=== pkt_writer ===
Fig. 1: pkt_writer, clock wiring as the flow saved it
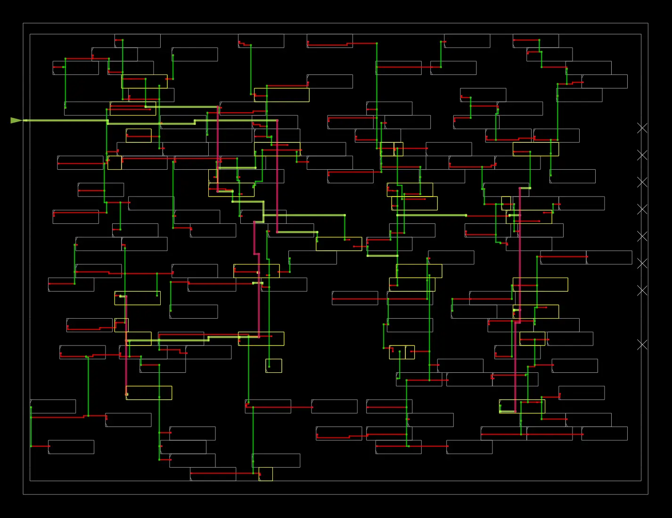
Fig. 2: pkt_writer, register map, names as in the netlist
(3 px per um) Other sequential cells in the stronger gray, the rest of the logic in the fainter gray.
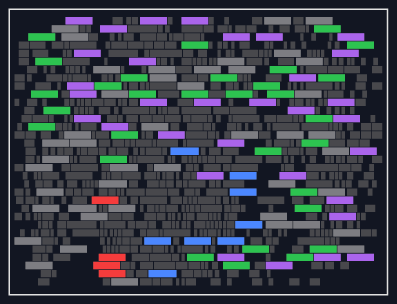
File: src/rtl/pkt_writer.sv
// pkt_writer: writer-side packet injector for a flit buffer.
//
// Accepts one 1- or 2-flit packet at a time from the local core. It waits
// until the buffer reports room for the whole packet, then strobes the flits
// in one at a time and waits for the buffer's packet-complete ack. If the ack
// does not arrive in time, the whole packet is re-sent. After MAX_RETRY
// re-sends the packet is dropped and err_drop pulses.
//
// Ports:
//   clk, rst_n          clock (rising edge), async active-low reset
//   pkt_valid/pkt_ready core handshake; a packet is accepted when both are high
//   pkt_len             0 = one flit, 1 = two flits
//   pkt_data0/1         head/tail payloads; bits [1:0] are replaced by framing
//   flit_out, write     buffer write interface (buffer latches on write rise)
//   capacity, ack       free slots and packet-complete flag from the buffer
//   busy                high whenever a packet is in flight
//   err_drop            one-cycle pulse when a packet is abandoned
//   sent_cnt            number of acked packets, wrapping at 8 bits
module pkt_writer #(
    parameter int BUFFER_SIZE = 5,
    parameter int ACK_TIMEOUT = 8,
    parameter int MAX_RETRY   = 3
) (
    input  logic        clk,
    input  logic        rst_n,
    input  logic        pkt_valid,
    output logic        pkt_ready,
    input  logic        pkt_len,
    input  logic [31:0] pkt_data0,
    input  logic [31:0] pkt_data1,
    output logic [31:0] flit_out,
    output logic        write,
    input  logic [2:0]  capacity,
    input  logic        ack,
    output logic        busy,
    output logic        err_drop,
    output logic [7:0]  sent_cnt
);

    typedef enum logic [2:0] {
        S_IDLE,
        S_CHECK,
        S_SETUP,
        S_STROBE,
        S_HOLD,
        S_WAIT_ACK
    } state_t;

    localparam logic [2:0] BUF_MAX  = 3'(BUFFER_SIZE);
    localparam logic [7:0] TMO_LAST = 8'(ACK_TIMEOUT - 1);
    localparam logic [3:0] RETRY_MAX = 4'(MAX_RETRY);

    state_t      state_q, state_d;
    logic        len_q, len_d;
    logic [29:0] data0_q, data0_d;
    logic [29:0] data1_q, data1_d;
    logic        idx_q, idx_d;
    logic [31:0] flit_q, flit_d;
    logic [3:0]  retry_q, retry_d;
    logic [7:0]  tmo_q, tmo_d;
    logic        ack_q;
    logic        err_q, err_d;
    logic [7:0]  sent_q, sent_d;

    logic [2:0]  cap_eff;
    logic [2:0]  need;
    logic [31:0] head_flit;
    logic [31:0] tail_flit;
    logic        unused_bits;

    // The low two payload bits are always replaced by framing, so they are
    // never stored.
    assign unused_bits = ^{pkt_data0[1:0], pkt_data1[1:0]};

    // Anything above the physical depth is a buffer reporting glitch; clamp it.
    assign cap_eff   = (capacity > BUF_MAX) ? BUF_MAX : capacity;
    assign need      = len_q ? 3'd2 : 3'd1;

    // Framing: bit0 = flit index, head bit1 = packet length, tail bit1 = 0.
    assign head_flit = {data0_q, len_q, 1'b0};
    assign tail_flit = {data1_q, 1'b0, 1'b1};

    always_ff @(posedge clk or negedge rst_n) begin
        if (!rst_n) begin
            state_q <= S_IDLE;
            len_q   <= 1'b0;
            data0_q <= '0;
            data1_q <= '0;
            idx_q   <= 1'b0;
            flit_q  <= '0;
            retry_q <= '0;
            tmo_q   <= '0;
            ack_q   <= 1'b0;
            err_q   <= 1'b0;
            sent_q  <= '0;
        end else begin
            state_q <= state_d;
            len_q   <= len_d;
            data0_q <= data0_d;
            data1_q <= data1_d;
            idx_q   <= idx_d;
            flit_q  <= flit_d;
            retry_q <= retry_d;
            tmo_q   <= tmo_d;
            ack_q   <= ack;
            err_q   <= err_d;
            sent_q  <= sent_d;
        end
    end

    // flit_out is only reloaded on the edge that enters SETUP, so it is stable
    // across the whole SETUP/STROBE/HOLD window around each write pulse.
    always_comb begin
        state_d = state_q;
        len_d   = len_q;
        data0_d = data0_q;
        data1_d = data1_q;
        idx_d   = idx_q;
        flit_d  = flit_q;
        retry_d = retry_q;
        tmo_d   = tmo_q;
        err_d   = 1'b0;
        sent_d  = sent_q;

        case (state_q)
            S_IDLE: begin
                if (pkt_valid) begin
                    len_d   = pkt_len;
                    data0_d = pkt_data0[31:2];
                    data1_d = pkt_data1[31:2];
                    state_d = S_CHECK;
                end
            end
            S_CHECK: begin
                // The whole packet must fit before the first strobe.
                if (cap_eff >= need) begin
                    idx_d   = 1'b0;
                    flit_d  = head_flit;
                    state_d = S_SETUP;
                end
            end
            S_SETUP: begin
                state_d = S_STROBE;
            end
            S_STROBE: begin
                state_d = S_HOLD;
            end
            S_HOLD: begin
                if (idx_q < len_q) begin
                    idx_d   = 1'b1;
                    flit_d  = tail_flit;
                    state_d = S_SETUP;
                end else begin
                    tmo_d   = '0;
                    state_d = S_WAIT_ACK;
                end
            end
            S_WAIT_ACK: begin
                if (ack_q) begin
                    sent_d  = sent_q + 8'd1;
                    retry_d = '0;
                    state_d = S_IDLE;
                end else if (tmo_q == TMO_LAST) begin
                    if (retry_q < RETRY_MAX) begin
                        retry_d = retry_q + 4'd1;
                        state_d = S_CHECK;
                    end else begin
                        err_d   = 1'b1;
                        retry_d = '0;
                        state_d = S_IDLE;
                    end
                end else begin
                    tmo_d = tmo_q + 8'd1;
                end
            end
            default: begin
                state_d = S_IDLE;
            end
        endcase
    end

    // Decoded straight from the state so an async reset drops write at once.
    assign pkt_ready = (state_q == S_IDLE);
    assign busy      = (state_q != S_IDLE);
    assign write     = (state_q == S_STROBE);
    assign flit_out  = flit_q;
    assign err_drop  = err_q;
    assign sent_cnt  = sent_q;

endmodule

File: config.mk
export PLATFORM = sky130hd
export DESIGN_NAME = pkt_writer
export DESIGN_NICKNAME = d
export VERILOG_FILES = /design/src/rtl/pkt_writer.sv
export SDC_FILE = /design/constraint.sdc
export NUM_CORES = 1
export LEC_CHECK = 0
export ABC_AREA = 1
export CORE_ASPECT_RATIO = 0.75
export CORE_UTILIZATION = 45
export DETAILED_ROUTE_END_ITERATION = 12
export GPL_ROUTABILITY_DRIVEN = 0
export GPL_TIMING_DRIVEN = 0
export PLACE_DENSITY = 0.75
export SLEW_MARGIN = 10
export SYNTH_ARGS = -nofsm -noshare
export SYNTH_HDL_FRONTEND = slang
export SYNTH_SLANG_ARGS = --single-unit
File: constraint.sdc
create_clock -name clk -period 1.5 [get_ports clk]
set_clock_uncertainty 0.05 [all_clocks]
set_input_delay 0.375 -clock clk [delete_from_list [all_inputs] [get_ports clk]]
set_output_delay 0.375 -clock clk [all_outputs]
set_load 0.03 [all_outputs]
==> run notes <==
The run finished, with violations left. The final reports fail on design-rule violations, negative setup slack. With the final max-slew violation count at 0, the placement-stage worst setup slack is -0.735 ns.

Kind of critical path: reg2reg. The run gives 3.93 nW as the leakage component of the power. With the areal power density over the cells at 2220 nW/um^2, the achievable clock frequency is 572 MHz. The commonest cells after synthesis are sky130_fd_sc_hd__nand2_1 (122), sky130_fd_sc_hd__dfrtp_1 (118), sky130_fd_sc_hd__nor2_1 (56). The average footprint of a synthesized cell works out to 9.32 um^2. With the placed instance area at 6560 um^2, the detailed-route DRC error count is 8. The simple-gate share of the synthesized area was 0.168; the total setup violations reported at the end of the flow was 114. The via count of the first global-routing pass was 4,698; the total power after layout was 18.3 mW. Counting plain and timing-repair buffers in the layout gives 192.

Area taken by flip-flops and latches: 2960 um^2. The area share of the largest cell type after synthesis was 0.573; the global route total overflow was 0. The run gives -0.248 ns as the final setup slack of the worst path. The critical path maximum fanout is 8.

Gates resized during post-CTS repair numbered 315. Synthesis produced a netlist whose cell count is 553. The tools report the start of the worst register-to-register path as state_q[0].

The area fraction in xor and xnor cells was 0.0102. Post-detailed-route via-to-cell ratio: 5.33. The worst VDD IR drop from the latest analysis is 1.17 mV.

The total negative setup slack came out at -16.44 ns. Number of unique standard cell types used by synthesis: 27. The predominant post-synthesis flop cell is sky130_fd_sc_hd__dfrtp_1. The run gives 1.17 for the final clock period utilization by the worst path. Slowest cell on the critical path: sky130_fd_sc_hd__dfrtp_2. The report lists the number of standard-cell rows as 33.

The run gives 140 for the number of well taps.
## Picture notes: Fig. 1
Clock Buffer Count: 20
sequential cell count: 118
clk ins delay skew pair: 0.41 ns
CTS Buf Count: 17

## Picture notes: Fig. 2
- blue: `tmo_q` (sequential cells 8; where south)
- red: `retry_q` (sequential cells 4; where south-west)
- green: `data0_q` (sequential cells 30; where widely spread)
- purple: `flit_out` (sequential cells 32; where widely spread)
- not colored: 44
Flop+latch power: 5.31 mW
post-layout util: 0.749
register share of the cell area: 0.358

==> layout by cell type, fill, tap and decap left out, drive strengths merged <==
cell type | Yosys | final
buf | 18 | 115
a21oi | 37 | 37
o21ai | 67 | 67
nand3b | 1 | 1
clkinv | 0 | 7
o21bai | 1 | 1
clkinvlp | 0 | 4
dlygate4sd3 | 0 | 1
mux2 | 30 | 30
nor2 | 58 | 58
nand3 | 16 | 16
o31ai | 1 | 1
bufinv | 0 | 2
inv | 55 | 54
dfrtp | 118 | 118
xnor2 | 1 | 1
ha | 5 | 5
nor3 | 7 | 7
clkbuf | 6 | 30
nand2 | 127 | 129
clkdlybuf4s50 | 0 | 63
xor2 | 5 | 5
dlygate4sd2 | 0 | 3
==> per-layer routing <==
layer  GRT usage  part of all wire  vias to the layer above
li1            -                 -                     2177
met1       0.333              0.42                     2351
met2       0.428              0.49                      196
met3      0.0748             0.062                       46
met4       0.112             0.027                        0
met5           0                 0                        -

=== round_robin_arbiter ===
Fig. 3: round_robin_arbiter, register map, names as in the netlist
(8 px per um) Other sequential cells in the stronger gray, the rest of the logic in the fainter gray.
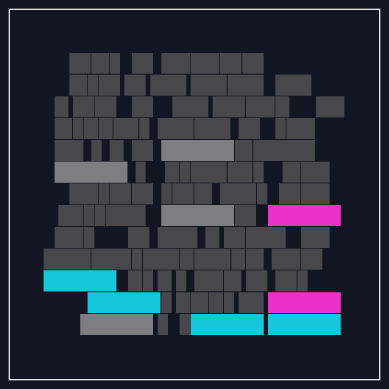
==> src/rtl/round_robin_arbiter_pkg.sv <==
// Shared constants and helpers for the packet-level round-robin arbiter.
// Index width is sized for the largest legal requester count.
package round_robin_arbiter_pkg;

    localparam int MAX_REQUEST = 32;
    localparam int IDX_W       = $clog2(MAX_REQUEST);

    // Input must be one-hot or zero; zero maps to index 0.
    function automatic logic [IDX_W-1:0] onehot_to_idx(input logic [MAX_REQUEST-1:0] oh);
        logic [IDX_W-1:0] idx;
        idx = '0;
        for (int i = 0; i < MAX_REQUEST; i++) begin
            if (oh[i]) begin
                idx = idx | IDX_W'(i);
            end
        end
        return idx;
    endfunction

endpackage

==> src/rtl/round_robin_arbiter_rr_priority_pick.sv <==
// Combinational rotating-priority pick: first set request at or after start_i,
// wrapping to 0, found with a double-width masked priority encoder.
import round_robin_arbiter_pkg::*;

module rr_priority_pick #(
    parameter int N = 4
) (
    input  logic [N-1:0]     req_i,
    input  logic [IDX_W-1:0] start_i,
    output logic [N-1:0]     pick_o,
    output logic             valid_o
);

    logic [2*N-1:0] dbl;
    logic [2*N-1:0] masked;
    logic [2*N-1:0] pick_dbl;
    logic           found;

    // NOTE: every variable written here gets a default first so no latch is inferred.
    always_comb begin
        dbl      = {req_i, req_i};
        masked   = '0;
        pick_dbl = '0;
        found    = 1'b0;
        for (int i = 0; i < 2 * N; i++) begin
            masked[i] = dbl[i] && (i >= int'(start_i));
        end
        for (int i = 0; i < 2 * N; i++) begin
            if (!found && masked[i]) begin
                found       = 1'b1;
                pick_dbl[i] = 1'b1;
            end
        end
        // Upper copy covers the wrapped part of the search; fold it back.
        pick_o  = pick_dbl[N-1:0] | pick_dbl[2*N-1:N];
        valid_o = |req_i;
    end

endmodule

==> src/rtl/round_robin_arbiter.sv <==
// Packet-level round-robin arbiter: holds a one-hot grant for a whole packet,
// re-arbitrates at the last beat, and caps sole-requester back-to-back packets.
import round_robin_arbiter_pkg::*;

module round_robin_arbiter #(
    parameter int NUM_REQUEST = 4,
    parameter int MAX_PACKETS = 8
) (
    input  logic                   clk,
    input  logic                   rst,
    input  logic [NUM_REQUEST-1:0] request_i,
    input  logic [NUM_REQUEST-1:0] s_last_i,
    output logic [NUM_REQUEST-1:0] grant_o
);

    localparam int CNT_W = $clog2(MAX_PACKETS + 1);

    logic [NUM_REQUEST-1:0] grant_q, grant_d;
    logic [IDX_W-1:0]       ptr_q, ptr_d;
    logic [CNT_W-1:0]       cnt_q, cnt_d;

    logic [MAX_REQUEST-1:0] grant_ext;
    logic [IDX_W-1:0]       holder_idx;
    logic [IDX_W-1:0]       after_holder;
    logic [IDX_W-1:0]       search_start;
    logic [NUM_REQUEST-1:0] pick;
    logic                   pick_valid;
    logic                   busy;
    logic                   release_now;
    logic                   sole_requester;

    assign grant_ext    = MAX_REQUEST'(grant_q);
    assign holder_idx   = onehot_to_idx(grant_ext);
    assign after_holder = (holder_idx == IDX_W'(NUM_REQUEST - 1)) ? '0 : holder_idx + 1'b1;
    assign busy         = |grant_q;
    assign release_now  = busy && ((|(s_last_i & grant_q)) || !(|(request_i & grant_q)));
    // Holder still requesting and nobody else is: the only case where it keeps the port.
    assign sole_requester = (request_i == grant_q);
    assign search_start   = busy ? after_holder : ptr_q;

    rr_priority_pick #(
        .N (NUM_REQUEST)
    ) u_pick (
        .req_i   (request_i),
        .start_i (search_start),
        .pick_o  (pick),
        .valid_o (pick_valid)
    );

    always_comb begin
        grant_d = grant_q;
        ptr_d   = ptr_q;
        cnt_d   = cnt_q;
        if (!busy) begin
            if (pick_valid) begin
                grant_d = pick;
            end
        end else if (release_now) begin
            ptr_d = after_holder;
            if (sole_requester) begin
                // Cap reached: one idle cycle lets the pointer move past the hog.
                if (cnt_q == CNT_W'(MAX_PACKETS)) begin
                    grant_d = '0;
                    cnt_d   = '0;
                end else begin
                    cnt_d = cnt_q + 1'b1;
                end
            end else begin
                grant_d = pick;
                cnt_d   = '0;
            end
        end
    end

    // NOTE: sequential state uses non-blocking assignments so all registers update together.
    always_ff @(posedge clk or posedge rst) begin
        if (rst) begin
            grant_q <= '0;
            ptr_q   <= '0;
            cnt_q   <= '0;
        end else begin
            grant_q <= grant_d;
            ptr_q   <= ptr_d;
            cnt_q   <= cnt_d;
        end
    end

    assign grant_o = grant_q;

endmodule

==> config.mk <==
export PLATFORM = sky130hd
export DESIGN_NAME = round_robin_arbiter
export DESIGN_NICKNAME = d
export VERILOG_FILES = /design/src/rtl/round_robin_arbiter_pkg.sv /design/src/rtl/round_robin_arbiter_rr_priority_pick.sv /design/src/rtl/round_robin_arbiter.sv
export SDC_FILE = /design/constraint.sdc
export NUM_CORES = 1
export LEC_CHECK = 0
export CAP_MARGIN = 20
export CORE_MARGIN = 4
export CORE_UTILIZATION = 53
export CTS_BUF_LIST = sky130_fd_sc_hd__clkbuf_8
export DETAILED_ROUTE_END_ITERATION = 16
export PLACE_DENSITY = 0.81
export SLEW_MARGIN = 10
export SYNTH_ARGS = -nofsm -noshare
export SYNTH_HDL_FRONTEND = slang
export SYNTH_SLANG_ARGS = --single-unit
==> constraint.sdc <==
create_clock -name clk -period 2.3 [get_ports clk]
set_input_delay 0.23 -clock clk [delete_from_list [all_inputs] [get_ports clk]]
set_output_delay 0.23 -clock clk [all_outputs]
set_load 0.005 [all_outputs]
==> run notes <==
The endpoint type of the worst setup path is a register. The area share of the largest cell type after synthesis was 0.325; the number of nets in the finished design was 128. The run gives 126 as the final instance count without filler cells. For this run, design rule violations remaining after detail routing come to 0.

The flow reported a cell area power density of 1170 nW/um^2. The cell count after placement was 122. The flow ran to the end, and the final reports show no timing, DRC or antenna violations. In the final layout, the multi-input gates occupy 485 um^2. The number of search-and-repair iterations in the first detailed-routing pass was 4; the area taken by flip-flops and latches was 250 um^2. Per report_power, the Combinational row totals 0.739 mW. With the total cell area reported by yosys after synthesis at 769 um^2, the area fraction in mux cells is 0.

The number of synthesis warnings was 0. The simple-gate share of the synthesized area is 0.223, and the weighted congestion reported at the end of routability-driven placement is 0.875. The fraction of the mapped netlist area in adder cells was 0.0976. The class occupying the most area after layout is reported as combinational gates.

The headroom to the max-slew limit is 0.639. With the number of well taps at 15, the average routed wire per standard cell is 15.7 um. The async set or reset register ratio after synthesis is 1.00, and the number of buffers inserted by port buffering is 13. The commonest register cell is sky130_fd_sc_hd__dfrtp_1. The tools report the floorplan row count as 13. The run gives 0.466 for the share of cell area taken by multi-input logic gates. The run gives 0.299 for the share of synthesized cell area in and-or and or-and compound cells. The tools report the total negative setup slack as 0 ns.

For the final max-slew violation count, the log shows 0. Number of buffers between clock root and the deepest sink: 2. The run gives 0 for the total of hold buffers inserted after clock tree synthesis. The placement-stage worst setup slack was -0.0234 ns. The tools report the sequential fraction of design power as 0.215.

The worst setup path is launched from a primary input. Clock root buffer: sky130_fd_sc_hd__clkbuf_8. Per the OpenROAD floorplan log, the area of the core is 1330 um^2. With the final hold violation count at 0, the share of post-route cells with drive strength above 1 is 0.216.

The tools report the post-synthesis instance area as 769 um^2. For the clock network fraction of design power, the log shows 0.180. The tools report the setup fix buffers added after clock tree synthesis as 0. The proportion of synthesized chip area in sequential cells was 0.325; the cell-internal power was 0.714 mW.
Notes on Fig. 3 above:
- magenta: `ptr_q` (sequential cells 2)
- cyan: `cnt_q` (sequential cells 4)
- not colored: 4
register share of the cell area: 0.240
Flop+latch power: 0.263 mW
post-layout util: 0.780

[kinds of logic (layout without fill, tap and decap cells)]
group,count (synthesis),count (layout)
compound gates,31,31
simple gates,30,30
flops,10,10
buf+inv,7,33
fa+ha+maj,6,6
xor+xnor,1,1
[worst paths after layout]
kind,from,slack (ns),endpoint
worst max-delay path,request_i[1],0.16,grant_o[1]
worst min-delay path,rst,0.27,cnt_q[3]
max in group asynchronous,rst,1.75,grant_o[1]
worst min register to register,ptr_q[1],0.49,ptr_q[1]
min in group clk,ptr_q[1],0.49,ptr_q[1]
worst max register to register,grant_o[1],0.26,grant_o[1]
[worst max-delay path, cell delays in order]
cell	delay [ns]
sky130_fd_sc_hd__clkdlybuf4s50_1	0.45
sky130_fd_sc_hd__ha_1	0.21
sky130_fd_sc_hd__or4_4	0.55
sky130_fd_sc_hd__a31oi_2	0.28
sky130_fd_sc_hd__a22oi_2	0.16
sky130_fd_sc_hd__o41ai_2	0.38
[metal layers]
layer	wire length, um	vias to the layer above	track usage
met5	0	-	0
met4	29	0	0.0625
met3	88	4	0.0625
met2	960	21	0.390
met1	903	331	0.270
li1	-	366	-

=== symbol_normalizer ===
Fig. 4: symbol_normalizer, register map, names as in the netlist
(1 px per um) Other sequential cells in the stronger gray, the rest of the logic in the fainter gray.
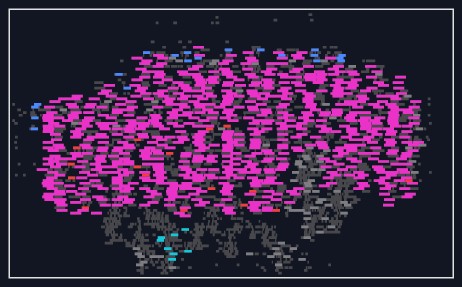
Fig. 5: symbol_normalizer, routed metal per tile
(1 px per um) The die is cut into 22 by 13 equal tiles; black is low, pale yellow is high, scaled to the fullest tile. Values are wire area over tile area, all layers added.
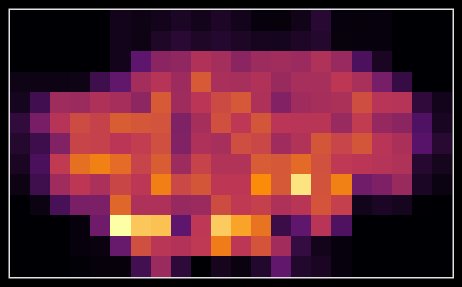
===== config.mk =====
export PLATFORM = sky130hd
export DESIGN_NAME = symbol_normalizer
export DESIGN_NICKNAME = d
export VERILOG_FILES = /design/src/rtl/symbol_normalizer.sv
export SDC_FILE = /design/constraint.sdc
export NUM_CORES = 1
export LEC_CHECK = 0
export ABC_AREA = 0
export CORE_ASPECT_RATIO = 0.6
export CORE_MARGIN = 2
export CORE_UTILIZATION = 30
export CTS_BUF_LIST = sky130_fd_sc_hd__clkbuf_8 sky130_fd_sc_hd__clkbuf_16
export DETAILED_ROUTE_END_ITERATION = 8
export SLEW_MARGIN = 5
export SYNTH_ARGS = -nofsm -noshare
export SYNTH_HDL_FRONTEND = slang
export SYNTH_HIERARCHICAL = 1
export SYNTH_SLANG_ARGS = --single-unit
export TNS_END_PERCENT = 100

===== constraint.sdc =====
create_clock -name clk_i -period 3.8 [get_ports clk_i]
set_input_delay 0.95 -clock clk_i [delete_from_list [all_inputs] [get_ports clk_i]]
set_output_delay 0.95 -clock clk_i [all_outputs]
set_load 0.1 [all_outputs]

===== src/rtl/symbol_normalizer.sv =====
// Rescales FFT output symbols to a common exponent, checks subcarrier framing and buffers in a FIFO.
// Build option: define SYMBOL_NORMALIZER_ROUND_EN to round right shifts half-up instead of truncating.

module symbol_normalizer_scale #(
    parameter int IH   = 8,
    parameter int OH   = 8,
    parameter int SH_W = 9
) (
    input  logic signed [IH-1:0]   x,
    input  logic signed [SH_W-1:0] sh,
    output logic signed [OH-1:0]   y
);
    localparam int WW = 2*OH + 2;
    localparam logic signed [WW-1:0]   SAT_MAX = WW'((64'sd1 <<< (OH-1)) - 64'sd1);
    localparam logic signed [WW-1:0]   SAT_MIN = ~SAT_MAX;
    localparam logic signed [SH_W-1:0] OH_S    = SH_W'(OH);
    localparam logic [SH_W-1:0]        IH_U    = SH_W'(IH);

    logic signed [WW-1:0] xw;
    logic signed [WW-1:0] acc;
    logic [SH_W-1:0]      rn;

    always_comb begin
        xw  = {{(WW-IH){x[IH-1]}}, x};
        acc = xw;
        rn  = '0;
        if (sh >= OH_S) begin
            acc = (x == '0) ? '0 : (x[IH-1] ? SAT_MIN : SAT_MAX);
        end else if (!sh[SH_W-1] && sh != '0) begin
            acc = xw <<< sh;
        end else if (sh[SH_W-1]) begin
            // Beyond IH bits every input has already collapsed to its sign (or 0 when rounding).
            rn = -sh;
            if (rn > IH_U)
                rn = IH_U;
`ifdef SYMBOL_NORMALIZER_ROUND_EN
            acc = (xw + (WW'(1) <<< (rn - SH_W'(1)))) >>> rn;
`else
            acc = xw >>> rn;
`endif
        end
        if (acc > SAT_MAX)
            y = SAT_MAX[OH-1:0];
        else if (acc < SAT_MIN)
            y = SAT_MIN[OH-1:0];
        else
            y = acc[OH-1:0];
    end
endmodule

module symbol_normalizer #(
    parameter int IN_DW                 = 16,
    parameter int OUT_DW                = 16,
    parameter int BLK_EXP_LEN           = 8,
    parameter int TARGET_EXP            = 0,
    parameter int BWP_LEN               = 240,
    parameter int SFN_WIDTH             = 10,
    parameter int SUBFRAME_NUMBER_WIDTH = 5,
    parameter int SYMBOL_NUMBER_WIDTH   = 4,
    parameter int FIFO_LEN              = 16
) (
    input  logic                                                                       clk_i,
    input  logic                                                                       reset_i,
    input  logic [IN_DW-1:0]                                                           s_axis_in_tdata,
    input  logic [SFN_WIDTH+SUBFRAME_NUMBER_WIDTH+SYMBOL_NUMBER_WIDTH+BLK_EXP_LEN:0]   s_axis_in_tuser,
    input  logic                                                                       s_axis_in_tlast,
    input  logic                                                                       s_axis_in_tvalid,
    output logic [OUT_DW-1:0]                                                          m_axis_out_tdata,
    output logic [SFN_WIDTH+SUBFRAME_NUMBER_WIDTH+SYMBOL_NUMBER_WIDTH:0]               m_axis_out_tuser,
    output logic [$clog2(BWP_LEN)-1:0]                                                 m_axis_out_sc_idx,
    output logic                                                                       m_axis_out_tlast,
    output logic                                                                       m_axis_out_tvalid,
    input  logic                                                                       m_axis_out_tready,
    output logic                                                                       framing_err_o,
    output logic                                                                       overflow_o
);
    localparam int IH    = IN_DW / 2;
    localparam int OH    = OUT_DW / 2;
    localparam int SH_W  = BLK_EXP_LEN + 1;
    localparam int TUW   = SFN_WIDTH + SUBFRAME_NUMBER_WIDTH + SYMBOL_NUMBER_WIDTH + BLK_EXP_LEN + 1;
    localparam int MW    = TUW - BLK_EXP_LEN;
    localparam int IDXW  = $clog2(BWP_LEN);
    localparam int PW    = $clog2(FIFO_LEN);
    localparam logic [IDXW-1:0] LAST_SC = IDXW'(BWP_LEN - 1);
    localparam logic [PW:0]     CAP     = (PW+1)'(FIFO_LEN);

    typedef struct packed {
        logic [1:0][OH-1:0] data;
        logic [MW-1:0]      meta;
        logic [IDXW-1:0]    idx;
        logic               last;
    } entry_t;

    // Stage 1: input register, subcarrier counter, per-symbol metadata latch
    logic [IDXW-1:0]        sc_cnt;
    logic                   at_last;
    logic                   s1_vld;
    logic                   s1_err;
    logic [1:0][IH-1:0]     s1_cmp;
    logic signed [SH_W-1:0] s1_shift;
    logic [MW-1:0]          s1_meta;
    logic [IDXW-1:0]        s1_idx;
    logic                   s1_last;

    assign at_last = (sc_cnt == LAST_SC);

    always_ff @(posedge clk_i) begin
        if (reset_i) begin
            sc_cnt   <= '0;
            s1_vld   <= 1'b0;
            s1_err   <= 1'b0;
            s1_cmp   <= '0;
            s1_shift <= '0;
            s1_meta  <= '0;
            s1_idx   <= '0;
            s1_last  <= 1'b0;
        end else begin
            s1_vld <= s_axis_in_tvalid;
            s1_err <= s_axis_in_tvalid && (s_axis_in_tlast != at_last);
            if (s_axis_in_tvalid) begin
                s1_cmp  <= s_axis_in_tdata;
                s1_idx  <= sc_cnt;
                s1_last <= at_last;
                sc_cnt  <= (s_axis_in_tlast || at_last) ? '0 : sc_cnt + IDXW'(1);
                // Metadata and shift are held for the whole symbol; later tuser values are ignored.
                if (sc_cnt == '0) begin
                    s1_meta  <= {s_axis_in_tuser[TUW-1:BLK_EXP_LEN+1], s_axis_in_tuser[0]};
                    s1_shift <= $signed({1'b0, s_axis_in_tuser[BLK_EXP_LEN:1]}) - SH_W'(TARGET_EXP);
                end
            end
        end
    end

    always_ff @(posedge clk_i) begin
        if (reset_i)
            framing_err_o <= 1'b0;
        else
            framing_err_o <= s1_err;
    end

    // Stage 2: per-component shift/saturate feeding the FIFO write
    logic [1:0][OH-1:0] s2_cmp;

    for (genvar c = 0; c < 2; c++) begin : g_cmp
        symbol_normalizer_scale #(.IH(IH), .OH(OH), .SH_W(SH_W)) u_scale (
            .x  (s1_cmp[c]),
            .sh (s1_shift),
            .y  (s2_cmp[c])
        );
    end

    entry_t wr_entry;
    assign wr_entry = '{data: s2_cmp, meta: s1_meta, idx: s1_idx, last: s1_last};

    // Output FIFO; the output register counts toward capacity so FIFO_LEN beats total are held.
    entry_t          mem [FIFO_LEN];
    entry_t          rd_entry;
    logic [PW-1:0]   wr_ptr;
    logic [PW-1:0]   rd_ptr;
    logic [PW:0]     mem_cnt;
    logic            full;
    logic            load;
    logic            wr_ok;

    assign rd_entry = mem[rd_ptr];
    assign full     = (mem_cnt + {{PW{1'b0}}, m_axis_out_tvalid}) == CAP;
    assign load     = (mem_cnt != '0) && (!m_axis_out_tvalid || m_axis_out_tready);
    assign wr_ok    = s1_vld && (!full || (m_axis_out_tvalid && m_axis_out_tready));

    always_ff @(posedge clk_i) begin
        if (wr_ok)
            mem[wr_ptr] <= wr_entry;
    end

    always_ff @(posedge clk_i) begin
        if (reset_i) begin
            wr_ptr            <= '0;
            rd_ptr            <= '0;
            mem_cnt           <= '0;
            overflow_o        <= 1'b0;
            m_axis_out_tdata  <= '0;
            m_axis_out_tuser  <= '0;
            m_axis_out_sc_idx <= '0;
            m_axis_out_tlast  <= 1'b0;
            m_axis_out_tvalid <= 1'b0;
        end else begin
            if (wr_ok)
                wr_ptr <= wr_ptr + PW'(1);
            if (load)
                rd_ptr <= rd_ptr + PW'(1);
            mem_cnt <= mem_cnt + (PW+1)'(wr_ok) - (PW+1)'(load);
            if (s1_vld && !wr_ok)
                overflow_o <= 1'b1;
            if (load) begin
                m_axis_out_tdata  <= rd_entry.data;
                m_axis_out_tuser  <= rd_entry.meta;
                m_axis_out_sc_idx <= rd_entry.idx;
                m_axis_out_tlast  <= rd_entry.last;
                m_axis_out_tvalid <= 1'b1;
            end else if (m_axis_out_tready) begin
                m_axis_out_tvalid <= 1'b0;
            end
        end
    end
endmodule

==> run notes <==
With the antenna diode count at 0, the final instance count without filler cells is 3,667. Per the post-run analysis, buffers plus inverters along the critical path come to 2. The library cells used most frequently in the layout, excluding fill and tap cells, are sky130_fd_sc_hd__edfxtp_1 (720), sky130_fd_sc_hd__mux4_2 (184), sky130_fd_sc_hd__mux2i_1 (121).

The logs give 3 for the H-tree depth and 0 for the final max-slew violation count. The share of synthesized cell area in and-or and or-and compound cells was 0.0512. The final weighted congestion recorded by global placement is 0.844. Once detail routing completed, the nets flagged for antenna violations numbered 0. The share of final layout cell area taken by clock buffers and inverters is 0.0656. Hold-critical path depth: 2. The class of the tightest hold or removal check is reg2reg. Buffers inserted to repair hold after CTS numbered 0. Startpoint class of the critical path: a register. In this run the standard cell core region covers 114,000 um^2. The run gives 0 for the post-CTS resize count. The endpoint type of the worst setup path is a register. The tools report the internal reg-to-reg setup slack as 0.17 ns. The synthesis stat section lists a flop and latch total of 844. The average footprint of a synthesized cell came out at 17.9 um^2.

The setup fix buffers added after clock tree synthesis is 0. For the worst reg-to-reg path, the startpoint reported by OpenROAD is s1_shift[1]. The main area contributors are sky130_fd_sc_hd__edfxtp_1 (62%), sky130_fd_sc_hd__mux4_2 (12%), sky130_fd_sc_hd__dfxtp_1 (7.2%).

The multi-input combinational cells in the finished layout cover a total of 9790 um^2. Counting the fill cells in the layout gives 10,600. In the final design database the tool counted 2,156 nets.

The global route total overflow was 0. Post-synth tally of flip-flops with integrated enable: 720. Fraction of the mapped netlist area in adder cells: 0.00925. The number of unique standard cell types used by synthesis was 82; the number of warnings in the stage logs was 35. The initialized floorplan defines 96 standard-cell rows. The run gives 18,800 as the via count of the first global-routing pass. Floorplan utilization: 0.303. In the setup report, the worst path falls into the class reg2reg. With the total negative setup slack at 0 ns, the worst path required time is 4.16 ns.

The share of post-route cells with drive strength above 1 is 0.251, and the area fraction in mux cells is 0.174. Summing all flip-flop and latch instances after layout gives 24,100 um^2. Area share of the largest cell type after synthesis: 0.625. The data arrival time reported for the critical path is 3.99 ns.

Walking the worst path, the cells encountered are inv_1 > ha_1 > or3b_1 > or2_2 > ha_1 > nor2b_1 > nor2b_1 > nor2_1 > a41oi_1 > o41ai_4 > buf_4 > a21o_1. Counting along the longest clock path gives a buffer depth of 3. The final-layout non-clock buffer area share works out to 0.0490. TritonCTS reports the number of clock sinks as 844. The run gives 182 for the number of ordinary and repair buffers in the finished layout. According to the Yosys statistics, the synthesized design has a chip area of 34,600 um^2.

For the reported max-cap violation count, the log shows 0. Setup repair after global routing left no endpoint under its margin. The total number of multi-input combinational cells was 943.

The overall die width works out to 443 um. For the finished layout, the period the worst path requires is 3.63 ns. Cell taking the most area after synthesis: sky130_fd_sc_hd__edfxtp_1. The critical path ends at mem[8][32]. The run gives 49,800 um as the detailed placement HPWL.

Reg-to-reg endpoint: mem[8][32]. Looking at the cell usage after synthesis, the top flip-flop cell is sky130_fd_sc_hd__edfxtp_1. The flow ran to the end, and the final reports show no timing, DRC or antenna violations. The flow reports an fmax of 276 MHz. Counting endpoints that fail hold in the final report gives 0.
About Fig. 4:
- blue: `s1_meta` (sequential cells 20)
- cyan: `s1_shift` (sequential cells 8)
- magenta: `mem` (sequential cells 720)
- red: `m_axis_out_tdata` (sequential cells 16)

About Fig. 5:
- tiles over half the peak: 21%
- mean over tiles: 0.11
- densest ninth of the die: center
Wirelength per Cell: 23.0 um
global-route usage over all layers: 0.141
total number of vias: 18,600
total wire length: 84,200 um

==> routing by layer <==
layer | up-vias | routed length [um] | global-route usage
met3 | 98 | 4640 | 0.0258
met5 | - | 0 | 0
met2 | 572 | 38700 | 0.224
li1 | 8131 | - | -
met4 | 0 | 1290 | 0.0303
met1 | 9764 | 39600 | 0.203
==> metrics by stage <==
stage	setup WS [ns]	hold slack (ns)	instance area, um^2	util
2_1_floorplan	0.0413	0.414	34600	-
3_3_place_gp	0.193	0.467	37900	0.332
3_5_place_dp	0.216	0.469	37900	0.332
4_1_cts	0.210	0.484	40600	0.355
5_1_grt	0.00363	0.499	40600	0.355
6_report	0.173	0.478	40600	0.355
==> registers in the layout, summed over array words and instances (netlist names), 4 cells and up <==
register / cells
s1_cmp: 16
m_axis_out_tdata: 16
s1_shift: 8
rd_ptr: 4
mem: 720
s1_idx: 8
m_axis_out_sc_idx: 8
wr_ptr: 4
m_axis_out_tuser: 20
sc_cnt: 8
s1_meta: 20
mem_cnt: 5
==> power by group <==
group	leakage [nW]	internal, mW	switching (mW)
combinational	4.18	2.59	4.06
clock	1.35	4.65	3.45
sequential	7.52	10.6	0.601
total	13.0	17.8	8.11

=== if_stage ===
Fig. 6: if_stage, register map, names as in the netlist
(2 px per um) Other sequential cells in the stronger gray, the rest of the logic in the fainter gray.
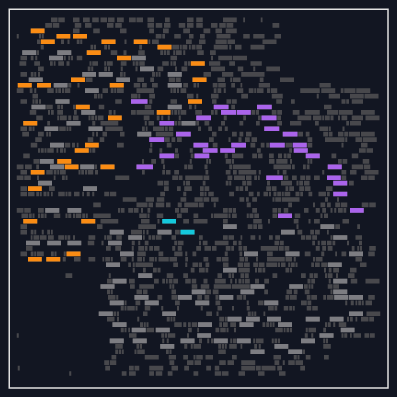
## src/rtl/if_stage.sv

```systemverilog
// Instruction-fetch stage: owns the PC, fetches over a valid/ready handshake and drives IF/ID.
// Optional performance counters are enabled by defining IF_PERF_CNT_EN.
module if_stage #(
  parameter logic [31:0] RESET_PC = 32'h0000_0000
) (
  input  logic        clk,
  input  logic        reset,
  input  logic        stall,
  input  logic        redirect,
  input  logic [31:0] redirect_pc,
  output logic        imem_req,
  output logic [31:0] imem_addr,
  input  logic        imem_ready,
  input  logic [31:0] imem_rdata,
  output logic        ifid_valid,
  output logic [31:0] ifid_instr,
  output logic [31:0] ifid_pc,
  output logic [31:0] ifid_pc_plus4,
  output logic [5:0]  opcode,
  output logic [5:0]  funct
`ifdef IF_PERF_CNT_EN
  ,
  output logic [31:0] perf_fetch,
  output logic [31:0] perf_stall,
  output logic [31:0] perf_flush
`endif
);

  typedef enum logic [1:0] {FETCH, HOLD, DRAIN} state_t;

  state_t      state;
  logic [31:0] pc;
  logic [31:0] skid;
  logic [31:0] drain_addr;
  logic        hit;
  logic [31:0] redirect_target;
  logic        load_valid;

  assign imem_req        = !reset && (state == FETCH || state == DRAIN);
  assign imem_addr       = (state == DRAIN) ? drain_addr : pc;
  assign hit             = imem_req && imem_ready;
  assign redirect_target = redirect_pc & 32'hFFFF_FFFC;
  assign ifid_pc_plus4   = ifid_pc + 32'd4;
  assign opcode          = ifid_instr[31:26];
  assign funct           = ifid_instr[5:0];

  // True whenever IF/ID is about to receive a real instruction.
  assign load_valid = !reset && !redirect && !stall &&
                      ((state == FETCH && hit) || state == HOLD);

  always_ff @(posedge clk) begin
    if (reset) begin
      state      <= FETCH;
      pc         <= RESET_PC;
      skid       <= 32'h0;
      drain_addr <= 32'h0;
      ifid_valid <= 1'b0;
      ifid_instr <= 32'h0;
      ifid_pc    <= 32'h0;
    end else if (redirect) begin
      ifid_valid <= 1'b0;
      ifid_instr <= 32'h0;
      ifid_pc    <= 32'h0;
      skid       <= 32'h0;
      pc         <= redirect_target;
      // An un-accepted request must still complete before the target is fetched.
      if (state == FETCH && !imem_ready) begin
        drain_addr <= pc;
        state      <= DRAIN;
      end else if (state == DRAIN && !hit) begin
        state <= DRAIN;
      end else begin
        state <= FETCH;
      end
    end else begin
      case (state)
        FETCH: begin
          if (hit) begin
            pc <= pc + 32'd4;
            if (stall) begin
              skid  <= imem_rdata;
              state <= HOLD;
            end else begin
              ifid_valid <= 1'b1;
              ifid_instr <= imem_rdata;
              ifid_pc    <= pc;
            end
          end else if (!stall) begin
            ifid_valid <= 1'b0;
            ifid_instr <= 32'h0;
            ifid_pc    <= 32'h0;
          end
        end
        HOLD: begin
          if (!stall) begin
            ifid_valid <= 1'b1;
            ifid_instr <= skid;
            ifid_pc    <= pc - 32'd4;
            state      <= FETCH;
          end
        end
        DRAIN: begin
          if (hit) state <= FETCH;
        end
        default: state <= FETCH;
      endcase
    end
  end

`ifdef IF_PERF_CNT_EN
  always_ff @(posedge clk) begin
    if (reset) begin
      perf_fetch <= 32'h0;
      perf_stall <= 32'h0;
      perf_flush <= 32'h0;
    end else begin
      if (load_valid) perf_fetch <= perf_fetch + 32'd1;
      if (stall)      perf_stall <= perf_stall + 32'd1;
      if (redirect)   perf_flush <= perf_flush + 32'd1;
    end
  end
`endif

endmodule

```

## config.mk

```make
export PLATFORM = sky130hd
export DESIGN_NAME = if_stage
export DESIGN_NICKNAME = d
export VERILOG_FILES = /design/src/rtl/if_stage.sv
export SDC_FILE = /design/constraint.sdc
export NUM_CORES = 1
export LEC_CHECK = 0
export CAP_MARGIN = 30
export CORE_MARGIN = 3
export CORE_UTILIZATION = 25
export CTS_CLUSTER_SIZE = 14
export DETAILED_ROUTE_END_ITERATION = 12
export PLACE_DENSITY_LB_ADDON = 0.1
export SYNTH_ARGS = -nofsm -noshare
export SYNTH_HDL_FRONTEND = slang
export SYNTH_SLANG_ARGS = --single-unit
export TNS_END_PERCENT = 20
```

## constraint.sdc

```tcl
create_clock -name clk -period 2.9 [get_ports clk]
set_input_delay 0.87 -clock clk [delete_from_list [all_inputs] [get_ports clk]]
set_output_delay 0.87 -clock clk [all_outputs]
set_load 0.05 [all_outputs]
```

==> run notes <==
The run finished, with violations left. The checks that failed: negative setup slack. The via count is 8,683. By count the netlist is led by sky130_fd_sc_hd__nand2_1 (184), sky130_fd_sc_hd__dfxtp_1 (157), sky130_fd_sc_hd__clkbuf_1 (85). The synthesis stat section lists a flop and latch total of 157. Global routing usage summed across all routing layers: 0.172. The predominant post-synthesis flop cell is sky130_fd_sc_hd__dfxtp_1.

TritonCTS built the clock tree. The simple-gate share of the synthesized area is 0.293, and the area growth from synthesis to final layout is 48.5%. The number of cells produced by synthesis came out at 1,070.

Data arrives at the worst endpoint at 2.09 ns. For reference, the clock transition at the flip-flops on the worst setup and hold paths is 0.08 ns. The delay of the slowest critical-path stage was 0.45 ns. The run gives 48,900 um as the global-route wire length before repair.

The run gives 0.377 as the proportion of synthesized chip area in sequential cells. The run gives -0.0552 ns as the final setup slack of the worst path. The length in cells of the worst reg-to-reg path is 4, and the detailed-route DRC error count is 0.

The smallest clock period supported by the final layout is computed as 2.96 ns. Entering global routing, the biggest net connects 71 pins. The share of synthesized cell area in and-or and or-and compound cells is 0.177, and the number of clock buffers inserted by TritonCTS is 17.

With the CTS sink count at 157, the buffer-and-inverter tally for the worst setup path is 3. Switching share of power: 0.342. Traced cell by cell, the critical path runs through ha_4 > inv_2 > or3_4 > buf_6 > nor3_4 > xor2_2 > buf_12. With the headroom to the max-slew limit at 0.456, the number of DRC markers in iteration 0 is 570.

Clock network fraction of design power: 0.405. Post-synth tally of flip-flops with integrated enable: 0. Setup repair after global routing could not meet its margin everywhere.

Total power for the finished layout comes to 5.89 mW. The script logs the ratio of routed vias to standard cells as 5.02. The report lists the number of cells resized after CTS as 20. The netlist uses 68 different library cells. With the via count of the first global-routing pass at 8,319, the worst hold slack is 0.454 ns. The data required time reported for the critical path is 2.03 ns. The sequential fraction of design power is 0.396. Per the OpenROAD floorplan log, the width of the die is 189 um. For the area inside the core boundary, the log shows 32,700 um^2. The setup fix buffers added after clock tree synthesis is 4, and the H-tree depth is 4. The timing report attributes the biggest portion of critical-path delay to simple AND/OR/NAND/NOR gates. For this design the top-level I/O count stands at 211. Per the detailed-route log, wirelength across all metal layers totals 31,200 um. The floorplan row count was 66; the largest fanout on the critical path was 8. The final clock period utilization by the worst path was 1.02. The endpoint type of the worst setup path is an output pin. RePlAce ended its routability-driven mode at a weighted congestion of 0.804. Endpoints with negative setup slack in the final report add up to 6. For the pin with the worst max-slew slack, the measured transition is 0.816 ns. The power report puts the net switching power at 2.02 mW.

Placed instance area: 11,600 um^2.
About Fig. 6:
- orange: `ifid_instr` (sequential cells 32)
- cyan: `state` (sequential cells 2)
- purple: `ifid_pc` (sequential cells 30)
- not colored: 93
register share of the cell area: 0.257
Reg area: 3180 um^2
post-layout util: 0.378

==> final cells by class <==
cell class	instances	area [um^2]	area share
clock buffer	17	425	0.0344
inverter	17	63.8	0.00516
tap	442	553	0.0447
clock inverter	15	209	0.0169
sequential	157	3180	0.257
multi-input combinational	785	4910	0.397
timing repair buffer	296	3040	0.245
==> metal layers <==
metal,up-vias,part of all wire,track usage
li1,4265,-,-
met1,4170,0.44,0.224
met2,224,0.50,0.297
met3,22,0.051,0.0333
met4,2,0.011,0.0372
met5,-,0.00042,0
==> power groups by stage <==
stage	sequential [mW]	clock [mW]	combinational, mW
floorplan	2.43	0	0.634
global placement	2.38	0	1.17
detailed placement	2.38	0	1.17
CTS	2.33	2.46	1.18
global route	2.35	2.54	1.25
finish	2.33	2.39	1.17
==> worst min-delay path by stage <==
stage,from,endpoint,slack [ns],cells after the start
floorplan,drain_addr[10],drain_addr[10],0.43,2
global placement,drain_addr[8],drain_addr[8],0.44,2
detailed placement,drain_addr[29],drain_addr[29],0.44,2
CTS,drain_addr[11],drain_addr[11],0.46,2
global route,drain_addr[10],drain_addr[10],0.47,2
finish,drain_addr[4],drain_addr[4],0.45,2

=== cc_read_scheduler_flat ===
Fig. 7: cc_read_scheduler_flat, M3 wires
(1 px per um)
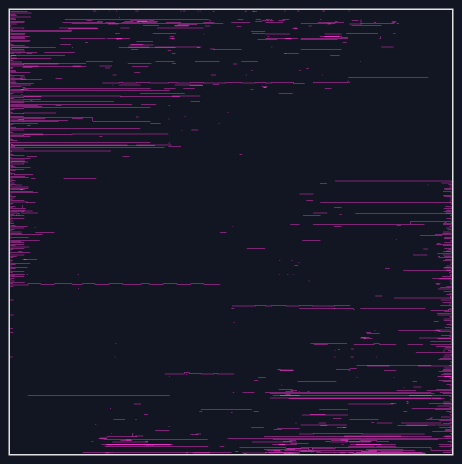
--- src/rtl/cc_read_scheduler_if.sv ---
// Bundle of the lookup, reorder-FIFO, and memory AR/R-snoop signals of the
// read scheduler. The slave side is the scheduler; the master side is its environment.
interface cc_read_scheduler_if #(
  parameter int ADDR_WIDTH = 32
);
  // lookup result channel
  logic                  lookup_valid_i;
  logic                  lookup_ready_o;
  logic                  lookup_hit_i;
  logic [ADDR_WIDTH-1:0] lookup_addr_i;
  logic [511:0]          lookup_data_i;
  logic [5:0]            lookup_offset_i;
  // reorder unit FIFOs
  logic                  hit_flag_fifo_afull_i;
  logic                  hit_flag_fifo_wren_o;
  logic                  hit_flag_fifo_wdata_o;
  logic                  hit_data_fifo_afull_i;
  logic                  hit_data_fifo_wren_o;
  logic [517:0]          hit_data_fifo_wdata_o;
  // memory AR channel
  logic [ADDR_WIDTH-1:0] mem_araddr_o;
  logic [3:0]            mem_arlen_o;
  logic [2:0]            mem_arsize_o;
  logic [1:0]            mem_arburst_o;
  logic                  mem_arvalid_o;
  logic                  mem_arready_i;
  // memory R channel snoop
  logic                  mem_rlast_i;
  logic                  mem_rvalid_i;
  logic                  mem_rready_i;
  // status
  logic [3:0]            outstanding_o;

  modport slave (
    input  lookup_valid_i, lookup_hit_i, lookup_addr_i, lookup_data_i, lookup_offset_i,
    input  hit_flag_fifo_afull_i, hit_data_fifo_afull_i,
    input  mem_arready_i, mem_rlast_i, mem_rvalid_i, mem_rready_i,
    output lookup_ready_o,
    output hit_flag_fifo_wren_o, hit_flag_fifo_wdata_o,
    output hit_data_fifo_wren_o, hit_data_fifo_wdata_o,
    output mem_araddr_o, mem_arlen_o, mem_arsize_o, mem_arburst_o, mem_arvalid_o,
    output outstanding_o
  );

  modport master (
    output lookup_valid_i, lookup_hit_i, lookup_addr_i, lookup_data_i, lookup_offset_i,
    output hit_flag_fifo_afull_i, hit_data_fifo_afull_i,
    output mem_arready_i, mem_rlast_i, mem_rvalid_i, mem_rready_i,
    input  lookup_ready_o,
    input  hit_flag_fifo_wren_o, hit_flag_fifo_wdata_o,
    input  hit_data_fifo_wren_o, hit_data_fifo_wdata_o,
    input  mem_araddr_o, mem_arlen_o, mem_arsize_o, mem_arburst_o, mem_arvalid_o,
    input  outstanding_o
  );
endinterface

--- src/rtl/cc_read_scheduler.sv ---
// Read scheduler in front of the reorder unit: turns in-order lookup results
// into hit-flag/hit-data FIFO writes and 8-beat AXI INCR read bursts for misses,
// throttled by FIFO almost-full flags and an outstanding-burst limit.
module cc_read_scheduler #(
  parameter int ADDR_WIDTH      = 32,
  parameter int MAX_OUTSTANDING = 4
) (
  input  logic               clk,
  input  logic               rst,
  cc_read_scheduler_if.slave bus
);

  typedef enum logic [0:0] {
    ST_IDLE   = 1'b0,
    ST_AR_REQ = 1'b1
  } state_e;

  localparam logic [3:0] MAX_OUT = 4'(MAX_OUTSTANDING);

  state_e                state_q, state_d;
  logic [3:0]            outstanding_q, outstanding_d;
  logic [ADDR_WIDTH-1:0] araddr_q, araddr_d;
  logic                  flag_wren_q, flag_wren_d;
  logic                  flag_wdata_q, flag_wdata_d;
  logic                  data_wren_q, data_wren_d;
  logic [517:0]          data_wdata_q, data_wdata_d;

  logic ready_s;
  logic accept_s;
  logic ar_hs_s;
  logic retire_s;
  logic unused_addr_s;

  // Bursts are line aligned, so the byte offset bits of the address are dropped.
  assign unused_addr_s = ^bus.lookup_addr_i[5:0];

  // Ready is a function of state and back-pressure only, never of hit/miss.
  assign ready_s  = (state_q == ST_IDLE) && !rst &&
                    !bus.hit_flag_fifo_afull_i && !bus.hit_data_fifo_afull_i &&
                    (outstanding_q < MAX_OUT);
  assign accept_s = bus.lookup_valid_i && ready_s;
  assign ar_hs_s  = (state_q == ST_AR_REQ) && bus.mem_arready_i;
  assign retire_s = bus.mem_rvalid_i && bus.mem_rready_i && bus.mem_rlast_i;

  // Next-state and FIFO write / AR address computation.
  always_comb begin
    state_d      = state_q;
    araddr_d     = araddr_q;
    flag_wren_d  = 1'b0;
    flag_wdata_d = flag_wdata_q;
    data_wren_d  = 1'b0;
    data_wdata_d = data_wdata_q;
    case (state_q)
      ST_IDLE: begin
        if (accept_s) begin
          flag_wren_d  = 1'b1;
          flag_wdata_d = bus.lookup_hit_i;
          if (bus.lookup_hit_i) begin
            data_wren_d  = 1'b1;
            data_wdata_d = {bus.lookup_offset_i, bus.lookup_data_i};
          end else begin
            araddr_d = {bus.lookup_addr_i[ADDR_WIDTH-1:6], 6'b000000};
            state_d  = ST_AR_REQ;
          end
        end else begin
          state_d = ST_IDLE;
        end
      end
      ST_AR_REQ: begin
        if (bus.mem_arready_i) begin
          state_d = ST_IDLE;
        end else begin
          state_d = ST_AR_REQ;
        end
      end
      default: begin
        state_d = ST_IDLE;
      end
    endcase
  end

  // Outstanding-burst counter; issue and retirement in one cycle cancel out,
  // and a stray retirement at zero leaves the counter at zero.
  always_comb begin
    outstanding_d = outstanding_q;
    case ({ar_hs_s, retire_s})
      2'b10: begin
        outstanding_d = outstanding_q + 4'd1;
      end
      2'b01: begin
        if (outstanding_q != 4'd0) begin
          outstanding_d = outstanding_q - 4'd1;
        end else begin
          outstanding_d = 4'd0;
        end
      end
      default: begin
        outstanding_d = outstanding_q;
      end
    endcase
  end

  // State and output registers with synchronous reset.
  always_ff @(posedge clk) begin
    if (rst) begin
      state_q       <= ST_IDLE;
      outstanding_q <= 4'd0;
      araddr_q      <= '0;
      flag_wren_q   <= 1'b0;
      flag_wdata_q  <= 1'b0;
      data_wren_q   <= 1'b0;
      data_wdata_q  <= '0;
    end else begin
      state_q       <= state_d;
      outstanding_q <= outstanding_d;
      araddr_q      <= araddr_d;
      flag_wren_q   <= flag_wren_d;
      flag_wdata_q  <= flag_wdata_d;
      data_wren_q   <= data_wren_d;
      data_wdata_q  <= data_wdata_d;
    end
  end

  assign bus.lookup_ready_o        = ready_s;
  assign bus.hit_flag_fifo_wren_o  = flag_wren_q;
  assign bus.hit_flag_fifo_wdata_o = flag_wdata_q;
  assign bus.hit_data_fifo_wren_o  = data_wren_q;
  assign bus.hit_data_fifo_wdata_o = data_wdata_q;
  assign bus.mem_araddr_o          = araddr_q;
  assign bus.mem_arlen_o           = 4'd7;
  assign bus.mem_arsize_o          = 3'd3;
  assign bus.mem_arburst_o         = 2'd1;
  assign bus.mem_arvalid_o         = (state_q == ST_AR_REQ);
  assign bus.outstanding_o         = outstanding_q;

endmodule
--- src/flat_wrapper.sv ---
// flat-port wrapper written by rule: the top's interface ports become plain ports
module cc_read_scheduler_flat 
#(
  parameter int ADDR_WIDTH      = 32,
  parameter int MAX_OUTSTANDING = 4
)
  (clk, rst, bus_lookup_valid_i, bus_lookup_hit_i, bus_lookup_addr_i, bus_lookup_data_i, bus_lookup_offset_i, bus_hit_flag_fifo_afull_i, bus_hit_data_fifo_afull_i, bus_mem_arready_i, bus_mem_rlast_i, bus_mem_rvalid_i, bus_mem_rready_i, bus_lookup_ready_o, bus_hit_flag_fifo_wren_o, bus_hit_flag_fifo_wdata_o, bus_hit_data_fifo_wren_o, bus_hit_data_fifo_wdata_o, bus_mem_araddr_o, bus_mem_arlen_o, bus_mem_arsize_o, bus_mem_arburst_o, bus_mem_arvalid_o, bus_outstanding_o);
  cc_read_scheduler_if #(.ADDR_WIDTH(ADDR_WIDTH)) bus_i ();
  input  logic clk;
  input  logic rst;
  input wire logic [$bits(bus_i.lookup_valid_i)-1:0] bus_lookup_valid_i;
  input wire logic [$bits(bus_i.lookup_hit_i)-1:0] bus_lookup_hit_i;
  input wire logic [$bits(bus_i.lookup_addr_i)-1:0] bus_lookup_addr_i;
  input wire logic [$bits(bus_i.lookup_data_i)-1:0] bus_lookup_data_i;
  input wire logic [$bits(bus_i.lookup_offset_i)-1:0] bus_lookup_offset_i;
  input wire logic [$bits(bus_i.hit_flag_fifo_afull_i)-1:0] bus_hit_flag_fifo_afull_i;
  input wire logic [$bits(bus_i.hit_data_fifo_afull_i)-1:0] bus_hit_data_fifo_afull_i;
  input wire logic [$bits(bus_i.mem_arready_i)-1:0] bus_mem_arready_i;
  input wire logic [$bits(bus_i.mem_rlast_i)-1:0] bus_mem_rlast_i;
  input wire logic [$bits(bus_i.mem_rvalid_i)-1:0] bus_mem_rvalid_i;
  input wire logic [$bits(bus_i.mem_rready_i)-1:0] bus_mem_rready_i;
  output wire logic [$bits(bus_i.lookup_ready_o)-1:0] bus_lookup_ready_o;
  output wire logic [$bits(bus_i.hit_flag_fifo_wren_o)-1:0] bus_hit_flag_fifo_wren_o;
  output wire logic [$bits(bus_i.hit_flag_fifo_wdata_o)-1:0] bus_hit_flag_fifo_wdata_o;
  output wire logic [$bits(bus_i.hit_data_fifo_wren_o)-1:0] bus_hit_data_fifo_wren_o;
  output wire logic [$bits(bus_i.hit_data_fifo_wdata_o)-1:0] bus_hit_data_fifo_wdata_o;
  output wire logic [$bits(bus_i.mem_araddr_o)-1:0] bus_mem_araddr_o;
  output wire logic [$bits(bus_i.mem_arlen_o)-1:0] bus_mem_arlen_o;
  output wire logic [$bits(bus_i.mem_arsize_o)-1:0] bus_mem_arsize_o;
  output wire logic [$bits(bus_i.mem_arburst_o)-1:0] bus_mem_arburst_o;
  output wire logic [$bits(bus_i.mem_arvalid_o)-1:0] bus_mem_arvalid_o;
  output wire logic [$bits(bus_i.outstanding_o)-1:0] bus_outstanding_o;
  assign bus_i.lookup_valid_i = bus_lookup_valid_i;
  assign bus_i.lookup_hit_i = bus_lookup_hit_i;
  assign bus_i.lookup_addr_i = bus_lookup_addr_i;
  assign bus_i.lookup_data_i = bus_lookup_data_i;
  assign bus_i.lookup_offset_i = bus_lookup_offset_i;
  assign bus_i.hit_flag_fifo_afull_i = bus_hit_flag_fifo_afull_i;
  assign bus_i.hit_data_fifo_afull_i = bus_hit_data_fifo_afull_i;
  assign bus_i.mem_arready_i = bus_mem_arready_i;
  assign bus_i.mem_rlast_i = bus_mem_rlast_i;
  assign bus_i.mem_rvalid_i = bus_mem_rvalid_i;
  assign bus_i.mem_rready_i = bus_mem_rready_i;
  assign bus_lookup_ready_o = bus_i.lookup_ready_o;
  assign bus_hit_flag_fifo_wren_o = bus_i.hit_flag_fifo_wren_o;
  assign bus_hit_flag_fifo_wdata_o = bus_i.hit_flag_fifo_wdata_o;
  assign bus_hit_data_fifo_wren_o = bus_i.hit_data_fifo_wren_o;
  assign bus_hit_data_fifo_wdata_o = bus_i.hit_data_fifo_wdata_o;
  assign bus_mem_araddr_o = bus_i.mem_araddr_o;
  assign bus_mem_arlen_o = bus_i.mem_arlen_o;
  assign bus_mem_arsize_o = bus_i.mem_arsize_o;
  assign bus_mem_arburst_o = bus_i.mem_arburst_o;
  assign bus_mem_arvalid_o = bus_i.mem_arvalid_o;
  assign bus_outstanding_o = bus_i.outstanding_o;
  cc_read_scheduler #(.ADDR_WIDTH(ADDR_WIDTH), .MAX_OUTSTANDING(MAX_OUTSTANDING)) u_core (.clk(clk), .rst(rst), .bus(bus_i));
endmodule
--- config.mk ---
export PLATFORM = sky130hd
export DESIGN_NAME = cc_read_scheduler_flat
export DESIGN_NICKNAME = d
export VERILOG_FILES = /design/src/rtl/cc_read_scheduler_if.sv /design/src/rtl/cc_read_scheduler.sv /design/src/flat_wrapper.sv
export SDC_FILE = /design/constraint.sdc
export NUM_CORES = 1
export LEC_CHECK = 0
export ABC_AREA = 1
export CAP_MARGIN = 20
export CORE_AREA = 2 2 440 442
export CTS_CLUSTER_SIZE = 30
export DETAILED_ROUTE_END_ITERATION = 8
export DIE_AREA = 0 0 442 444
export SLEW_MARGIN = 20
export SYNTH_ARGS = -nofsm -noshare
export SYNTH_HDL_FRONTEND = slang
export SYNTH_SLANG_ARGS = --single-unit
--- constraint.sdc ---
create_clock -name clk -period 3.6 [get_ports clk]
set_clock_uncertainty 0.05 [all_clocks]
set_input_delay 0.72 -clock clk [delete_from_list [all_inputs] [get_ports clk]]
set_output_delay 0.72 -clock clk [all_outputs]
set_load 0.005 [all_outputs]
==> run notes <==
The flow ran to the end, and the final reports show no timing, DRC or antenna violations. Wire segments on met3 add up to 14,400 um in the final route. Across all register-to-register paths, the minimum setup slack is 1.08 ns. The switching share of power is 0.272. Per STA, the worst path accumulates the most delay in the family buffers and inverters. Synthesis produced 3,651 cells. Global route total overflow: 0. The worst setup path is of the in2out kind. TritonCTS built the clock tree.

According to the cell report, flip-flops and latches in the layout number 552. The headroom to the max-slew limit is 0.366. In this run the standard cell core region covers 192,000 um^2. Detailed routing placed a total of 63,800 um of wire on met2. The number of warnings in the stage logs was 42. The synthesized netlist occupies a cell area of 24,800 um^2. The number of antenna violations at the first check in global routing came out at 58. Per the timing report, the most critical flop-to-flop path finishes at u_core.bus.hit_data_fifo_wdata_o[493].

Layer carrying the most global-route usage: met2. The run gives 0.270 for the fraction of area in registers. The worst setup path is launched from a primary input.

The tools report the hold path startpoint as u_core.bus.hit_data_fifo_wdata_o[181]. The analysis reports a worst IR drop on VDD of 0.358 mV. The power group with the largest share is the clock network. Cell internal power was estimated by the tool at 11.9 mW. The worst setup path is captured at an output pin.

For the worst path required time, the log shows 2.83 ns. For the power dissipated in combinational cells, the log shows 2.16 mW. With the clock network fraction of design power at 0.482, the wire length on met1 is 56,200 um. The final timing report derives a shortest allowable period of 3.31 ns. After routing, the total negative slack on setup checks comes to 0 ns. Before CTS, the worst setup slack after placement is 0.310 ns. Power attributed to sequential cells is 6.32 mW. In this run the power spent charging and discharging nets is 4.45 mW. The worst min-delay path endpoint is u_core.bus.hit_data_fifo_wdata_o[181]. The design received a total of 2,526 well taps at floorplan.

In the routed design, unresolved DRC markers number 0.
Notes on Fig. 7 above:
- wire length on this layer: 14,400 um
- longest straight run: 224 um
total wire length: 142,000 um
total number of vias: 27,200
grt met3 use: 0.0570

## kinds of logic (layout without fill, tap and decap cells)
kind of cell,count (synthesis),count (layout),synth area share
buffers and inverters,870,1870,0.157
flip-flops,552,552,0.446
AND/OR/NAND/NOR,2213,2213,0.393
adder cells (fa/ha/maj),3,3,0.00152
other,2,33,0.000303
AND-OR/OR-AND,11,11,0.00222
## state kept, by name, indices dropped and copies added, names as in the netlist
register,count
u_core.bus.hit_flag_fifo_wren_o,1
u_core.bus.hit_flag_fifo_wdata_o,1
u_core.bus.mem_araddr_o,26
u_core.bus.hit_data_fifo_wdata_o,518
u_core.bus.hit_data_fifo_wren_o,1
u_core.bus.outstanding_o,4
u_core.bus.mem_arvalid_o,1
## per-stage QoR
| step | utilization | cell area (um^2) | std cells |
|---|---|---|---|
| finish | 0.213 | 40900 | 7208 |
| global route | 0.213 | 40900 | 7199 |
| CTS | 0.213 | 40800 | 7190 |
| detailed placement | 0.200 | 38300 | 7060 |
| global placement | 0.200 | 38300 | 7060 |
| floorplan | - | 24800 | 3664 |

=== ex_wb_skid ===
===== config.mk =====
export PLATFORM = sky130hd
export DESIGN_NAME = ex_wb_skid
export DESIGN_NICKNAME = d
export VERILOG_FILES = /design/src/rtl/ex_wb_skid.sv
export SDC_FILE = /design/constraint.sdc
export NUM_CORES = 1
export LEC_CHECK = 0
export CORE_ASPECT_RATIO = 1.5
export CORE_MARGIN = 2
export CORE_UTILIZATION = 50
export CTS_CLUSTER_SIZE = 16
export DETAILED_ROUTE_END_ITERATION = 8
export PLACE_DENSITY_LB_ADDON = 0.05
export SKIP_LAST_GASP = 1
export SLEW_MARGIN = 0
export SYNTH_ARGS = -nofsm -noshare
export SYNTH_HDL_FRONTEND = slang
export SYNTH_SLANG_ARGS = --single-unit

===== constraint.sdc =====
create_clock -name clk -period 1.91 [get_ports clk]
set_input_delay 0.2865 -clock clk [delete_from_list [all_inputs] [get_ports clk]]
set_output_delay 0.2865 -clock clk [all_outputs]
set_load 0.01 [all_outputs]

===== src/rtl/ex_wb_skid.sv =====
// Execute-to-writeback pipeline register built as a two-entry skid buffer.
// ex_ready is registered-state only, so writeback stalls never reach execute combinationally.
module ex_wb_skid #(
  parameter int DATA_W = 32
) (
  input  logic              clk,
  input  logic              rst,
  input  logic              flush,
  input  logic              ex_valid,
  output logic              ex_ready,
  input  logic [DATA_W-1:0] ex_result,
  input  logic [2:0]        ex_dest,
  input  logic [1:0]        ex_size,
  input  logic [5:0]        ex_flags,
  input  logic              ex_flags_we,
  output logic              wb_valid,
  input  logic              wb_ready,
  output logic [DATA_W-1:0] wb_result,
  output logic [2:0]        wb_dest,
  output logic [1:0]        wb_size,
  output logic [5:0]        wb_flags,
  output logic              wb_flags_we,
  output logic [1:0]        count
);

  // Handshake: a transfer happens on a rising edge where valid & ready are both high;
  // valid and the head fields hold steady until that transfer completes.
  localparam int ENT_W = DATA_W + 12;

  typedef enum logic [1:0] {
    EMPTY = 2'd0,
    ONE   = 2'd1,
    FULL  = 2'd2
  } state_t;

  state_t            r_state;
  state_t            w_next;
  logic [ENT_W-1:0]  r_head;
  logic [ENT_W-1:0]  r_skid;
  logic [ENT_W-1:0]  w_in;
  logic [DATA_W-1:0] w_masked;
  logic              w_push;
  logic              w_pop;
  logic              w_head_ld_in;
  logic              w_head_ld_skid;
  logic              w_skid_ld;

  always_comb begin
    case (ex_size)
      2'b00:   w_masked = ex_result & {{(DATA_W-8){1'b0}}, 8'hFF};
      2'b01:   w_masked = ex_result & {{(DATA_W-16){1'b0}}, 16'hFFFF};
      default: w_masked = ex_result;
    endcase
  end

  assign w_in     = {w_masked, ex_dest, ex_size, ex_flags, ex_flags_we};
  assign wb_valid = (r_state != EMPTY);
  assign ex_ready = ~rst & (r_state != FULL);
  assign w_push   = ex_valid & ex_ready;
  assign w_pop    = wb_valid & wb_ready;

  always_comb begin
    w_next         = r_state;
    w_head_ld_in   = 1'b0;
    w_head_ld_skid = 1'b0;
    w_skid_ld      = 1'b0;
    if (flush) begin
      // Any same-cycle pop still completes; the push is simply not captured.
      w_next = EMPTY;
    end else begin
      case (r_state)
        EMPTY: begin
          if (w_push) begin
            w_next       = ONE;
            w_head_ld_in = 1'b1;
          end
        end
        ONE: begin
          if (w_push && w_pop) begin
            w_head_ld_in = 1'b1;
          end else if (w_push) begin
            w_next    = FULL;
            w_skid_ld = 1'b1;
          end else if (w_pop) begin
            w_next = EMPTY;
          end
        end
        FULL: begin
          if (w_pop) begin
            w_next         = ONE;
            w_head_ld_skid = 1'b1;
          end
        end
        default: w_next = EMPTY;
      endcase
    end
  end

  always_ff @(posedge clk) begin
    if (rst) begin
      r_state <= EMPTY;
      r_head  <= '0;
      r_skid  <= '0;
    end else begin
      r_state <= w_next;
      if (w_head_ld_in) begin
        r_head <= w_in;
      end else if (w_head_ld_skid) begin
        r_head <= r_skid;
      end
      if (w_skid_ld) begin
        r_skid <= w_in;
      end
    end
  end

  assign wb_result   = r_head[ENT_W-1:12];
  assign wb_dest     = r_head[11:9];
  assign wb_size     = r_head[8:7];
  assign wb_flags    = r_head[6:1];
  assign wb_flags_we = r_head[0];
  assign count       = r_state;

endmodule


Fig. 8: ex_wb_skid, M3 wires
(4 px per um)
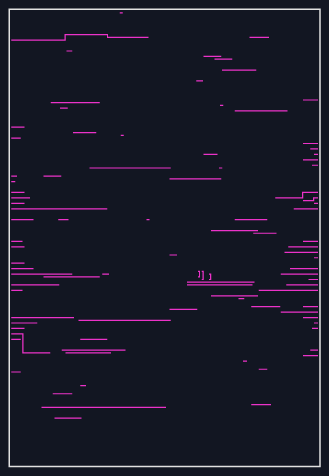
- wire length on this layer: 598 um
- longest straight run: 30.8 um
- nets with wire on the layer: 75
- share of all routed wire: 5.5%
grt met3 use: 0.0491
total wire length: 10,900 um
total number of vias: 3,971

Fig. 9: ex_wb_skid, clock wiring as the flow saved it
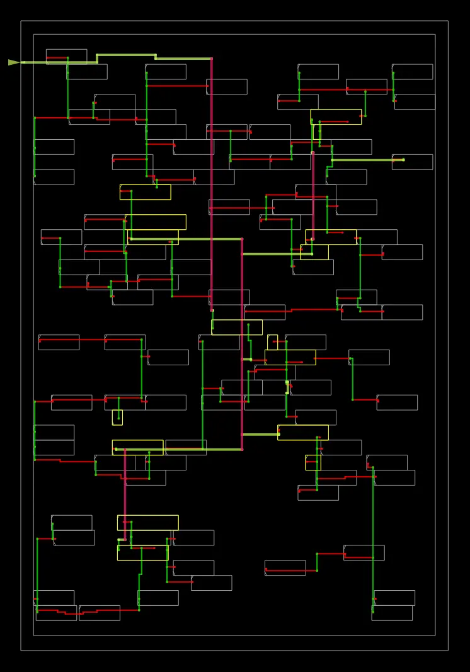
clock network power: 1.87 mW
Clock Buffer Count: 11
Post-Route Skew: 0.00500 ns
Num Clock Sinks: 90

Fig. 10: ex_wb_skid, routed metal per tile
(3 px per um) The die is cut into 15 by 23 equal tiles; black is low, pale yellow is high, scaled to the fullest tile. Values are wire area over tile area, all layers added.
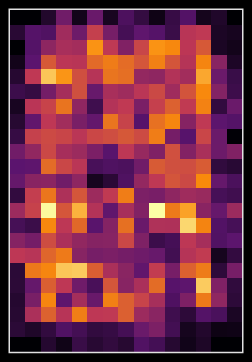
- mean over tiles: 0.20
- tiles over half the peak: 31%
- fullest tile: 0.52
- emptiest ninth of the die: south-east
- nearly empty tiles: 2.6%

==> run notes <==
The leakage power in the latest report is 1.66 nW. Per the cell usage report, the commonest logic cells after layout are sky130_fd_sc_hd__clkdlybuf4s50_1 (93), sky130_fd_sc_hd__dfxtp_1 (90), sky130_fd_sc_hd__a21oi_1 (74). Proportion of synthesized chip area in sequential cells: 0.447.

The number of warnings in the stage logs is 26, and the final clock period utilization by the worst path is 0.887. The global-route wire length before repair came out at 17,600 um. The tools report the endpoint type of the worst setup path as a register.

Counting every instance in the synthesized netlist gives 462. The routed design uses 5480 um of met2 wire. The slowest cell on the critical path was sky130_fd_sc_hd__or4bb_2. The run gives 0 for the post-synth tally of flip-flops with integrated enable. After its last routability iteration, the placer logged a weighted congestion of 0.786.

The run gives 511 as the number of nets in the synthesized netlist. The most common cell in the synthesized netlist is sky130_fd_sc_hd__dfxtp_1. The areal power density over the cells came out at 782 nW/um^2. The synthesis stat section lists a flop and latch total of 90. Registers take 1800 um^2. The dominant logic cell type in the layout was sky130_fd_sc_hd__clkdlybuf4s50_1.

In this run the full chip footprint comes out at 8810 um^2. The skew report gives the latency at the later pin of the worst-skew pair as 0.33 ns. With the multi-input gate area in the final layout at 1970 um^2, the detailed placement HPWL is 6470 um.

The async set or reset register ratio after synthesis is 0. The chip area line in the Yosys stat output reads 4030 um^2. Area share of the largest cell type after synthesis: 0.447. The logs give 0.522 for the headroom to the max-slew limit and 0.244 for the global routing usage summed across all routing layers.

The main area contributors are sky130_fd_sc_hd__dfxtp_1 (45%), sky130_fd_sc_hd__a21oi_1 (9.2%), sky130_fd_sc_hd__a32oi_1 (6.1%). STA lists the maximum fanout along the critical path as 31. The area fraction in xor and xnor cells came out at 0. Gates resized during post-CTS repair numbered 0. The clock network fraction of design power was 0.441; the clock transition at the registers of the reported paths was 0.06 ns.

Final max-slew violation count: 0. The tree is rooted in a sky130_fd_sc_hd__clkbuf_16. After layout, the minimum clock period comes to 1.69 ns. With the worst path required time at 2.10 ns, the detailed-route DRC error count is 0. The flow ran to the end, and the final reports show no timing, DRC or antenna violations. After layout, the worst setup slack is 0.215 ns.

The switching share of power is 0.222, and the cell-internal power is 3.30 mW. Counting both buffers and inverters, the worst setup path holds a total of 2. The predominant post-synthesis flop cell was sky130_fd_sc_hd__dfxtp_1. According to the report, the first pass of detailed routing completed in 5 iterations.

The fraction of the mapped netlist area in adder cells is 0. The simple-gate share of the synthesized area came out at 0.128. The sequential fraction of design power came out at 0.455. Buffers inserted to repair hold after CTS numbered 0. The cell family contributing the most delay on the critical path is buffers and inverters. In this run the cell area of the synthesized design comes to 4030 um^2. Fill cells in the final layout number 723. The script logs the ratio of routed vias to standard cells as 6.25. The run gives 574 for the number of nets in the finished design.
## metrics by stage
stage                     hold WS (ns)  power [mW]  TNS [ns]  area (um^2)  instances
after floorplan                  0.363        2.17         0         4030        462
after global placement           0.454        2.40     -2.68         5090        619
after detailed placement         0.466        2.41     -4.65         5090        619
after CTS                        0.460        4.28         0         5410        635
after global routing             0.480        4.39         0         5420        635
final                            0.471        4.24         0         5420        635
## layer usage
layer,vias up,global-route usage
met4,0,0.0893
met2,136,0.395
met3,17,0.0491
li1,1902,-
met5,-,0
met1,1916,0.324
## final cells by class
cell class	instances	share of cell area
clock buffer	11	0.0448
multi-input combinational	307	0.364
sequential	90	0.332
clock inverter	5	0.0143
timing repair buffer	117	0.220
tap	105	0.0242
## power groups by stage
stage               logic, mW  registers (mW)  clock network, mW
floorplan               0.188            1.98                  0
global placement        0.432            1.97                  0
detailed placement      0.438            1.97                  0
CTS                     0.440            1.93               1.91
global route            0.471            1.93               1.99
finish                  0.441            1.93               1.87
## final timing paths
path,startpoint,to,slack (ns),cells past startpoint
hold / removal,rst,r_skid[26],0.47,3
hold reg to reg,r_skid[13],r_skid[13],0.47,2
setup / recovery,wb_ready,r_head[43],0.22,5
setup reg to reg,count[1],r_head[5],0.31,5

=== bsg_cache_non_blocking_resp_reorder ===
`config.mk`:
```
export PLATFORM = sky130hd
export DESIGN_NAME = bsg_cache_non_blocking_resp_reorder
export DESIGN_NICKNAME = d
export VERILOG_FILES = /design/src/rtl/bsg_cache_non_blocking_resp_reorder_pkg.sv /design/src/rtl/bsg_cache_non_blocking_resp_reorder_chk.sv /design/src/rtl/bsg_cache_non_blocking_resp_reorder_mem.sv /design/src/rtl/bsg_cache_non_blocking_resp_reorder.sv
export SDC_FILE = /design/constraint.sdc
export NUM_CORES = 1
export LEC_CHECK = 0
export CORE_MARGIN = 4
export CORE_UTILIZATION = 60
export CTS_CLUSTER_DIAMETER = 40
export CTS_CLUSTER_SIZE = 8
export DETAILED_ROUTE_END_ITERATION = 8
export PLACE_DENSITY = 0.82
export SYNTH_ARGS = -nofsm -noshare
export SYNTH_HDL_FRONTEND = slang
export SYNTH_HIERARCHICAL = 1
export SYNTH_SLANG_ARGS = --single-unit
```
`constraint.sdc`:
```
create_clock -name clk_i -period 4.7 [get_ports clk_i]
set_clock_uncertainty 0.15 [all_clocks]
set_input_delay 0.705 -clock clk_i [delete_from_list [all_inputs] [get_ports clk_i]]
set_output_delay 0.705 -clock clk_i [all_outputs]
set_load 0.02 [all_outputs]
```
`src/rtl/bsg_cache_non_blocking_resp_reorder_pkg.sv`:
```
// Shared helpers for the non-blocking cache response reorder buffer.
package bsg_cache_non_blocking_resp_reorder_pkg;

  // Ceiling log2 that never returns less than 1, so a slot index always has a bit.
  function automatic int unsigned safe_clog2(input int unsigned n);
    int unsigned r;
    r = 32'd0;
    for (int unsigned i = 32'd0; i < 32'd31; i++) begin
      if ((32'd1 << i) < n) begin
        r = i + 32'd1;
      end else begin
        r = r;
      end
    end
    return (r < 32'd1) ? 32'd1 : r;
  endfunction

endpackage

```
`src/rtl/bsg_cache_non_blocking_resp_reorder_chk.sv`:
```
// Simulation-only protocol checks for the reorder buffer's requester and cache interfaces.
module bsg_cache_non_blocking_resp_reorder_chk #(
  parameter int unsigned els_p        = 8,
  parameter int unsigned id_width_p   = 30,
  parameter int unsigned lg_els_p     = 3,
  parameter int unsigned ptr_width_p  = 4
) (
  input logic                   clk_i,
  input logic                   reset_i,
  input logic                   alloc_v_i,
  input logic                   alloc_ready_i,
  input logic                   resp_v_i,
  input logic [id_width_p-1:0]  resp_id_i,
  input logic                   v_i,
  input logic                   yumi_i,
  input logic [els_p-1:0]       filled_i,
  input logic [lg_els_p-1:0]    rd_slot_i,
  input logic [ptr_width_p-1:0] count_i
);

  logic [lg_els_p-1:0] resp_slot_s;
  logic [lg_els_p-1:0] resp_off_s;
  logic                resp_allocated_s;

  assign resp_slot_s      = resp_id_i[lg_els_p-1:0];
  assign resp_off_s       = resp_slot_s - rd_slot_i;
  assign resp_allocated_s = ({1'b0, resp_off_s} < count_i);

  // Flag illegal handshakes at each edge while out of reset.
  always @(posedge clk_i) begin
    if (!reset_i) begin
      assert (!(alloc_v_i && !alloc_ready_i))
        else $error("alloc_v_i asserted while alloc_ready_o low");
      assert (!(yumi_i && !v_i))
        else $error("yumi_i asserted without v_o");
      assert (!(resp_v_i && ((resp_id_i >> lg_els_p) != '0)))
        else $error("resp_id_i upper bits nonzero");
      assert (!(resp_v_i && !resp_allocated_s))
        else $error("response to unallocated slot");
      assert (!(resp_v_i && filled_i[resp_slot_s]))
        else $error("response to already filled slot");
    end
  end

endmodule

```
`src/rtl/bsg_cache_non_blocking_resp_reorder_mem.sv`:
```
// Register-file storage: one synchronous write port and one asynchronous read port.
module bsg_mem_1r1w
  import bsg_cache_non_blocking_resp_reorder_pkg::*;
#(
  parameter int unsigned width_p       = 32,
  parameter int unsigned els_p         = 8,
  parameter int unsigned addr_width_lp = safe_clog2(els_p)
) (
  input  logic                     w_clk_i,
  input  logic                     w_v_i,
  input  logic [addr_width_lp-1:0] w_addr_i,
  input  logic [width_p-1:0]       w_data_i,
  input  logic [addr_width_lp-1:0] r_addr_i,
  output logic [width_p-1:0]       r_data_o
);

  logic [width_p-1:0] mem_r [els_p];

  // Data is deliberately not reset; slot validity is tracked by the owner.
  always_ff @(posedge w_clk_i) begin
    if (w_v_i) begin
      mem_r[w_addr_i] <= w_data_i;
    end
  end

  assign r_data_o = mem_r[r_addr_i];

endmodule

```
`src/rtl/bsg_cache_non_blocking_resp_reorder.sv`:
```
// Allocates cache request ids, absorbs out-of-order responses and re-emits their data
// in allocation order.
module bsg_cache_non_blocking_resp_reorder
  import bsg_cache_non_blocking_resp_reorder_pkg::*;
#(
  parameter int unsigned els_p        = 8,
  parameter int unsigned id_width_p   = 30,
  parameter int unsigned data_width_p = 32
) (
  input  logic                    clk_i,
  input  logic                    reset_i,

  input  logic                    alloc_v_i,
  output logic                    alloc_ready_o,
  output logic [id_width_p-1:0]   alloc_id_o,

  input  logic                    resp_v_i,
  input  logic [id_width_p-1:0]   resp_id_i,
  input  logic [data_width_p-1:0] resp_data_i,
  output logic                    resp_yumi_o,

  output logic                    v_o,
  output logic [data_width_p-1:0] data_o,
  input  logic                    yumi_i
);

  localparam int unsigned lg_els_lp    = safe_clog2(els_p);
  localparam int unsigned ptr_width_lp = lg_els_lp + 32'd1;

  logic [ptr_width_lp-1:0] wr_ptr_r, rd_ptr_r, count_s;
  logic [els_p-1:0]        filled_r, filled_n_s;
  logic [lg_els_lp-1:0]    wr_slot_s, rd_slot_s, resp_slot_s;
  logic                    full_s, empty_s, alloc_s, deq_s, accept_s;

  assign wr_slot_s   = wr_ptr_r[lg_els_lp-1:0];
  assign rd_slot_s   = rd_ptr_r[lg_els_lp-1:0];
  assign resp_slot_s = resp_id_i[lg_els_lp-1:0];

  // The extra pointer MSB distinguishes full from empty when the slot bits match.
  assign count_s = wr_ptr_r - rd_ptr_r;
  assign full_s  = (count_s == ptr_width_lp'(els_p));
  assign empty_s = (count_s == '0);

  // Ready depends only on registered state, never on this cycle's yumi_i.
  assign alloc_ready_o = ~reset_i & ~full_s;
  assign alloc_id_o    = id_width_p'(wr_slot_s);
  assign resp_yumi_o   = ~reset_i & resp_v_i;
  assign v_o           = ~reset_i & ~empty_s & filled_r[rd_slot_s];

  assign alloc_s  = alloc_v_i & alloc_ready_o;
  assign deq_s    = v_o & yumi_i;
  assign accept_s = resp_yumi_o;

  // Next-state filled bits: a response never targets the slot being dequeued.
  always_comb begin
    filled_n_s = filled_r;
    if (accept_s) begin
      filled_n_s[resp_slot_s] = 1'b1;
    end else begin
      filled_n_s[resp_slot_s] = filled_r[resp_slot_s];
    end
    if (deq_s) begin
      filled_n_s[rd_slot_s] = 1'b0;
    end else begin
      filled_n_s[rd_slot_s] = filled_n_s[rd_slot_s];
    end
  end

  // Pointer and filled-bit state with asynchronous reset.
  always_ff @(posedge clk_i or posedge reset_i) begin
    if (reset_i) begin
      wr_ptr_r <= '0;
      rd_ptr_r <= '0;
      filled_r <= '0;
    end else begin
      wr_ptr_r <= alloc_s ? (wr_ptr_r + ptr_width_lp'(1)) : wr_ptr_r;
      rd_ptr_r <= deq_s   ? (rd_ptr_r + ptr_width_lp'(1)) : rd_ptr_r;
      filled_r <= filled_n_s;
    end
  end

  bsg_mem_1r1w #(
    .width_p (data_width_p),
    .els_p   (els_p)
  ) data_mem (
    .w_clk_i  (clk_i),
    .w_v_i    (accept_s),
    .w_addr_i (resp_slot_s),
    .w_data_i (resp_data_i),
    .r_addr_i (rd_slot_s),
    .r_data_o (data_o)
  );

  bsg_cache_non_blocking_resp_reorder_chk #(
    .els_p       (els_p),
    .id_width_p  (id_width_p),
    .lg_els_p    (lg_els_lp),
    .ptr_width_p (ptr_width_lp)
  ) chk (
    .clk_i         (clk_i),
    .reset_i       (reset_i),
    .alloc_v_i     (alloc_v_i),
    .alloc_ready_i (alloc_ready_o),
    .resp_v_i      (resp_v_i),
    .resp_id_i     (resp_id_i),
    .v_i           (v_o),
    .yumi_i        (yumi_i),
    .filled_i      (filled_r),
    .rd_slot_i     (rd_slot_s),
    .count_i       (count_s)
  );

endmodule
```
Fig. 11: bsg_cache_non_blocking_resp_reorder, clock wiring as the flow saved it
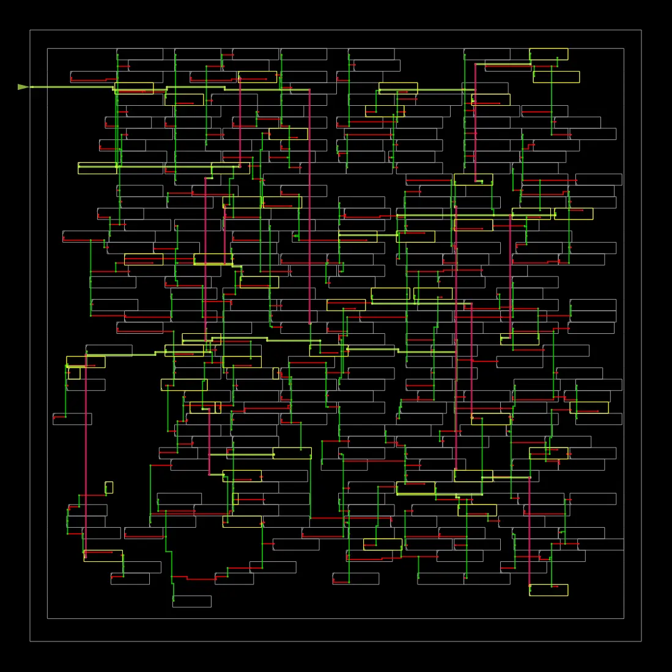
clk ins delay skew pair: 0.50 ns
sequential cell count: 272
Clock Buffer Count: 45
CTS Buf Count: 41
clock network power: 2.62 mW

==> run notes <==
TritonCTS built the clock tree. Compared with the post-synthesis result, the final layout area differs by 18.4%. Static timing analysis puts the maximum clock frequency at 239 MHz. The via count of the first global-routing pass is 5,989. The run gives 0 as the number of antenna violations at the first check in global routing. For this run, design rule violations remaining after detail routing come to 0.

Internal reg-to-reg setup slack: 1.82 ns. After synthesis, the chip area reported by Yosys is 11,400 um^2. According to the hold report, the worst path is of the reg2reg type. The run gives 1,057 as the number of filler instances in the final layout.

The run gives 0.0852 for the share of final layout cell area taken by clock buffers and inverters. The synthesis report lists the most area-consuming cells as sky130_fd_sc_hd__edfxtp_1 (67%), sky130_fd_sc_hd__mux4_1 (9.2%), sky130_fd_sc_hd__mux4_2 (4.9%). The headroom to the max-slew limit is 0.428, and the H-tree depth is 2.

Reg-to-reg endpoint: rd_ptr_r[1]. The number of buffers inserted by port buffering came out at 77. Slowest cell on the critical path: sky130_fd_sc_hd__clkdlybuf4s50_1. Once detailed placement completed, the half-perimeter wirelength came to 11,700 um. Setup repair after global routing left no endpoint under its margin. The start of the worst register-to-register path was rd_ptr_r[2].

The worst setup path is of the reg2out kind. The run finished with clean final reports. The share of post-route cells with drive strength above 1 was 0.211. The run gives 0.323 for the clock network fraction of design power. The CTS log lists the clock sinks for this run as 272.

The multi-input combinational cells in the finished layout cover a total of 3040 um^2. The logs give 18,700 um^2 for the area inside the core boundary and 0.709 for the proportion of synthesized chip area in sequential cells. The average footprint of a synthesized cell is 20.3 um^2, and the post-detailed-route via-to-cell ratio is 6.24. Walking the worst path, the cells encountered are clkinv_1 > ha_1 > a21oi_1 > nand3_1 > a211oi_4 > nor2_1 > clkdlybuf4s50_1.

The run gives 256 for the post-synth tally of flip-flops with integrated enable. The startpoint class of the critical path is a register. The switching component of the power was reported as 2.37 mW. The hold path startpoint was rd_ptr_r[3].

The tools report the number of well taps as 234. The fraction of area in registers works out to 0.600. The library cells used most frequently in the layout, excluding fill and tap cells, are sky130_fd_sc_hd__edfxtp_1 (256), sky130_fd_sc_hd__clkdlybuf4s50_1 (77), sky130_fd_sc_hd__clkbuf_16 (42). The final timing report counts setup violations totalling 0. After global routing the overflow that remains totals 0. The sequential cells in the finished layout cover a total of 8100 um^2. Entering global routing, the biggest net connects 65 pins.

The run gives 0.00549 for the fraction of the mapped netlist area in adder cells. The cell type that accounts for the most area after synthesis is sky130_fd_sc_hd__edfxtp_1. In this run, placement finished with an instance count of 856. By count the netlist is led by sky130_fd_sc_hd__edfxtp_1 (256), sky130_fd_sc_hd__mux4_1 (40), sky130_fd_sc_hd__mux2_2 (33).

The longest incremental delay of any stage on the critical path is reported as 0.56 ns. The floorplan has 50 rows. For the power consumed by sequential cells, the log shows 2.98 mW. The power group with the largest share was sequential cells. The number of unique standard cell types used by synthesis was 56; the switching share of power was 0.292. Clock root buffer: sky130_fd_sc_hd__clkbuf_16. The class occupying the most area after layout is reported as sequential cells. According to the floorplan report, the die width is 146 um. The net count of the finished layout is 737.

The run gives 0.0244 for the share of synthesized cell area in and-or and or-and compound cells.
Fig. 12: bsg_cache_non_blocking_resp_reorder, routed metal per tile
(2 px per um) The die is cut into 29 by 29 equal tiles; black is low, pale yellow is high, scaled to the fullest tile. Values are wire area over tile area, all layers added.
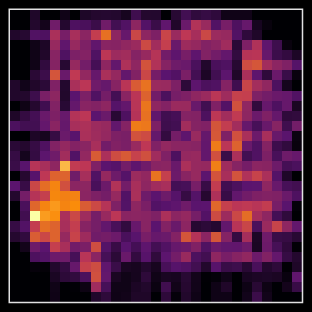
- tiles over half the peak: 11%
- nearly empty tiles: 9.3%
- fullest tile: 0.62
- mean over tiles: 0.17
total number of vias: 5,655
total wire length: 22,400 um
Wirelength per Cell: 24.8 um
global-route usage over all layers: 0.212

-- sequential cells by signal (all words and copies together) (netlist names) --
name	cells
data_mem/mem_r	256
rd_ptr_r	4
filled_r	8
wr_ptr_r	4
-- worst max-delay path by stage --
stage                           start                    to  depth (start not counted)
after floorplan              resp_v_i  data_mem/mem_r[4][0]                          3
after global placement    rd_ptr_r[2]                   v_o                          7
after detailed placement  rd_ptr_r[2]                   v_o                          7
after CTS                 rd_ptr_r[2]                   v_o                          7
after global routing      rd_ptr_r[2]                   v_o                          7
final                     rd_ptr_r[2]                   v_o                          7
-- through the flow --
stage | cell area [um^2] | worst slack [ns] | hold slack (ns)
floorplan | 11500 | 0.397 | 0.310
global placement | 12400 | 1.09 | 0.325
detailed placement | 12400 | 1.03 | 0.329
CTS | 13500 | 0.477 | 0.336
global route | 13500 | 0.288 | 0.343
finish | 13500 | 0.512 | 0.330
-- routing by layer --
metal,vias to the layer above,track usage,part of all wire
met1,2904,0.285,0.39
met5,-,0,0
met4,0,0.0769,0.024
met3,41,0.0458,0.068
li1,2463,-,-
met2,247,0.350,0.52

=== ranging_sequencer ===
File: src/rtl/ranging_pkg.sv
// ranging_pkg
// Shared types and default timing for the ultrasonic ranging sequencer.
//   state_e     : sequencer FSM states (IDLE, TRIG, WAIT_RISE, MEASURE, HOLDOFF)
//   err_code_e  : error codes reported on err_code
//   *_DEF       : default timing constants for a 12 MHz clock
//   sat_inc     : 32-bit saturating increment used by all counters
package ranging_pkg;

    typedef enum logic [2:0] {
        ST_IDLE      = 3'd0,
        ST_TRIG      = 3'd1,
        ST_WAIT_RISE = 3'd2,
        ST_MEASURE   = 3'd3,
        ST_HOLDOFF   = 3'd4
    } state_e;

    typedef enum logic [1:0] {
        ERR_NONE       = 2'd0,
        ERR_NO_ECHO    = 2'd1,
        ERR_OVER_RANGE = 2'd2,
        ERR_STUCK_HIGH = 2'd3
    } err_code_e;

    localparam int unsigned TRIG_CYCLES_DEF   = 120;     // 10 us
    localparam int unsigned RISE_TIMEOUT_DEF  = 24000;   // 2 ms
    localparam int unsigned ECHO_MAX_DEF      = 456000;  // 38 ms
    localparam int unsigned PERIOD_CYCLES_DEF = 720000;  // 60 ms

    function automatic logic [31:0] sat_inc(input logic [31:0] v);
        return (v == 32'hFFFF_FFFF) ? v : v + 32'd1;
    endfunction

endpackage

File: src/rtl/echo_sync.sv
// echo_sync
// Brings the asynchronous sensor echo into the clk domain and derives edges.
//   clk       in  : system clock
//   rst       in  : synchronous active-high reset
//   echo      in  : raw echo pin, asynchronous
//   echo_s    out : echo after a 2-FF synchronizer (2-cycle latency)
//   echo_rise out : echo_s is 1 this cycle and was 0 the cycle before
//   echo_fall out : echo_s is 0 this cycle and was 1 the cycle before
// Both edges see the same latency, so widths measured between them are exact.
module echo_sync (
    input  logic clk,
    input  logic rst,
    input  logic echo,
    output logic echo_s,
    output logic echo_rise,
    output logic echo_fall
);

    logic meta_q;
    logic sync_q;
    logic prev_q;

    always_ff @(posedge clk) begin
        if (rst) begin
            meta_q <= 1'b0;
            sync_q <= 1'b0;
            prev_q <= 1'b0;
        end else begin
            meta_q <= echo;
            sync_q <= meta_q;
            prev_q <= sync_q;
        end
    end

    assign echo_s    = sync_q;
    assign echo_rise = sync_q & ~prev_q;
    assign echo_fall = ~sync_q & prev_q;

endmodule

File: src/rtl/ranging_sequencer.sv
// ranging_sequencer
// Runs the ultrasonic ranger trigger/echo cycle: issues the trigger pulse,
// times the synchronized echo, enforces the measurement period and reports
// either one validated echo width or an error per measurement.
//
// Ports
//   clk          in     : system clock (12 MHz)
//   rst          in     : synchronous active-high reset
//   enable       in     : continuous ranging while high
//   start        in     : one-shot request, only looked at in IDLE
//   echo         in     : raw sensor echo, asynchronous
//   trig         out    : sensor trigger
//   busy         out    : high whenever the FSM is not IDLE
//   echo_cycles  out 32 : last accepted echo width, held between results
//   result_valid out    : one-cycle pulse when echo_cycles updates
//   err_valid    out    : one-cycle pulse on a failed measurement
//   err_code     out 2  : last error (err_code_e), held until next error/reset
//   dbg_state    out 3  : current FSM state for observation
//
// Build option: RANGE_AVG_EN -- when defined, results are averaged over four
// consecutive successes (34-bit sum, truncated >>2); any error restarts the
// average. When undefined every success is reported directly.
module ranging_sequencer
    import ranging_pkg::*;
#(
    parameter int unsigned TRIG_CYCLES   = TRIG_CYCLES_DEF,
    parameter int unsigned RISE_TIMEOUT  = RISE_TIMEOUT_DEF,
    parameter int unsigned ECHO_MAX      = ECHO_MAX_DEF,
    parameter int unsigned PERIOD_CYCLES = PERIOD_CYCLES_DEF
) (
    input  logic        clk,
    input  logic        rst,
    input  logic        enable,
    input  logic        start,
    input  logic        echo,
    output logic        trig,
    output logic        busy,
    output logic [31:0] echo_cycles,
    output logic        result_valid,
    output logic        err_valid,
    output logic [1:0]  err_code,
    output logic [2:0]  dbg_state
);

    logic echo_s;
    logic echo_rise;
    logic echo_fall;

    echo_sync u_echo_sync (
        .clk       (clk),
        .rst       (rst),
        .echo      (echo),
        .echo_s    (echo_s),
        .echo_rise (echo_rise),
        .echo_fall (echo_fall)
    );

    state_e      state_q, state_d;
    logic [31:0] cnt_q, cnt_d;        // trigger length, rise timeout, echo width
    logic [31:0] period_q, period_d;  // cycles since the current trigger rise
    logic        trig_q;
    logic [31:0] echo_cycles_q, echo_cycles_d;
    logic        result_valid_q, result_valid_d;
    logic        err_valid_q;
    err_code_e   err_code_q, err_code_d;

    logic        success;
    logic        fail;
    err_code_e   fail_code;

    // ------------------------------------------------------------------
    // FSM and counters
    // ------------------------------------------------------------------
    always_comb begin
        state_d   = state_q;
        cnt_d     = sat_inc(cnt_q);
        period_d  = sat_inc(period_q);
        success   = 1'b0;
        fail      = 1'b0;
        fail_code = ERR_NONE;

        case (state_q)
            ST_IDLE: begin
                if (enable || start) begin
                    cnt_d    = '0;
                    // Cleared here too so a stuck-high holdoff lasts a full period.
                    period_d = '0;
                    if (echo_s) begin
                        state_d   = ST_HOLDOFF;
                        fail      = 1'b1;
                        fail_code = ERR_STUCK_HIGH;
                    end else begin
                        state_d = ST_TRIG;
                    end
                end
            end
            ST_TRIG: begin
                if (cnt_q == 32'(TRIG_CYCLES - 1)) begin
                    state_d = ST_WAIT_RISE;
                    cnt_d   = '0;
                end
            end
            ST_WAIT_RISE: begin
                // A rise in the timeout cycle still counts as a rise.
                if (echo_rise) begin
                    state_d = ST_MEASURE;
                    cnt_d   = 32'd1;
                end else if (cnt_q >= 32'(RISE_TIMEOUT - 1)) begin
                    state_d   = ST_HOLDOFF;
                    fail      = 1'b1;
                    fail_code = ERR_NO_ECHO;
                end
            end
            ST_MEASURE: begin
                if (!echo_s) begin
                    cnt_d = cnt_q;
                end
                // A fall coinciding with ECHO_MAX is a valid result.
                if (echo_fall) begin
                    state_d = ST_HOLDOFF;
                    success = 1'b1;
                end else if (cnt_q >= 32'(ECHO_MAX)) begin
                    state_d   = ST_HOLDOFF;
                    fail      = 1'b1;
                    fail_code = ERR_OVER_RANGE;
                end
            end
            ST_HOLDOFF: begin
                if (period_q >= 32'(PERIOD_CYCLES - 1)) begin
                    state_d = enable ? ST_TRIG : ST_IDLE;
                end
            end
            default: begin
                state_d = ST_IDLE;
            end
        endcase

        // Every trigger starts a fresh period and a fresh trigger count, which
        // keeps continuous-mode trigger rises exactly PERIOD_CYCLES apart.
        if (state_d == ST_TRIG && state_q != ST_TRIG) begin
            period_d = '0;
            cnt_d    = '0;
        end
    end

    // ------------------------------------------------------------------
    // Result path
    // ------------------------------------------------------------------
`ifdef RANGE_AVG_EN
    logic [33:0] acc_q, acc_d;
    logic [1:0]  nsucc_q, nsucc_d;
    logic [33:0] acc_sum;

    always_comb begin
        acc_d          = acc_q;
        nsucc_d        = nsucc_q;
        echo_cycles_d  = echo_cycles_q;
        result_valid_d = 1'b0;
        acc_sum        = acc_q + {2'b00, cnt_q};
        if (fail) begin
            acc_d   = '0;
            nsucc_d = '0;
        end else if (success) begin
            if (nsucc_q == 2'd3) begin
                echo_cycles_d  = acc_sum[33:2];
                result_valid_d = 1'b1;
                acc_d          = '0;
                nsucc_d        = '0;
            end else begin
                acc_d   = acc_sum;
                nsucc_d = nsucc_q + 2'd1;
            end
        end
    end

    always_ff @(posedge clk) begin
        if (rst) begin
            acc_q   <= '0;
            nsucc_q <= '0;
        end else begin
            acc_q   <= acc_d;
            nsucc_q <= nsucc_d;
        end
    end
`else
    always_comb begin
        echo_cycles_d  = success ? cnt_q : echo_cycles_q;
        result_valid_d = success;
    end
`endif

    always_comb begin
        err_code_d = fail ? fail_code : err_code_q;
    end

    // ------------------------------------------------------------------
    // State registers
    // ------------------------------------------------------------------
    always_ff @(posedge clk) begin
        if (rst) begin
            state_q        <= ST_IDLE;
            cnt_q          <= '0;
            period_q       <= '0;
            trig_q         <= 1'b0;
            echo_cycles_q  <= '0;
            result_valid_q <= 1'b0;
            err_valid_q    <= 1'b0;
            err_code_q     <= ERR_NONE;
        end else begin
            state_q        <= state_d;
            cnt_q          <= cnt_d;
            period_q       <= period_d;
            trig_q         <= (state_d == ST_TRIG);
            echo_cycles_q  <= echo_cycles_d;
            result_valid_q <= result_valid_d;
            err_valid_q    <= fail;
            err_code_q     <= err_code_d;
        end
    end

    assign trig         = trig_q;
    assign busy         = (state_q != ST_IDLE);
    assign echo_cycles  = echo_cycles_q;
    assign result_valid = result_valid_q;
    assign err_valid    = err_valid_q;
    assign err_code     = err_code_q;
    assign dbg_state    = state_q;

endmodule

File: config.mk
export PLATFORM = sky130hd
export DESIGN_NAME = ranging_sequencer
export DESIGN_NICKNAME = d
export VERILOG_FILES = /design/src/rtl/ranging_pkg.sv /design/src/rtl/echo_sync.sv /design/src/rtl/ranging_sequencer.sv
export SDC_FILE = /design/constraint.sdc
export NUM_CORES = 1
export LEC_CHECK = 0
export ABC_AREA = 1
export CORE_MARGIN = 2
export CORE_UTILIZATION = 60
export CTS_BUF_LIST = sky130_fd_sc_hd__clkbuf_8 sky130_fd_sc_hd__clkbuf_16
export DETAILED_ROUTE_END_ITERATION = 8
export PLACE_DENSITY = 0.82
export SYNTH_ARGS = -nofsm -noshare
export SYNTH_HDL_FRONTEND = slang
export SYNTH_HIERARCHICAL = 1
export SYNTH_SLANG_ARGS = --single-unit
File: constraint.sdc
create_clock -name clk -period 4 [get_ports clk]
set_clock_uncertainty 0.05 [all_clocks]
set_input_delay 1.2 -clock clk [delete_from_list [all_inputs] [get_ports clk]]
set_output_delay 1.2 -clock clk [all_outputs]
set_load 0.1 [all_outputs]
Fig. 13: ranging_sequencer, clock wiring as the flow saved it
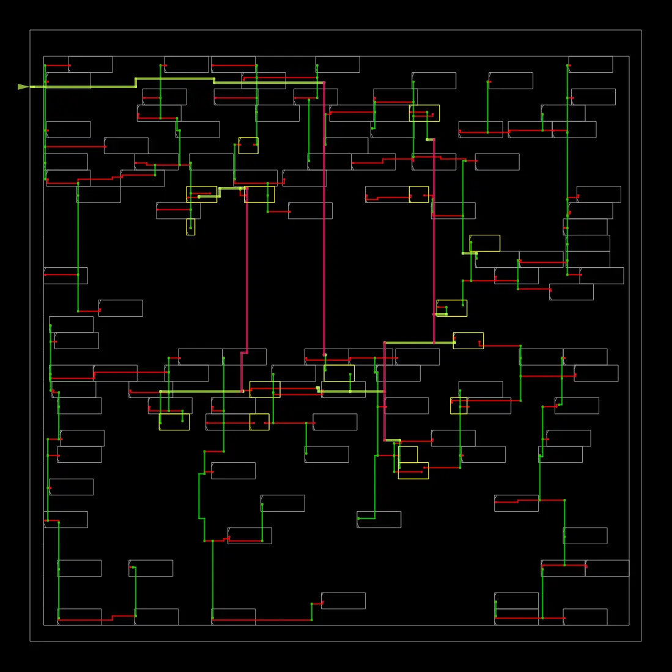
CTS Buf Count: 9
Clock Buffer Count: 10
clock network power: 0.629 mW

Fig. 14: ranging_sequencer, register map, names as in the netlist
(4 px per um) Other sequential cells in the stronger gray, the rest of the logic in the fainter gray.
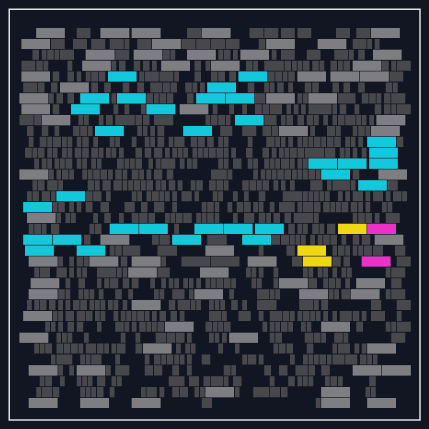
- yellow: `dbg_state` (sequential cells 3)
- cyan: `cnt_q` (sequential cells 32)
- magenta: `err_code` (sequential cells 2)
- not colored: 70

==> run notes <==
The final clock period utilization by the worst path is 0.863. For the total of hold buffers inserted after clock tree synthesis, the log shows 0. The cell family contributing the most delay on the critical path is simple AND/OR/NAND/NOR gates. Post-CTS timing repair inserted 0 buffers for setup. The layer carrying the most global-route usage is met2.

The region available for standard cell placement spans 9330 um^2. The flow ran to the end, and the final reports show no timing, DRC or antenna violations. After routing the design area is 6460 um^2.

Per the detailed placement report, the placed cell area equals 6280 um^2. The critical path in the final layout is reported with a setup slack of 0.547 ns. According to the report, the first pass of detailed routing completed in 5 iterations. The weighted congestion reported at the end of routability-driven placement came out at 1.05. Wires add up to 14,700 um. In the post-synthesis netlist, the cell with the most instances is sky130_fd_sc_hd__nand2_1. The share of cell area taken by multi-input logic gates was 0.483. In this run the layout overhead on the synthesized area is reported as 11.4%. Including well taps, the total number of placed cells is 1,043.

The run gives 0 for the post-CTS resize count. The kind of critical path is in2reg. The fraction of area in registers works out to 0.331.

For reference, the top cells by count after synthesis are sky130_fd_sc_hd__nand2_1 (198), sky130_fd_sc_hd__nor2_1 (156), sky130_fd_sc_hd__nand3_1 (114). The run gives 0 for the detailed-route DRC error count. The startpoint class of the critical path is a primary input.

The delay of the slowest critical-path stage was 0.77 ns. Nets still carrying antenna violations after routing amount to 0. The headroom to the max-slew limit came out at 0.313.

Entering global routing, the biggest net connects 41 pins. With the number of well taps at 129, the flip-flop and latch count after synthesis is 107. VDD sags by at most 0.248 mV. In this design, the critical path's most frequently occurring cell is sky130_fd_sc_hd__nor2_1. The cell sequence reported for the critical path is clkdlybuf4s50_1 > nor2_1 > nor2_8 > inv_2 > or2_0 > nand3_2 > nand2_2 > nand2_4 > buf_4 > nor2_1.

Leakage component of the power: 2.37 nW. The CTS sink count was 107. On the final layout, the worst hold slack is 0.386 ns. The run gives 0.0472 for the met3 layer usage reported by global route. The run gives 1.55 ns for the internal reg-to-reg setup slack. For the clock network fraction of design power, the log shows 0.332.

The share of final layout cell area taken by clock buffers and inverters was 0.0285; the number of buffers inserted by port buffering was 45. The startpoint identified for the worst register-to-register timing path is cnt_q[1]. STA puts the critical path data required time at 4.26 ns.

After synthesis the cells add up to 5800 um^2.
Fig. 15: ranging_sequencer, M3 wires
(4 px per um)
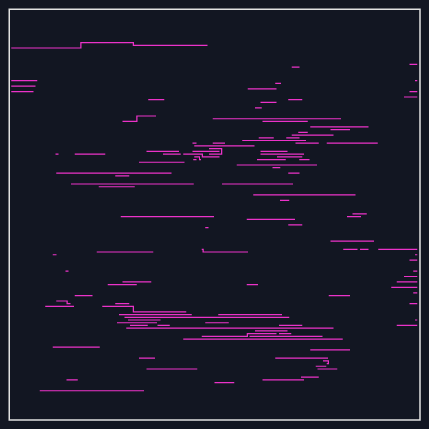
- share of all routed wire: 6.8%
- longest straight run: 51.5 um
- main direction: horizontal
- nets with wire on the layer: 95

-- kinds of logic after synthesis --
kind of cell               share of synthesized area
AOI/OAI and AO/OA                             0.0882
xor gates and xnor gates                      0.0181
adders and majority gates                    0.00647
buffers and inverters                         0.0925
DFF                                            0.369
and+or+nand+nor                                0.425
-- flip-flops by register name, summed over array words and instances, names as in the netlist --
name,cells
u_echo_sync/meta_q,1
u_echo_sync/echo_s,1
period_q,32
trig,1
echo_cycles,32
cnt_q,32
u_echo_sync/prev_q,1
err_valid,1
result_valid,1
err_code,2
dbg_state,3
-- power groups by stage --
stage,registers [mW],logic (mW),clock network (mW)
floorplan,1.13,0.120,0
global placement,1.10,0.178,0
detailed placement,1.11,0.183,0
CTS,1.08,0.184,0.647
global route,1.08,0.202,0.669
finish,1.08,0.185,0.629
-- worst max path at each step --
stage	end	slack [ns]
CTS	cnt_q[27]	0.56
floorplan	busy	0.36
global route	cnt_q[29]	0.34
global placement	cnt_q[29]	0.30
finish	cnt_q[27]	0.55
detailed placement	cnt_q[27]	0.15
-- layer usage --
layer  vias up  wire length, um
met5         -                0
met4         0              219
met3        22             1000
met2       221             6590
met1      2685             6860
li1       2966                -

=== mem_wb_pipe_reg ===
Fig. 16: mem_wb_pipe_reg, M3 wires
(4 px per um)
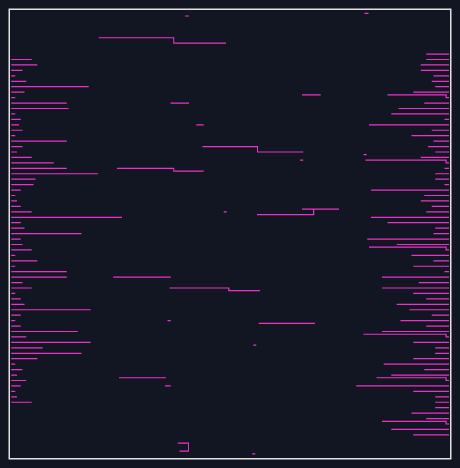
### config.mk
export PLATFORM = sky130hd
export DESIGN_NAME = mem_wb_pipe_reg
export DESIGN_NICKNAME = d
export VERILOG_FILES = /design/src/rtl/mem_wb_pipe_reg.sv
export SDC_FILE = /design/constraint.sdc
export NUM_CORES = 1
export LEC_CHECK = 0
export CAP_MARGIN = 20
export CORE_AREA = 2 2 108 110
export CTS_BUF_LIST = sky130_fd_sc_hd__clkbuf_4 sky130_fd_sc_hd__clkbuf_8 sky130_fd_sc_hd__clkbuf_16
export DETAILED_ROUTE_END_ITERATION = 10
export DIE_AREA = 0 0 110 112
export PLACE_DENSITY = 0.81
export SYNTH_ARGS = -nofsm -noshare
export SYNTH_HDL_FRONTEND = slang
export SYNTH_SLANG_ARGS = --single-unit
### constraint.sdc
create_clock -name clk -period 1.5 [get_ports clk]
set_input_delay 0.225 -clock clk [delete_from_list [all_inputs] [get_ports clk]]
set_output_delay 0.225 -clock clk [all_outputs]
set_load 0.05 [all_outputs]
### src/rtl/mem_wb_pipe_reg.sv
// MEM->WB pipeline register: captures the M-stage bundle every edge and presents it as W.
// Optional build macro MEM_WB_ZERO_DST_SQUASH_EN drops register writes that target $0.
module mem_wb_pipe_reg #(
  parameter int DATA_W     = 32,
  parameter int REG_ADDR_W = 5,
  parameter int MEMTOREG_W = 4
) (
  input  logic                  clk,
  input  logic                  reset,
  input  logic                  RegWrite_M,
  input  logic [MEMTOREG_W-1:0] MemtoReg_M,
  input  logic [DATA_W-1:0]     PC_M,
  input  logic [DATA_W-1:0]     PC8_M,
  input  logic [DATA_W-1:0]     ALUresult_M,
  input  logic [DATA_W-1:0]     MemOutput_M,
  input  logic [REG_ADDR_W-1:0] Dst_M,
  output logic                  RegWrite_W,
  output logic [MEMTOREG_W-1:0] MemtoReg_W,
  output logic [DATA_W-1:0]     PC_W,
  output logic [DATA_W-1:0]     PC8_W,
  output logic [DATA_W-1:0]     ALUresult_W,
  output logic [REG_ADDR_W-1:0] Dst_W,
  output logic [DATA_W-1:0]     MemOutput_W
);

  logic                  r_regwrite;
  logic [MEMTOREG_W-1:0] r_memtoreg;
  logic [DATA_W-1:0]     r_pc;
  logic [DATA_W-1:0]     r_pc8;
  logic [DATA_W-1:0]     r_aluresult;
  logic [DATA_W-1:0]     r_memoutput;
  logic [REG_ADDR_W-1:0] r_dst;
  logic                  w_regwrite_next;

`ifdef MEM_WB_ZERO_DST_SQUASH_EN
  // A write to $0 is turned into a bubble here so forwarding never sees it.
  assign w_regwrite_next = RegWrite_M & (Dst_M != '0);
`else
  assign w_regwrite_next = RegWrite_M;
`endif

  // NOTE: non-blocking assignments keep every field sampled at the same edge,
  // so fields of consecutive bundles can never mix.
  always_ff @(posedge clk) begin
    if (reset) begin
      r_regwrite  <= 1'b0;
      r_memtoreg  <= '0;
      r_pc        <= '0;
      r_pc8       <= '0;
      r_aluresult <= '0;
      r_memoutput <= '0;
      r_dst       <= '0;
    end else begin
      r_regwrite  <= w_regwrite_next;
      r_memtoreg  <= MemtoReg_M;
      r_pc        <= PC_M;
      r_pc8       <= PC8_M;
      r_aluresult <= ALUresult_M;
      r_memoutput <= MemOutput_M;
      r_dst       <= Dst_M;
    end
  end

  assign RegWrite_W  = r_regwrite;
  assign MemtoReg_W  = r_memtoreg;
  assign PC_W        = r_pc;
  assign PC8_W       = r_pc8;
  assign ALUresult_W = r_aluresult;
  assign Dst_W       = r_dst;
  assign MemOutput_W = r_memoutput;

endmodule

==> run notes <==
Counting the fill cells in the layout gives 908. The overall die width was 110 um. The tools report the headroom to the max-slew limit as 0.794.

Per the placement log, port buffering inserted 277 buffers. Setup repair after global routing left no endpoint under its margin. Simple-gate share of the synthesized area: 0.233. The run gives 0.332 for the floorplan utilization.

The tools report the met3 wire length as 1210 um. The logs give 0 for the setup fix buffers added after clock tree synthesis and 0 ns for the total negative setup slack. Per the detail_route report, the via count comes to 2,896. Per the run summary, max-cap violations total 0. Clock network fraction of design power: 0.459. The top cell types in the final layout, fill and taps aside, are sky130_fd_sc_hd__buf_4 (139), sky130_fd_sc_hd__dfxtp_1 (138), sky130_fd_sc_hd__nor2b_1 (138), sky130_fd_sc_hd__clkdlybuf4s50_1 (138), sky130_fd_sc_hd__clkbuf_16 (17). The flow ran to the end, and the final reports show no timing, DRC or antenna violations.

Global routing put the most usage on met2. Area fraction in xor and xnor cells: 0. With the global routing usage on met2 at 0.294, the number of cells produced by synthesis is 291. The largest fanout on the critical path is 1, and the worst path required time is 1.27 ns. With the wire length on met1 at 3370 um, the fraction of the mapped netlist area in adder cells is 0. The area fraction in mux cells is 0, and the global route total overflow is 0. The run gives 0.158 for the met1 usage in global routing. Cell internal power was estimated by the tool at 7.61 mW. The run gives 0 as the total of hold buffers inserted after clock tree synthesis.

The run gives 0 for the async set or reset register ratio after synthesis. Per the OpenROAD power report, leakage power amounts to 3.05 nW. With the post-synthesis instance area at 3710 um^2, the H-tree depth is 4. The switching share of power is 0.250. The predominant post-synthesis flop cell was sky130_fd_sc_hd__dfxtp_1. Total wire length after detailed routing: 10,100 um.

The average routed wire per standard cell was 13.8 um. The average footprint of a synthesized cell works out to 12.7 um^2. The share of synthesized cell area in and-or and or-and compound cells is 0. After synthesis, the most frequently instantiated cells are sky130_fd_sc_hd__dfxtp_1 (138), sky130_fd_sc_hd__nor2b_1 (138), sky130_fd_sc_hd__buf_2 (13). Area of the die: 12,300 um^2. Slowest cell on the critical path: sky130_fd_sc_hd__dfxtp_1.

From synthesis to final layout, the design area changed by 87.3%. The top cell type in the final layout, fill and taps aside, is sky130_fd_sc_hd__buf_4. After the last flow step, the layout net total stands at 714. The logs give 4 for the number of unique standard cell types used by synthesis and 7700 um for the detailed placement HPWL.

The critical path is of the reg2out type. The vertical die dimension reported for this design is 112 um. The number of clock buffers inserted by TritonCTS was 17; the detailed-route DRC error count was 0. Summed over all nets, wire length on met2 after detailed routing comes to 5280 um. For the post-detailed-route count of antenna-violating nets, the log shows 0. The post-detailed-route via-to-cell ratio is 3.97. Synthesis produced a netlist with a net count of 431. The final hold violation count came out at 0.
## Picture notes: Fig. 16
- longest straight run: 27.4 um
- wire length on this layer: 1,210 um
- main direction: horizontal
- share of all routed wire: 12%

## metrics by stage
step	setup slack, ns	instances	total power [mW]
floorplan	0.688	291	4.87
global placement	0.600	698	5.56
detailed placement	0.585	698	5.58
CTS	0.279	730	10.3
global route	0.260	730	10.5
finish	0.318	730	10.1
## power by group through the flow
| stage | sequential, mW | combinational (mW) | clock (mW) |
|---|---|---|---|
| 2_1_floorplan | 4.69 | 0.173 | 0 |
| 3_3_place_gp | 4.00 | 1.56 | 0 |
| 3_5_place_dp | 4.01 | 1.58 | 0 |
| 4_1_cts | 3.93 | 1.58 | 4.78 |
| 5_1_grt | 3.94 | 1.64 | 4.94 |
| 6_report | 3.92 | 1.57 | 4.66 |
## cell type report
cell class,instances,area (um^2),share of cell area
repair buffers,279,2460,0.355
multi-input cells,138,863,0.124
clock buffers,20,460,0.0663
flip-flops and latches,138,2760,0.398
clock inverters,12,211,0.0305
well taps,143,179,0.0258
## final timing paths
kind	start	to	slack, ns	depth (start not counted)
worst max-delay path	ALUresult_W[16]	ALUresult_W[16]	0.32	1
worst min-delay path	reset	ALUresult_W[5]	0.30	3

=== alu_issue_stage ===
Fig. 17: alu_issue_stage, clock wiring as the flow saved it
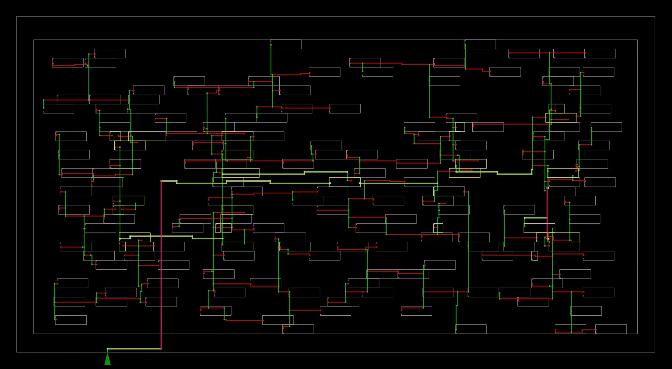
Fig. 18: alu_issue_stage, drive-strength map
(3 px per um)
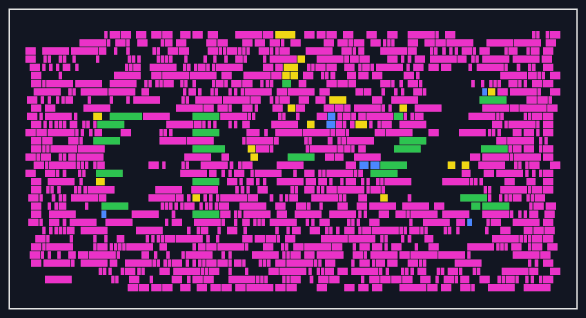
[config.mk]
export PLATFORM = sky130hd
export DESIGN_NAME = alu_issue_stage
export DESIGN_NICKNAME = d
export VERILOG_FILES = /design/src/rtl/alu_issue_stage.sv
export SDC_FILE = /design/constraint.sdc
export NUM_CORES = 1
export LEC_CHECK = 0
export CAP_MARGIN = 0
export CORE_ASPECT_RATIO = 0.5
export CORE_MARGIN = 5
export CORE_UTILIZATION = 40
export DETAILED_ROUTE_END_ITERATION = 12
export HOLD_SLACK_MARGIN = 0.05
export PLACE_DENSITY_LB_ADDON = 0.3
export SYNTH_ARGS = -nofsm -noshare
export SYNTH_HDL_FRONTEND = slang
export SYNTH_SLANG_ARGS = --single-unit
[constraint.sdc]
create_clock -name clk_i -period 13.3 [get_ports clk_i]
set_clock_uncertainty 0.1 [all_clocks]
set_input_delay 3.325 -clock clk_i [delete_from_list [all_inputs] [get_ports clk_i]]
set_output_delay 3.325 -clock clk_i [all_outputs]
set_load 0.005 [all_outputs]
[src/rtl/alu_issue_stage.sv]
// RV32I execute-stage front end: ID/EX register, ALU op decode and operand selection.
// Define ALU_ISSUE_FORWARDING_EN to enable EX/MEM and MEM/WB forwarding with hold refresh.
package alu_issue_pkg;
  localparam int DATA_WIDTH = 32;

  typedef enum logic [3:0] {
    ALU_ADD    = 4'd0,
    ALU_SUB    = 4'd1,
    ALU_SLL    = 4'd2,
    ALU_SLT    = 4'd3,
    ALU_SLTU   = 4'd4,
    ALU_XOR    = 4'd5,
    ALU_SRL    = 4'd6,
    ALU_SRA    = 4'd7,
    ALU_OR     = 4'd8,
    ALU_AND    = 4'd9,
    ALU_PASS_B = 4'd10
  } alu_sel_e;

  typedef enum logic [1:0] {OP1_ZERO = 2'd0, OP1_RS1 = 2'd1, OP1_PC = 2'd2} op1_sel_e;
  typedef enum logic [1:0] {OP2_ZERO = 2'd0, OP2_RS2 = 2'd1, OP2_IMM = 2'd2, OP2_FOUR = 2'd3} op2_sel_e;
endpackage

module alu_issue_stage
  import alu_issue_pkg::*;
(
  input  logic                  clk_i,
  input  logic                  rst_i,
  input  logic                  flush_i,
  input  logic                  id_valid_i,
  output logic                  id_ready_o,
  input  logic [6:0]            opcode_i,
  input  logic [2:0]            funct3_i,
  input  logic                  funct7_5_i,
  input  logic [DATA_WIDTH-1:0] pc_i,
  input  logic [DATA_WIDTH-1:0] rs1_data_i,
  input  logic [DATA_WIDTH-1:0] rs2_data_i,
  input  logic [DATA_WIDTH-1:0] imm_i,
  input  logic [4:0]            rs1_addr_i,
  input  logic [4:0]            rs2_addr_i,
  input  logic [4:0]            rd_addr_i,
  input  logic                  exmem_regwrite_i,
  input  logic [4:0]            exmem_rd_i,
  input  logic [DATA_WIDTH-1:0] exmem_result_i,
  input  logic                  memwb_regwrite_i,
  input  logic [4:0]            memwb_rd_i,
  input  logic [DATA_WIDTH-1:0] memwb_result_i,
  output logic                  ex_valid_o,
  input  logic                  ex_ready_i,
  output alu_sel_e              ALUSel_o,
  output logic [DATA_WIDTH-1:0] operand1_o,
  output logic [DATA_WIDTH-1:0] operand2_o,
  output logic [DATA_WIDTH-1:0] store_data_o,
  output logic [4:0]            rd_addr_o,
  output logic                  illegal_o
);

  logic                  r_valid;
  alu_sel_e              r_alu_sel;
  op1_sel_e              r_op1_sel;
  op2_sel_e              r_op2_sel;
  logic [DATA_WIDTH-1:0] r_pc;
  logic [DATA_WIDTH-1:0] r_rs1_data;
  logic [DATA_WIDTH-1:0] r_rs2_data;
  logic [DATA_WIDTH-1:0] r_imm;
  logic [4:0]            r_rs1_addr;
  logic [4:0]            r_rs2_addr;
  logic [4:0]            r_rd_addr;
  logic                  r_illegal;

  alu_sel_e              w_alu_sel;
  op1_sel_e              w_op1_sel;
  op2_sel_e              w_op2_sel;
  logic                  w_illegal;
  logic                  w_load;
  logic [DATA_WIDTH-1:0] w_rs1_fwd;
  logic [DATA_WIDTH-1:0] w_rs2_fwd;

  assign id_ready_o = !r_valid || ex_ready_i;
  assign w_load     = id_valid_i && id_ready_o && !flush_i;

  always_comb begin
    w_alu_sel = ALU_ADD;
    w_op1_sel = OP1_ZERO;
    w_op2_sel = OP2_ZERO;
    w_illegal = 1'b0;
    case (opcode_i)
      7'b0110011, 7'b0010011: begin
        w_op1_sel = OP1_RS1;
        w_op2_sel = (opcode_i == 7'b0110011) ? OP2_RS2 : OP2_IMM;
        case (funct3_i)
          // funct7_5 is an immediate bit for ADDI, so only register-register ops may subtract
          3'b000:  w_alu_sel = ((opcode_i == 7'b0110011) && funct7_5_i) ? ALU_SUB : ALU_ADD;
          3'b001:  w_alu_sel = ALU_SLL;
          3'b010:  w_alu_sel = ALU_SLT;
          3'b011:  w_alu_sel = ALU_SLTU;
          3'b100:  w_alu_sel = ALU_XOR;
          3'b101:  w_alu_sel = funct7_5_i ? ALU_SRA : ALU_SRL;
          3'b110:  w_alu_sel = ALU_OR;
          3'b111:  w_alu_sel = ALU_AND;
          default: w_alu_sel = ALU_ADD;
        endcase
      end
      7'b0000011, 7'b0100011: begin
        w_op1_sel = OP1_RS1;
        w_op2_sel = OP2_IMM;
      end
      7'b0110111: begin
        w_alu_sel = ALU_PASS_B;
        w_op2_sel = OP2_IMM;
      end
      7'b0010111: begin
        w_op1_sel = OP1_PC;
        w_op2_sel = OP2_IMM;
      end
      7'b1101111, 7'b1100111: begin
        w_op1_sel = OP1_PC;
        w_op2_sel = OP2_FOUR;
      end
      7'b1100011: begin
        w_alu_sel = ALU_SUB;
        w_op1_sel = OP1_RS1;
        w_op2_sel = OP2_RS2;
      end
      default: w_illegal = 1'b1;
    endcase
  end

`ifdef ALU_ISSUE_FORWARDING_EN
  function automatic logic [DATA_WIDTH-1:0] fwd_sel(
    input logic [4:0]            addr,
    input logic [DATA_WIDTH-1:0] latched
  );
    if (exmem_regwrite_i && (exmem_rd_i != 5'd0) && (exmem_rd_i == addr)) begin
      return exmem_result_i;
    end else if (memwb_regwrite_i && (memwb_rd_i != 5'd0) && (memwb_rd_i == addr)) begin
      return memwb_result_i;
    end else begin
      return latched;
    end
  endfunction

  assign w_rs1_fwd = fwd_sel(r_rs1_addr, r_rs1_data);
  assign w_rs2_fwd = fwd_sel(r_rs2_addr, r_rs2_data);
`else
  logic w_unused_fwd;
  assign w_unused_fwd = ^{exmem_regwrite_i, exmem_rd_i, exmem_result_i,
                          memwb_regwrite_i, memwb_rd_i, memwb_result_i,
                          r_rs1_addr, r_rs2_addr};
  assign w_rs1_fwd = r_rs1_data;
  assign w_rs2_fwd = r_rs2_data;
`endif

  always_ff @(posedge clk_i or posedge rst_i) begin
    if (rst_i) begin
      r_valid    <= 1'b0;
      r_alu_sel  <= ALU_ADD;
      r_op1_sel  <= OP1_ZERO;
      r_op2_sel  <= OP2_ZERO;
      r_pc       <= '0;
      r_rs1_data <= '0;
      r_rs2_data <= '0;
      r_imm      <= '0;
      r_rs1_addr <= 5'd0;
      r_rs2_addr <= 5'd0;
      r_rd_addr  <= 5'd0;
      r_illegal  <= 1'b0;
    end else if (flush_i) begin
      r_valid <= 1'b0;
    end else if (w_load) begin
      r_valid    <= 1'b1;
      r_alu_sel  <= w_alu_sel;
      r_op1_sel  <= w_op1_sel;
      r_op2_sel  <= w_op2_sel;
      r_pc       <= pc_i;
      r_rs1_data <= rs1_data_i;
      r_rs2_data <= rs2_data_i;
      r_imm      <= imm_i;
      r_rs1_addr <= rs1_addr_i;
      r_rs2_addr <= rs2_addr_i;
      r_rd_addr  <= rd_addr_i;
      r_illegal  <= w_illegal;
    end else if (r_valid && !ex_ready_i) begin
      // capture forwarded values so a producer retiring during the stall is not lost
      r_rs1_data <= w_rs1_fwd;
      r_rs2_data <= w_rs2_fwd;
    end else begin
      r_valid <= 1'b0;
    end
  end

  always_comb begin
    case (r_op1_sel)
      OP1_RS1: operand1_o = w_rs1_fwd;
      OP1_PC:  operand1_o = r_pc;
      default: operand1_o = '0;
    endcase
    case (r_op2_sel)
      OP2_RS2:  operand2_o = w_rs2_fwd;
      OP2_IMM:  operand2_o = r_imm;
      OP2_FOUR: operand2_o = DATA_WIDTH'(4);
      default:  operand2_o = '0;
    endcase
  end

  assign store_data_o = w_rs2_fwd;
  assign ex_valid_o   = r_valid;
  assign ALUSel_o     = r_alu_sel;
  assign rd_addr_o    = r_rd_addr;
  assign illegal_o    = r_illegal;

endmodule

==> run notes <==
The run finished with clean final reports. The length in cells of the worst reg-to-reg path works out to 7. In the hold timing report, the worst path depth is 2.

The die is 189 um wide. With the post-synth tally of flip-flops with integrated enable at 0, the number of buffers between clock root and the deepest sink is 2. For reference, the post-synthesis area per instance comes to 8.57 um^2. The combinational fraction of design power was 0.223; the post-synthesis cell count from yosys was 745. The run gives 115 for the number of warnings in the stage logs.

The kind of critical path is in2out. Total cell area reported by yosys after synthesis: 6390 um^2. The main logic family after synthesis was simple AND/OR/NAND/NOR gates. Headroom to the max-slew limit: 0.237.

From the final report, the count of setup violators was given as 0. Entering global routing, the biggest net connects 113 pins. The run gives 1,220 for the number of nets in the finished design. The library cells used most frequently in the layout, excluding fill and tap cells, are sky130_fd_sc_hd__nand2_1 (404), sky130_fd_sc_hd__clkdlybuf4s50_1 (256), sky130_fd_sc_hd__dfrtp_1 (143).

The number of gates resized after CTS was 0. The internal power of the cells totals 0.934 mW. Fraction of area in registers: 0.373. The run gives 0.411 for the floorplan utilization. With the post-detailed-route count of antenna-violating nets at 0, the area fraction in xor and xnor cells is 0.00274.

According to the floorplan report, the placeable core area is 15,500 um^2. With the via count at 5,842, the global route total overflow is 0. TritonCTS built the clock tree.

The launch point of the critical path was reported as ex_ready_i. The tools report the reported max-cap violation count as 0. The run gives 0.274 for the final-layout non-clock buffer area share. With the final instance count without filler cells at 1,199, the total negative setup slack is 0 ns. The worst setup path is launched from a primary input.

With the achievable clock frequency at 127 MHz, the area of the die is 18,700 um^2. Fill cells in the final layout number 1,364. Global-route wire length before repair: 30,700 um. The final clock period utilization by the worst path works out to 0.593. With the total power after layout at 1.29 mW, the sequential fraction of design power is 0.417. The floorplan has 32 rows. The area fraction in mux cells was 0.00313; the post-synthesis instance area was 6390 um^2.

The synthesized netlist handed to floorplanning was reported with a cell count of 745. The area share of the largest cell type after synthesis was 0.560. The biggest slice of the area belongs to sequential cells. RePlAce ended its routability-driven mode at a weighted congestion of 0.771.

The transition at the pin with the smallest max-transition slack is 1.14 ns, and the detailed placement HPWL is 12,400 um. The number of buffers inserted by port buffering is 256. Class of the tightest hold or removal check: reg2reg.

The number of clock buffers inserted by TritonCTS was 17. The final timing report lists a max-slew violation count of 0.
About Fig. 17:
Num Clock Sinks: 143
Clock Buffer Count: 18
clk ins delay skew pair: 0.41 ns
sequential cell count: 143
clock network power: 0.464 mW

About Fig. 18:
- blue: _2 cells (cells 7; share 0.70%)
- yellow: _3 and _4 cells (cells 19; share 1.9%)
- magenta: _0 and _1 cells (cells 947; share 95%)
- green: _6 and larger (cells 22; share 2.2%)
signed area change from the synthesized netlist to the final layout: 50.1%
Final WS setup: 5.41 ns
non-clock buffer count: 265
design area: 9590 um^2

==> power groups by stage <==
stage	registers (mW)	clock network [mW]	logic (mW)
2_1_floorplan	0.536	0	0.126
3_3_place_gp	0.539	0	0.285
3_5_place_dp	0.543	0	0.290
4_1_cts	0.535	0.473	0.292
5_1_grt	0.544	0.494	0.317
6_report	0.535	0.464	0.286
==> flip-flops by register name, summed over array words and instances (netlist names) <==
register and flops:
ALUSel_o 4, ex_valid_o 1, illegal_o 1, r_imm 32
r_op1_sel 2, r_op2_sel 2, r_pc 32, r_rs1_data 32
rd_addr_o 5, store_data_o 32
==> layer usage <==
| layer | up-vias | share of wire | GRT usage |
|---|---|---|---|
| li1 | 2864 | - | - |
| met1 | 2805 | 0.42 | 0.248 |
| met2 | 146 | 0.50 | 0.346 |
| met3 | 27 | 0.052 | 0.0498 |
| met4 | 0 | 0.022 | 0.0688 |
| met5 | - | 0 | 0 |
==> critical path, cell delays in order <==
cell and delay, ns:
sky130_fd_sc_hd__clkdlybuf4s50_1 0.50, sky130_fd_sc_hd__nor2b_4 0.06, sky130_fd_sc_hd__inv_1 0.07, sky130_fd_sc_hd__clkdlybuf4s50_1 0.50


## Gallery

Clock wiring as the flow saved it.
panel A
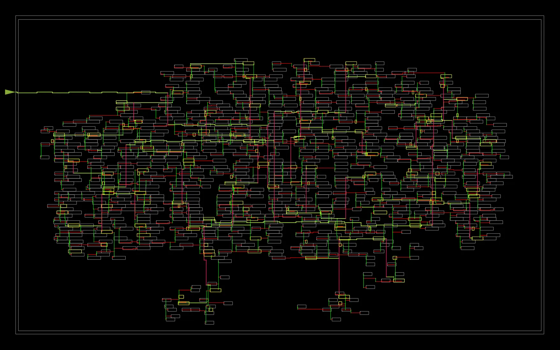
panel B
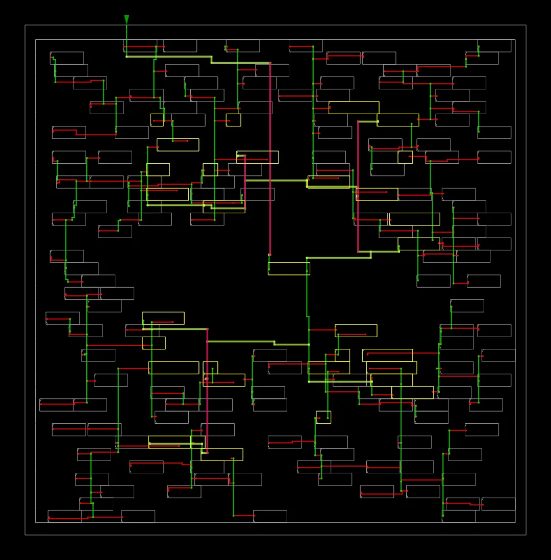
panel C
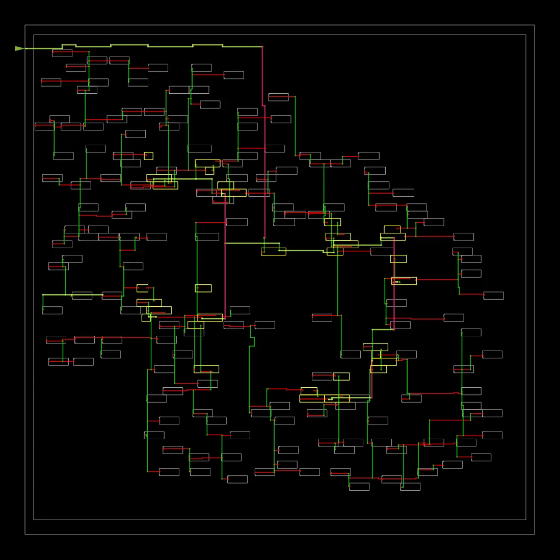
panel D
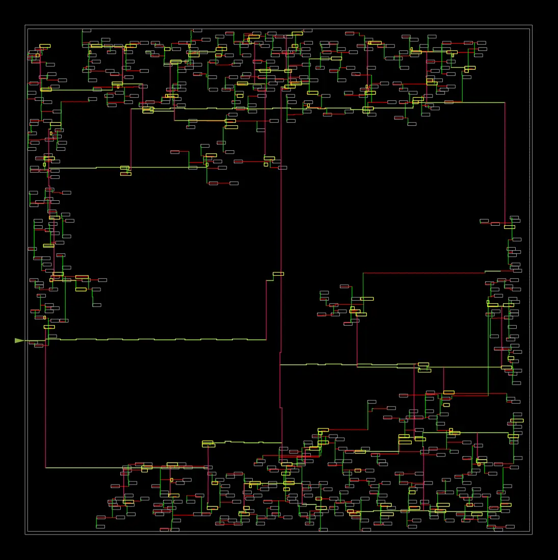
- cc_read_scheduler_flat = panel D
- symbol_normalizer = panel A
- mem_wb_pipe_reg = panel B
- if_stage = panel C
The one with the most sequential cells is panel A.


==> gallery <==
Routed metal per tile.
picture 1
(3 px per um) The die is cut into 22 by 22 equal tiles; black is low, pale yellow is high, scaled to the fullest tile. Values are wire area over tile area, all layers added.
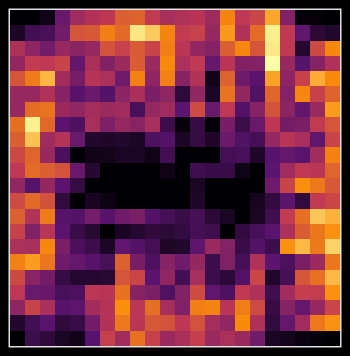
picture 2
(8 px per um) The die is cut into 9 by 9 equal tiles; black is low, pale yellow is high, scaled to the fullest tile. Values are wire area over tile area, all layers added.
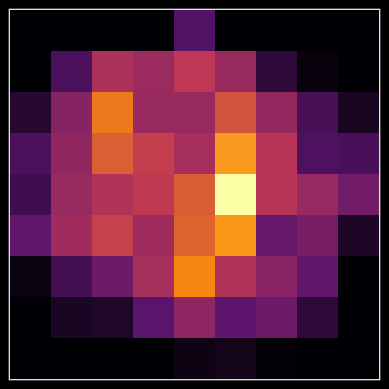
picture 3
(2 px per um) The die is cut into 38 by 38 equal tiles; black is low, pale yellow is high, scaled to the fullest tile. Values are wire area over tile area, all layers added.
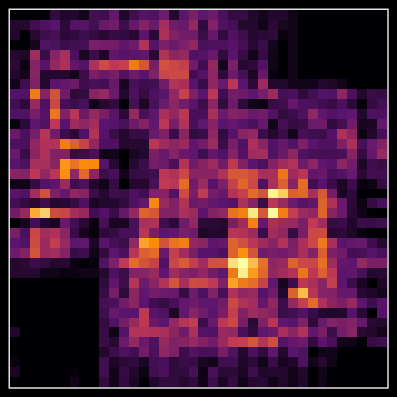
picture 4
(3 px per um) The die is cut into 25 by 19 equal tiles; black is low, pale yellow is high, scaled to the fullest tile. Values are wire area over tile area, all layers added.
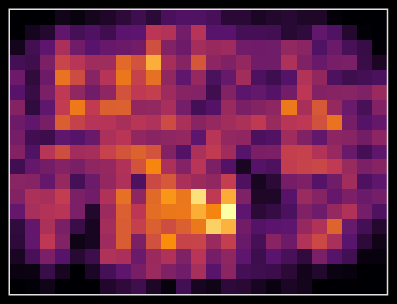
picture 5
(2 px per um) The die is cut into 38 by 20 equal tiles; black is low, pale yellow is high, scaled to the fullest tile. Values are wire area over tile area, all layers added.
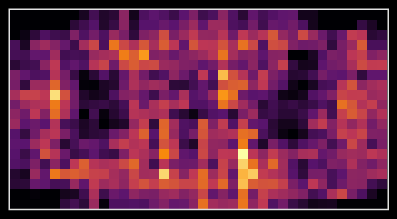
picture 6
The die is cut into 22 by 22 equal tiles; black is low, pale yellow is high, scaled to the fullest tile. Values are wire area over tile area, all layers added.
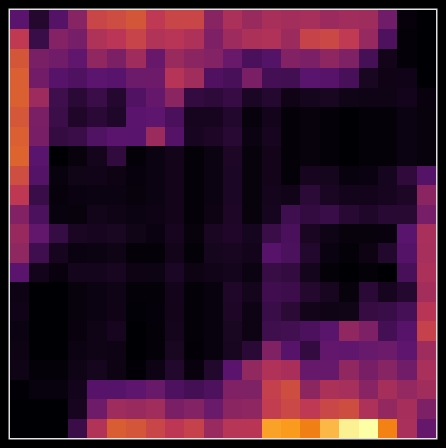
pkt_writer is picture 4.
cc_read_scheduler_flat is picture 6.
if_stage is picture 3.
round_robin_arbiter is picture 2.
alu_issue_stage is picture 5.
mem_wb_pipe_reg is picture 1.
The one with the largest die is picture 6.
The one with the smallest die is picture 2.

No activity file was given, so power comes from the tool's default toggle rates.
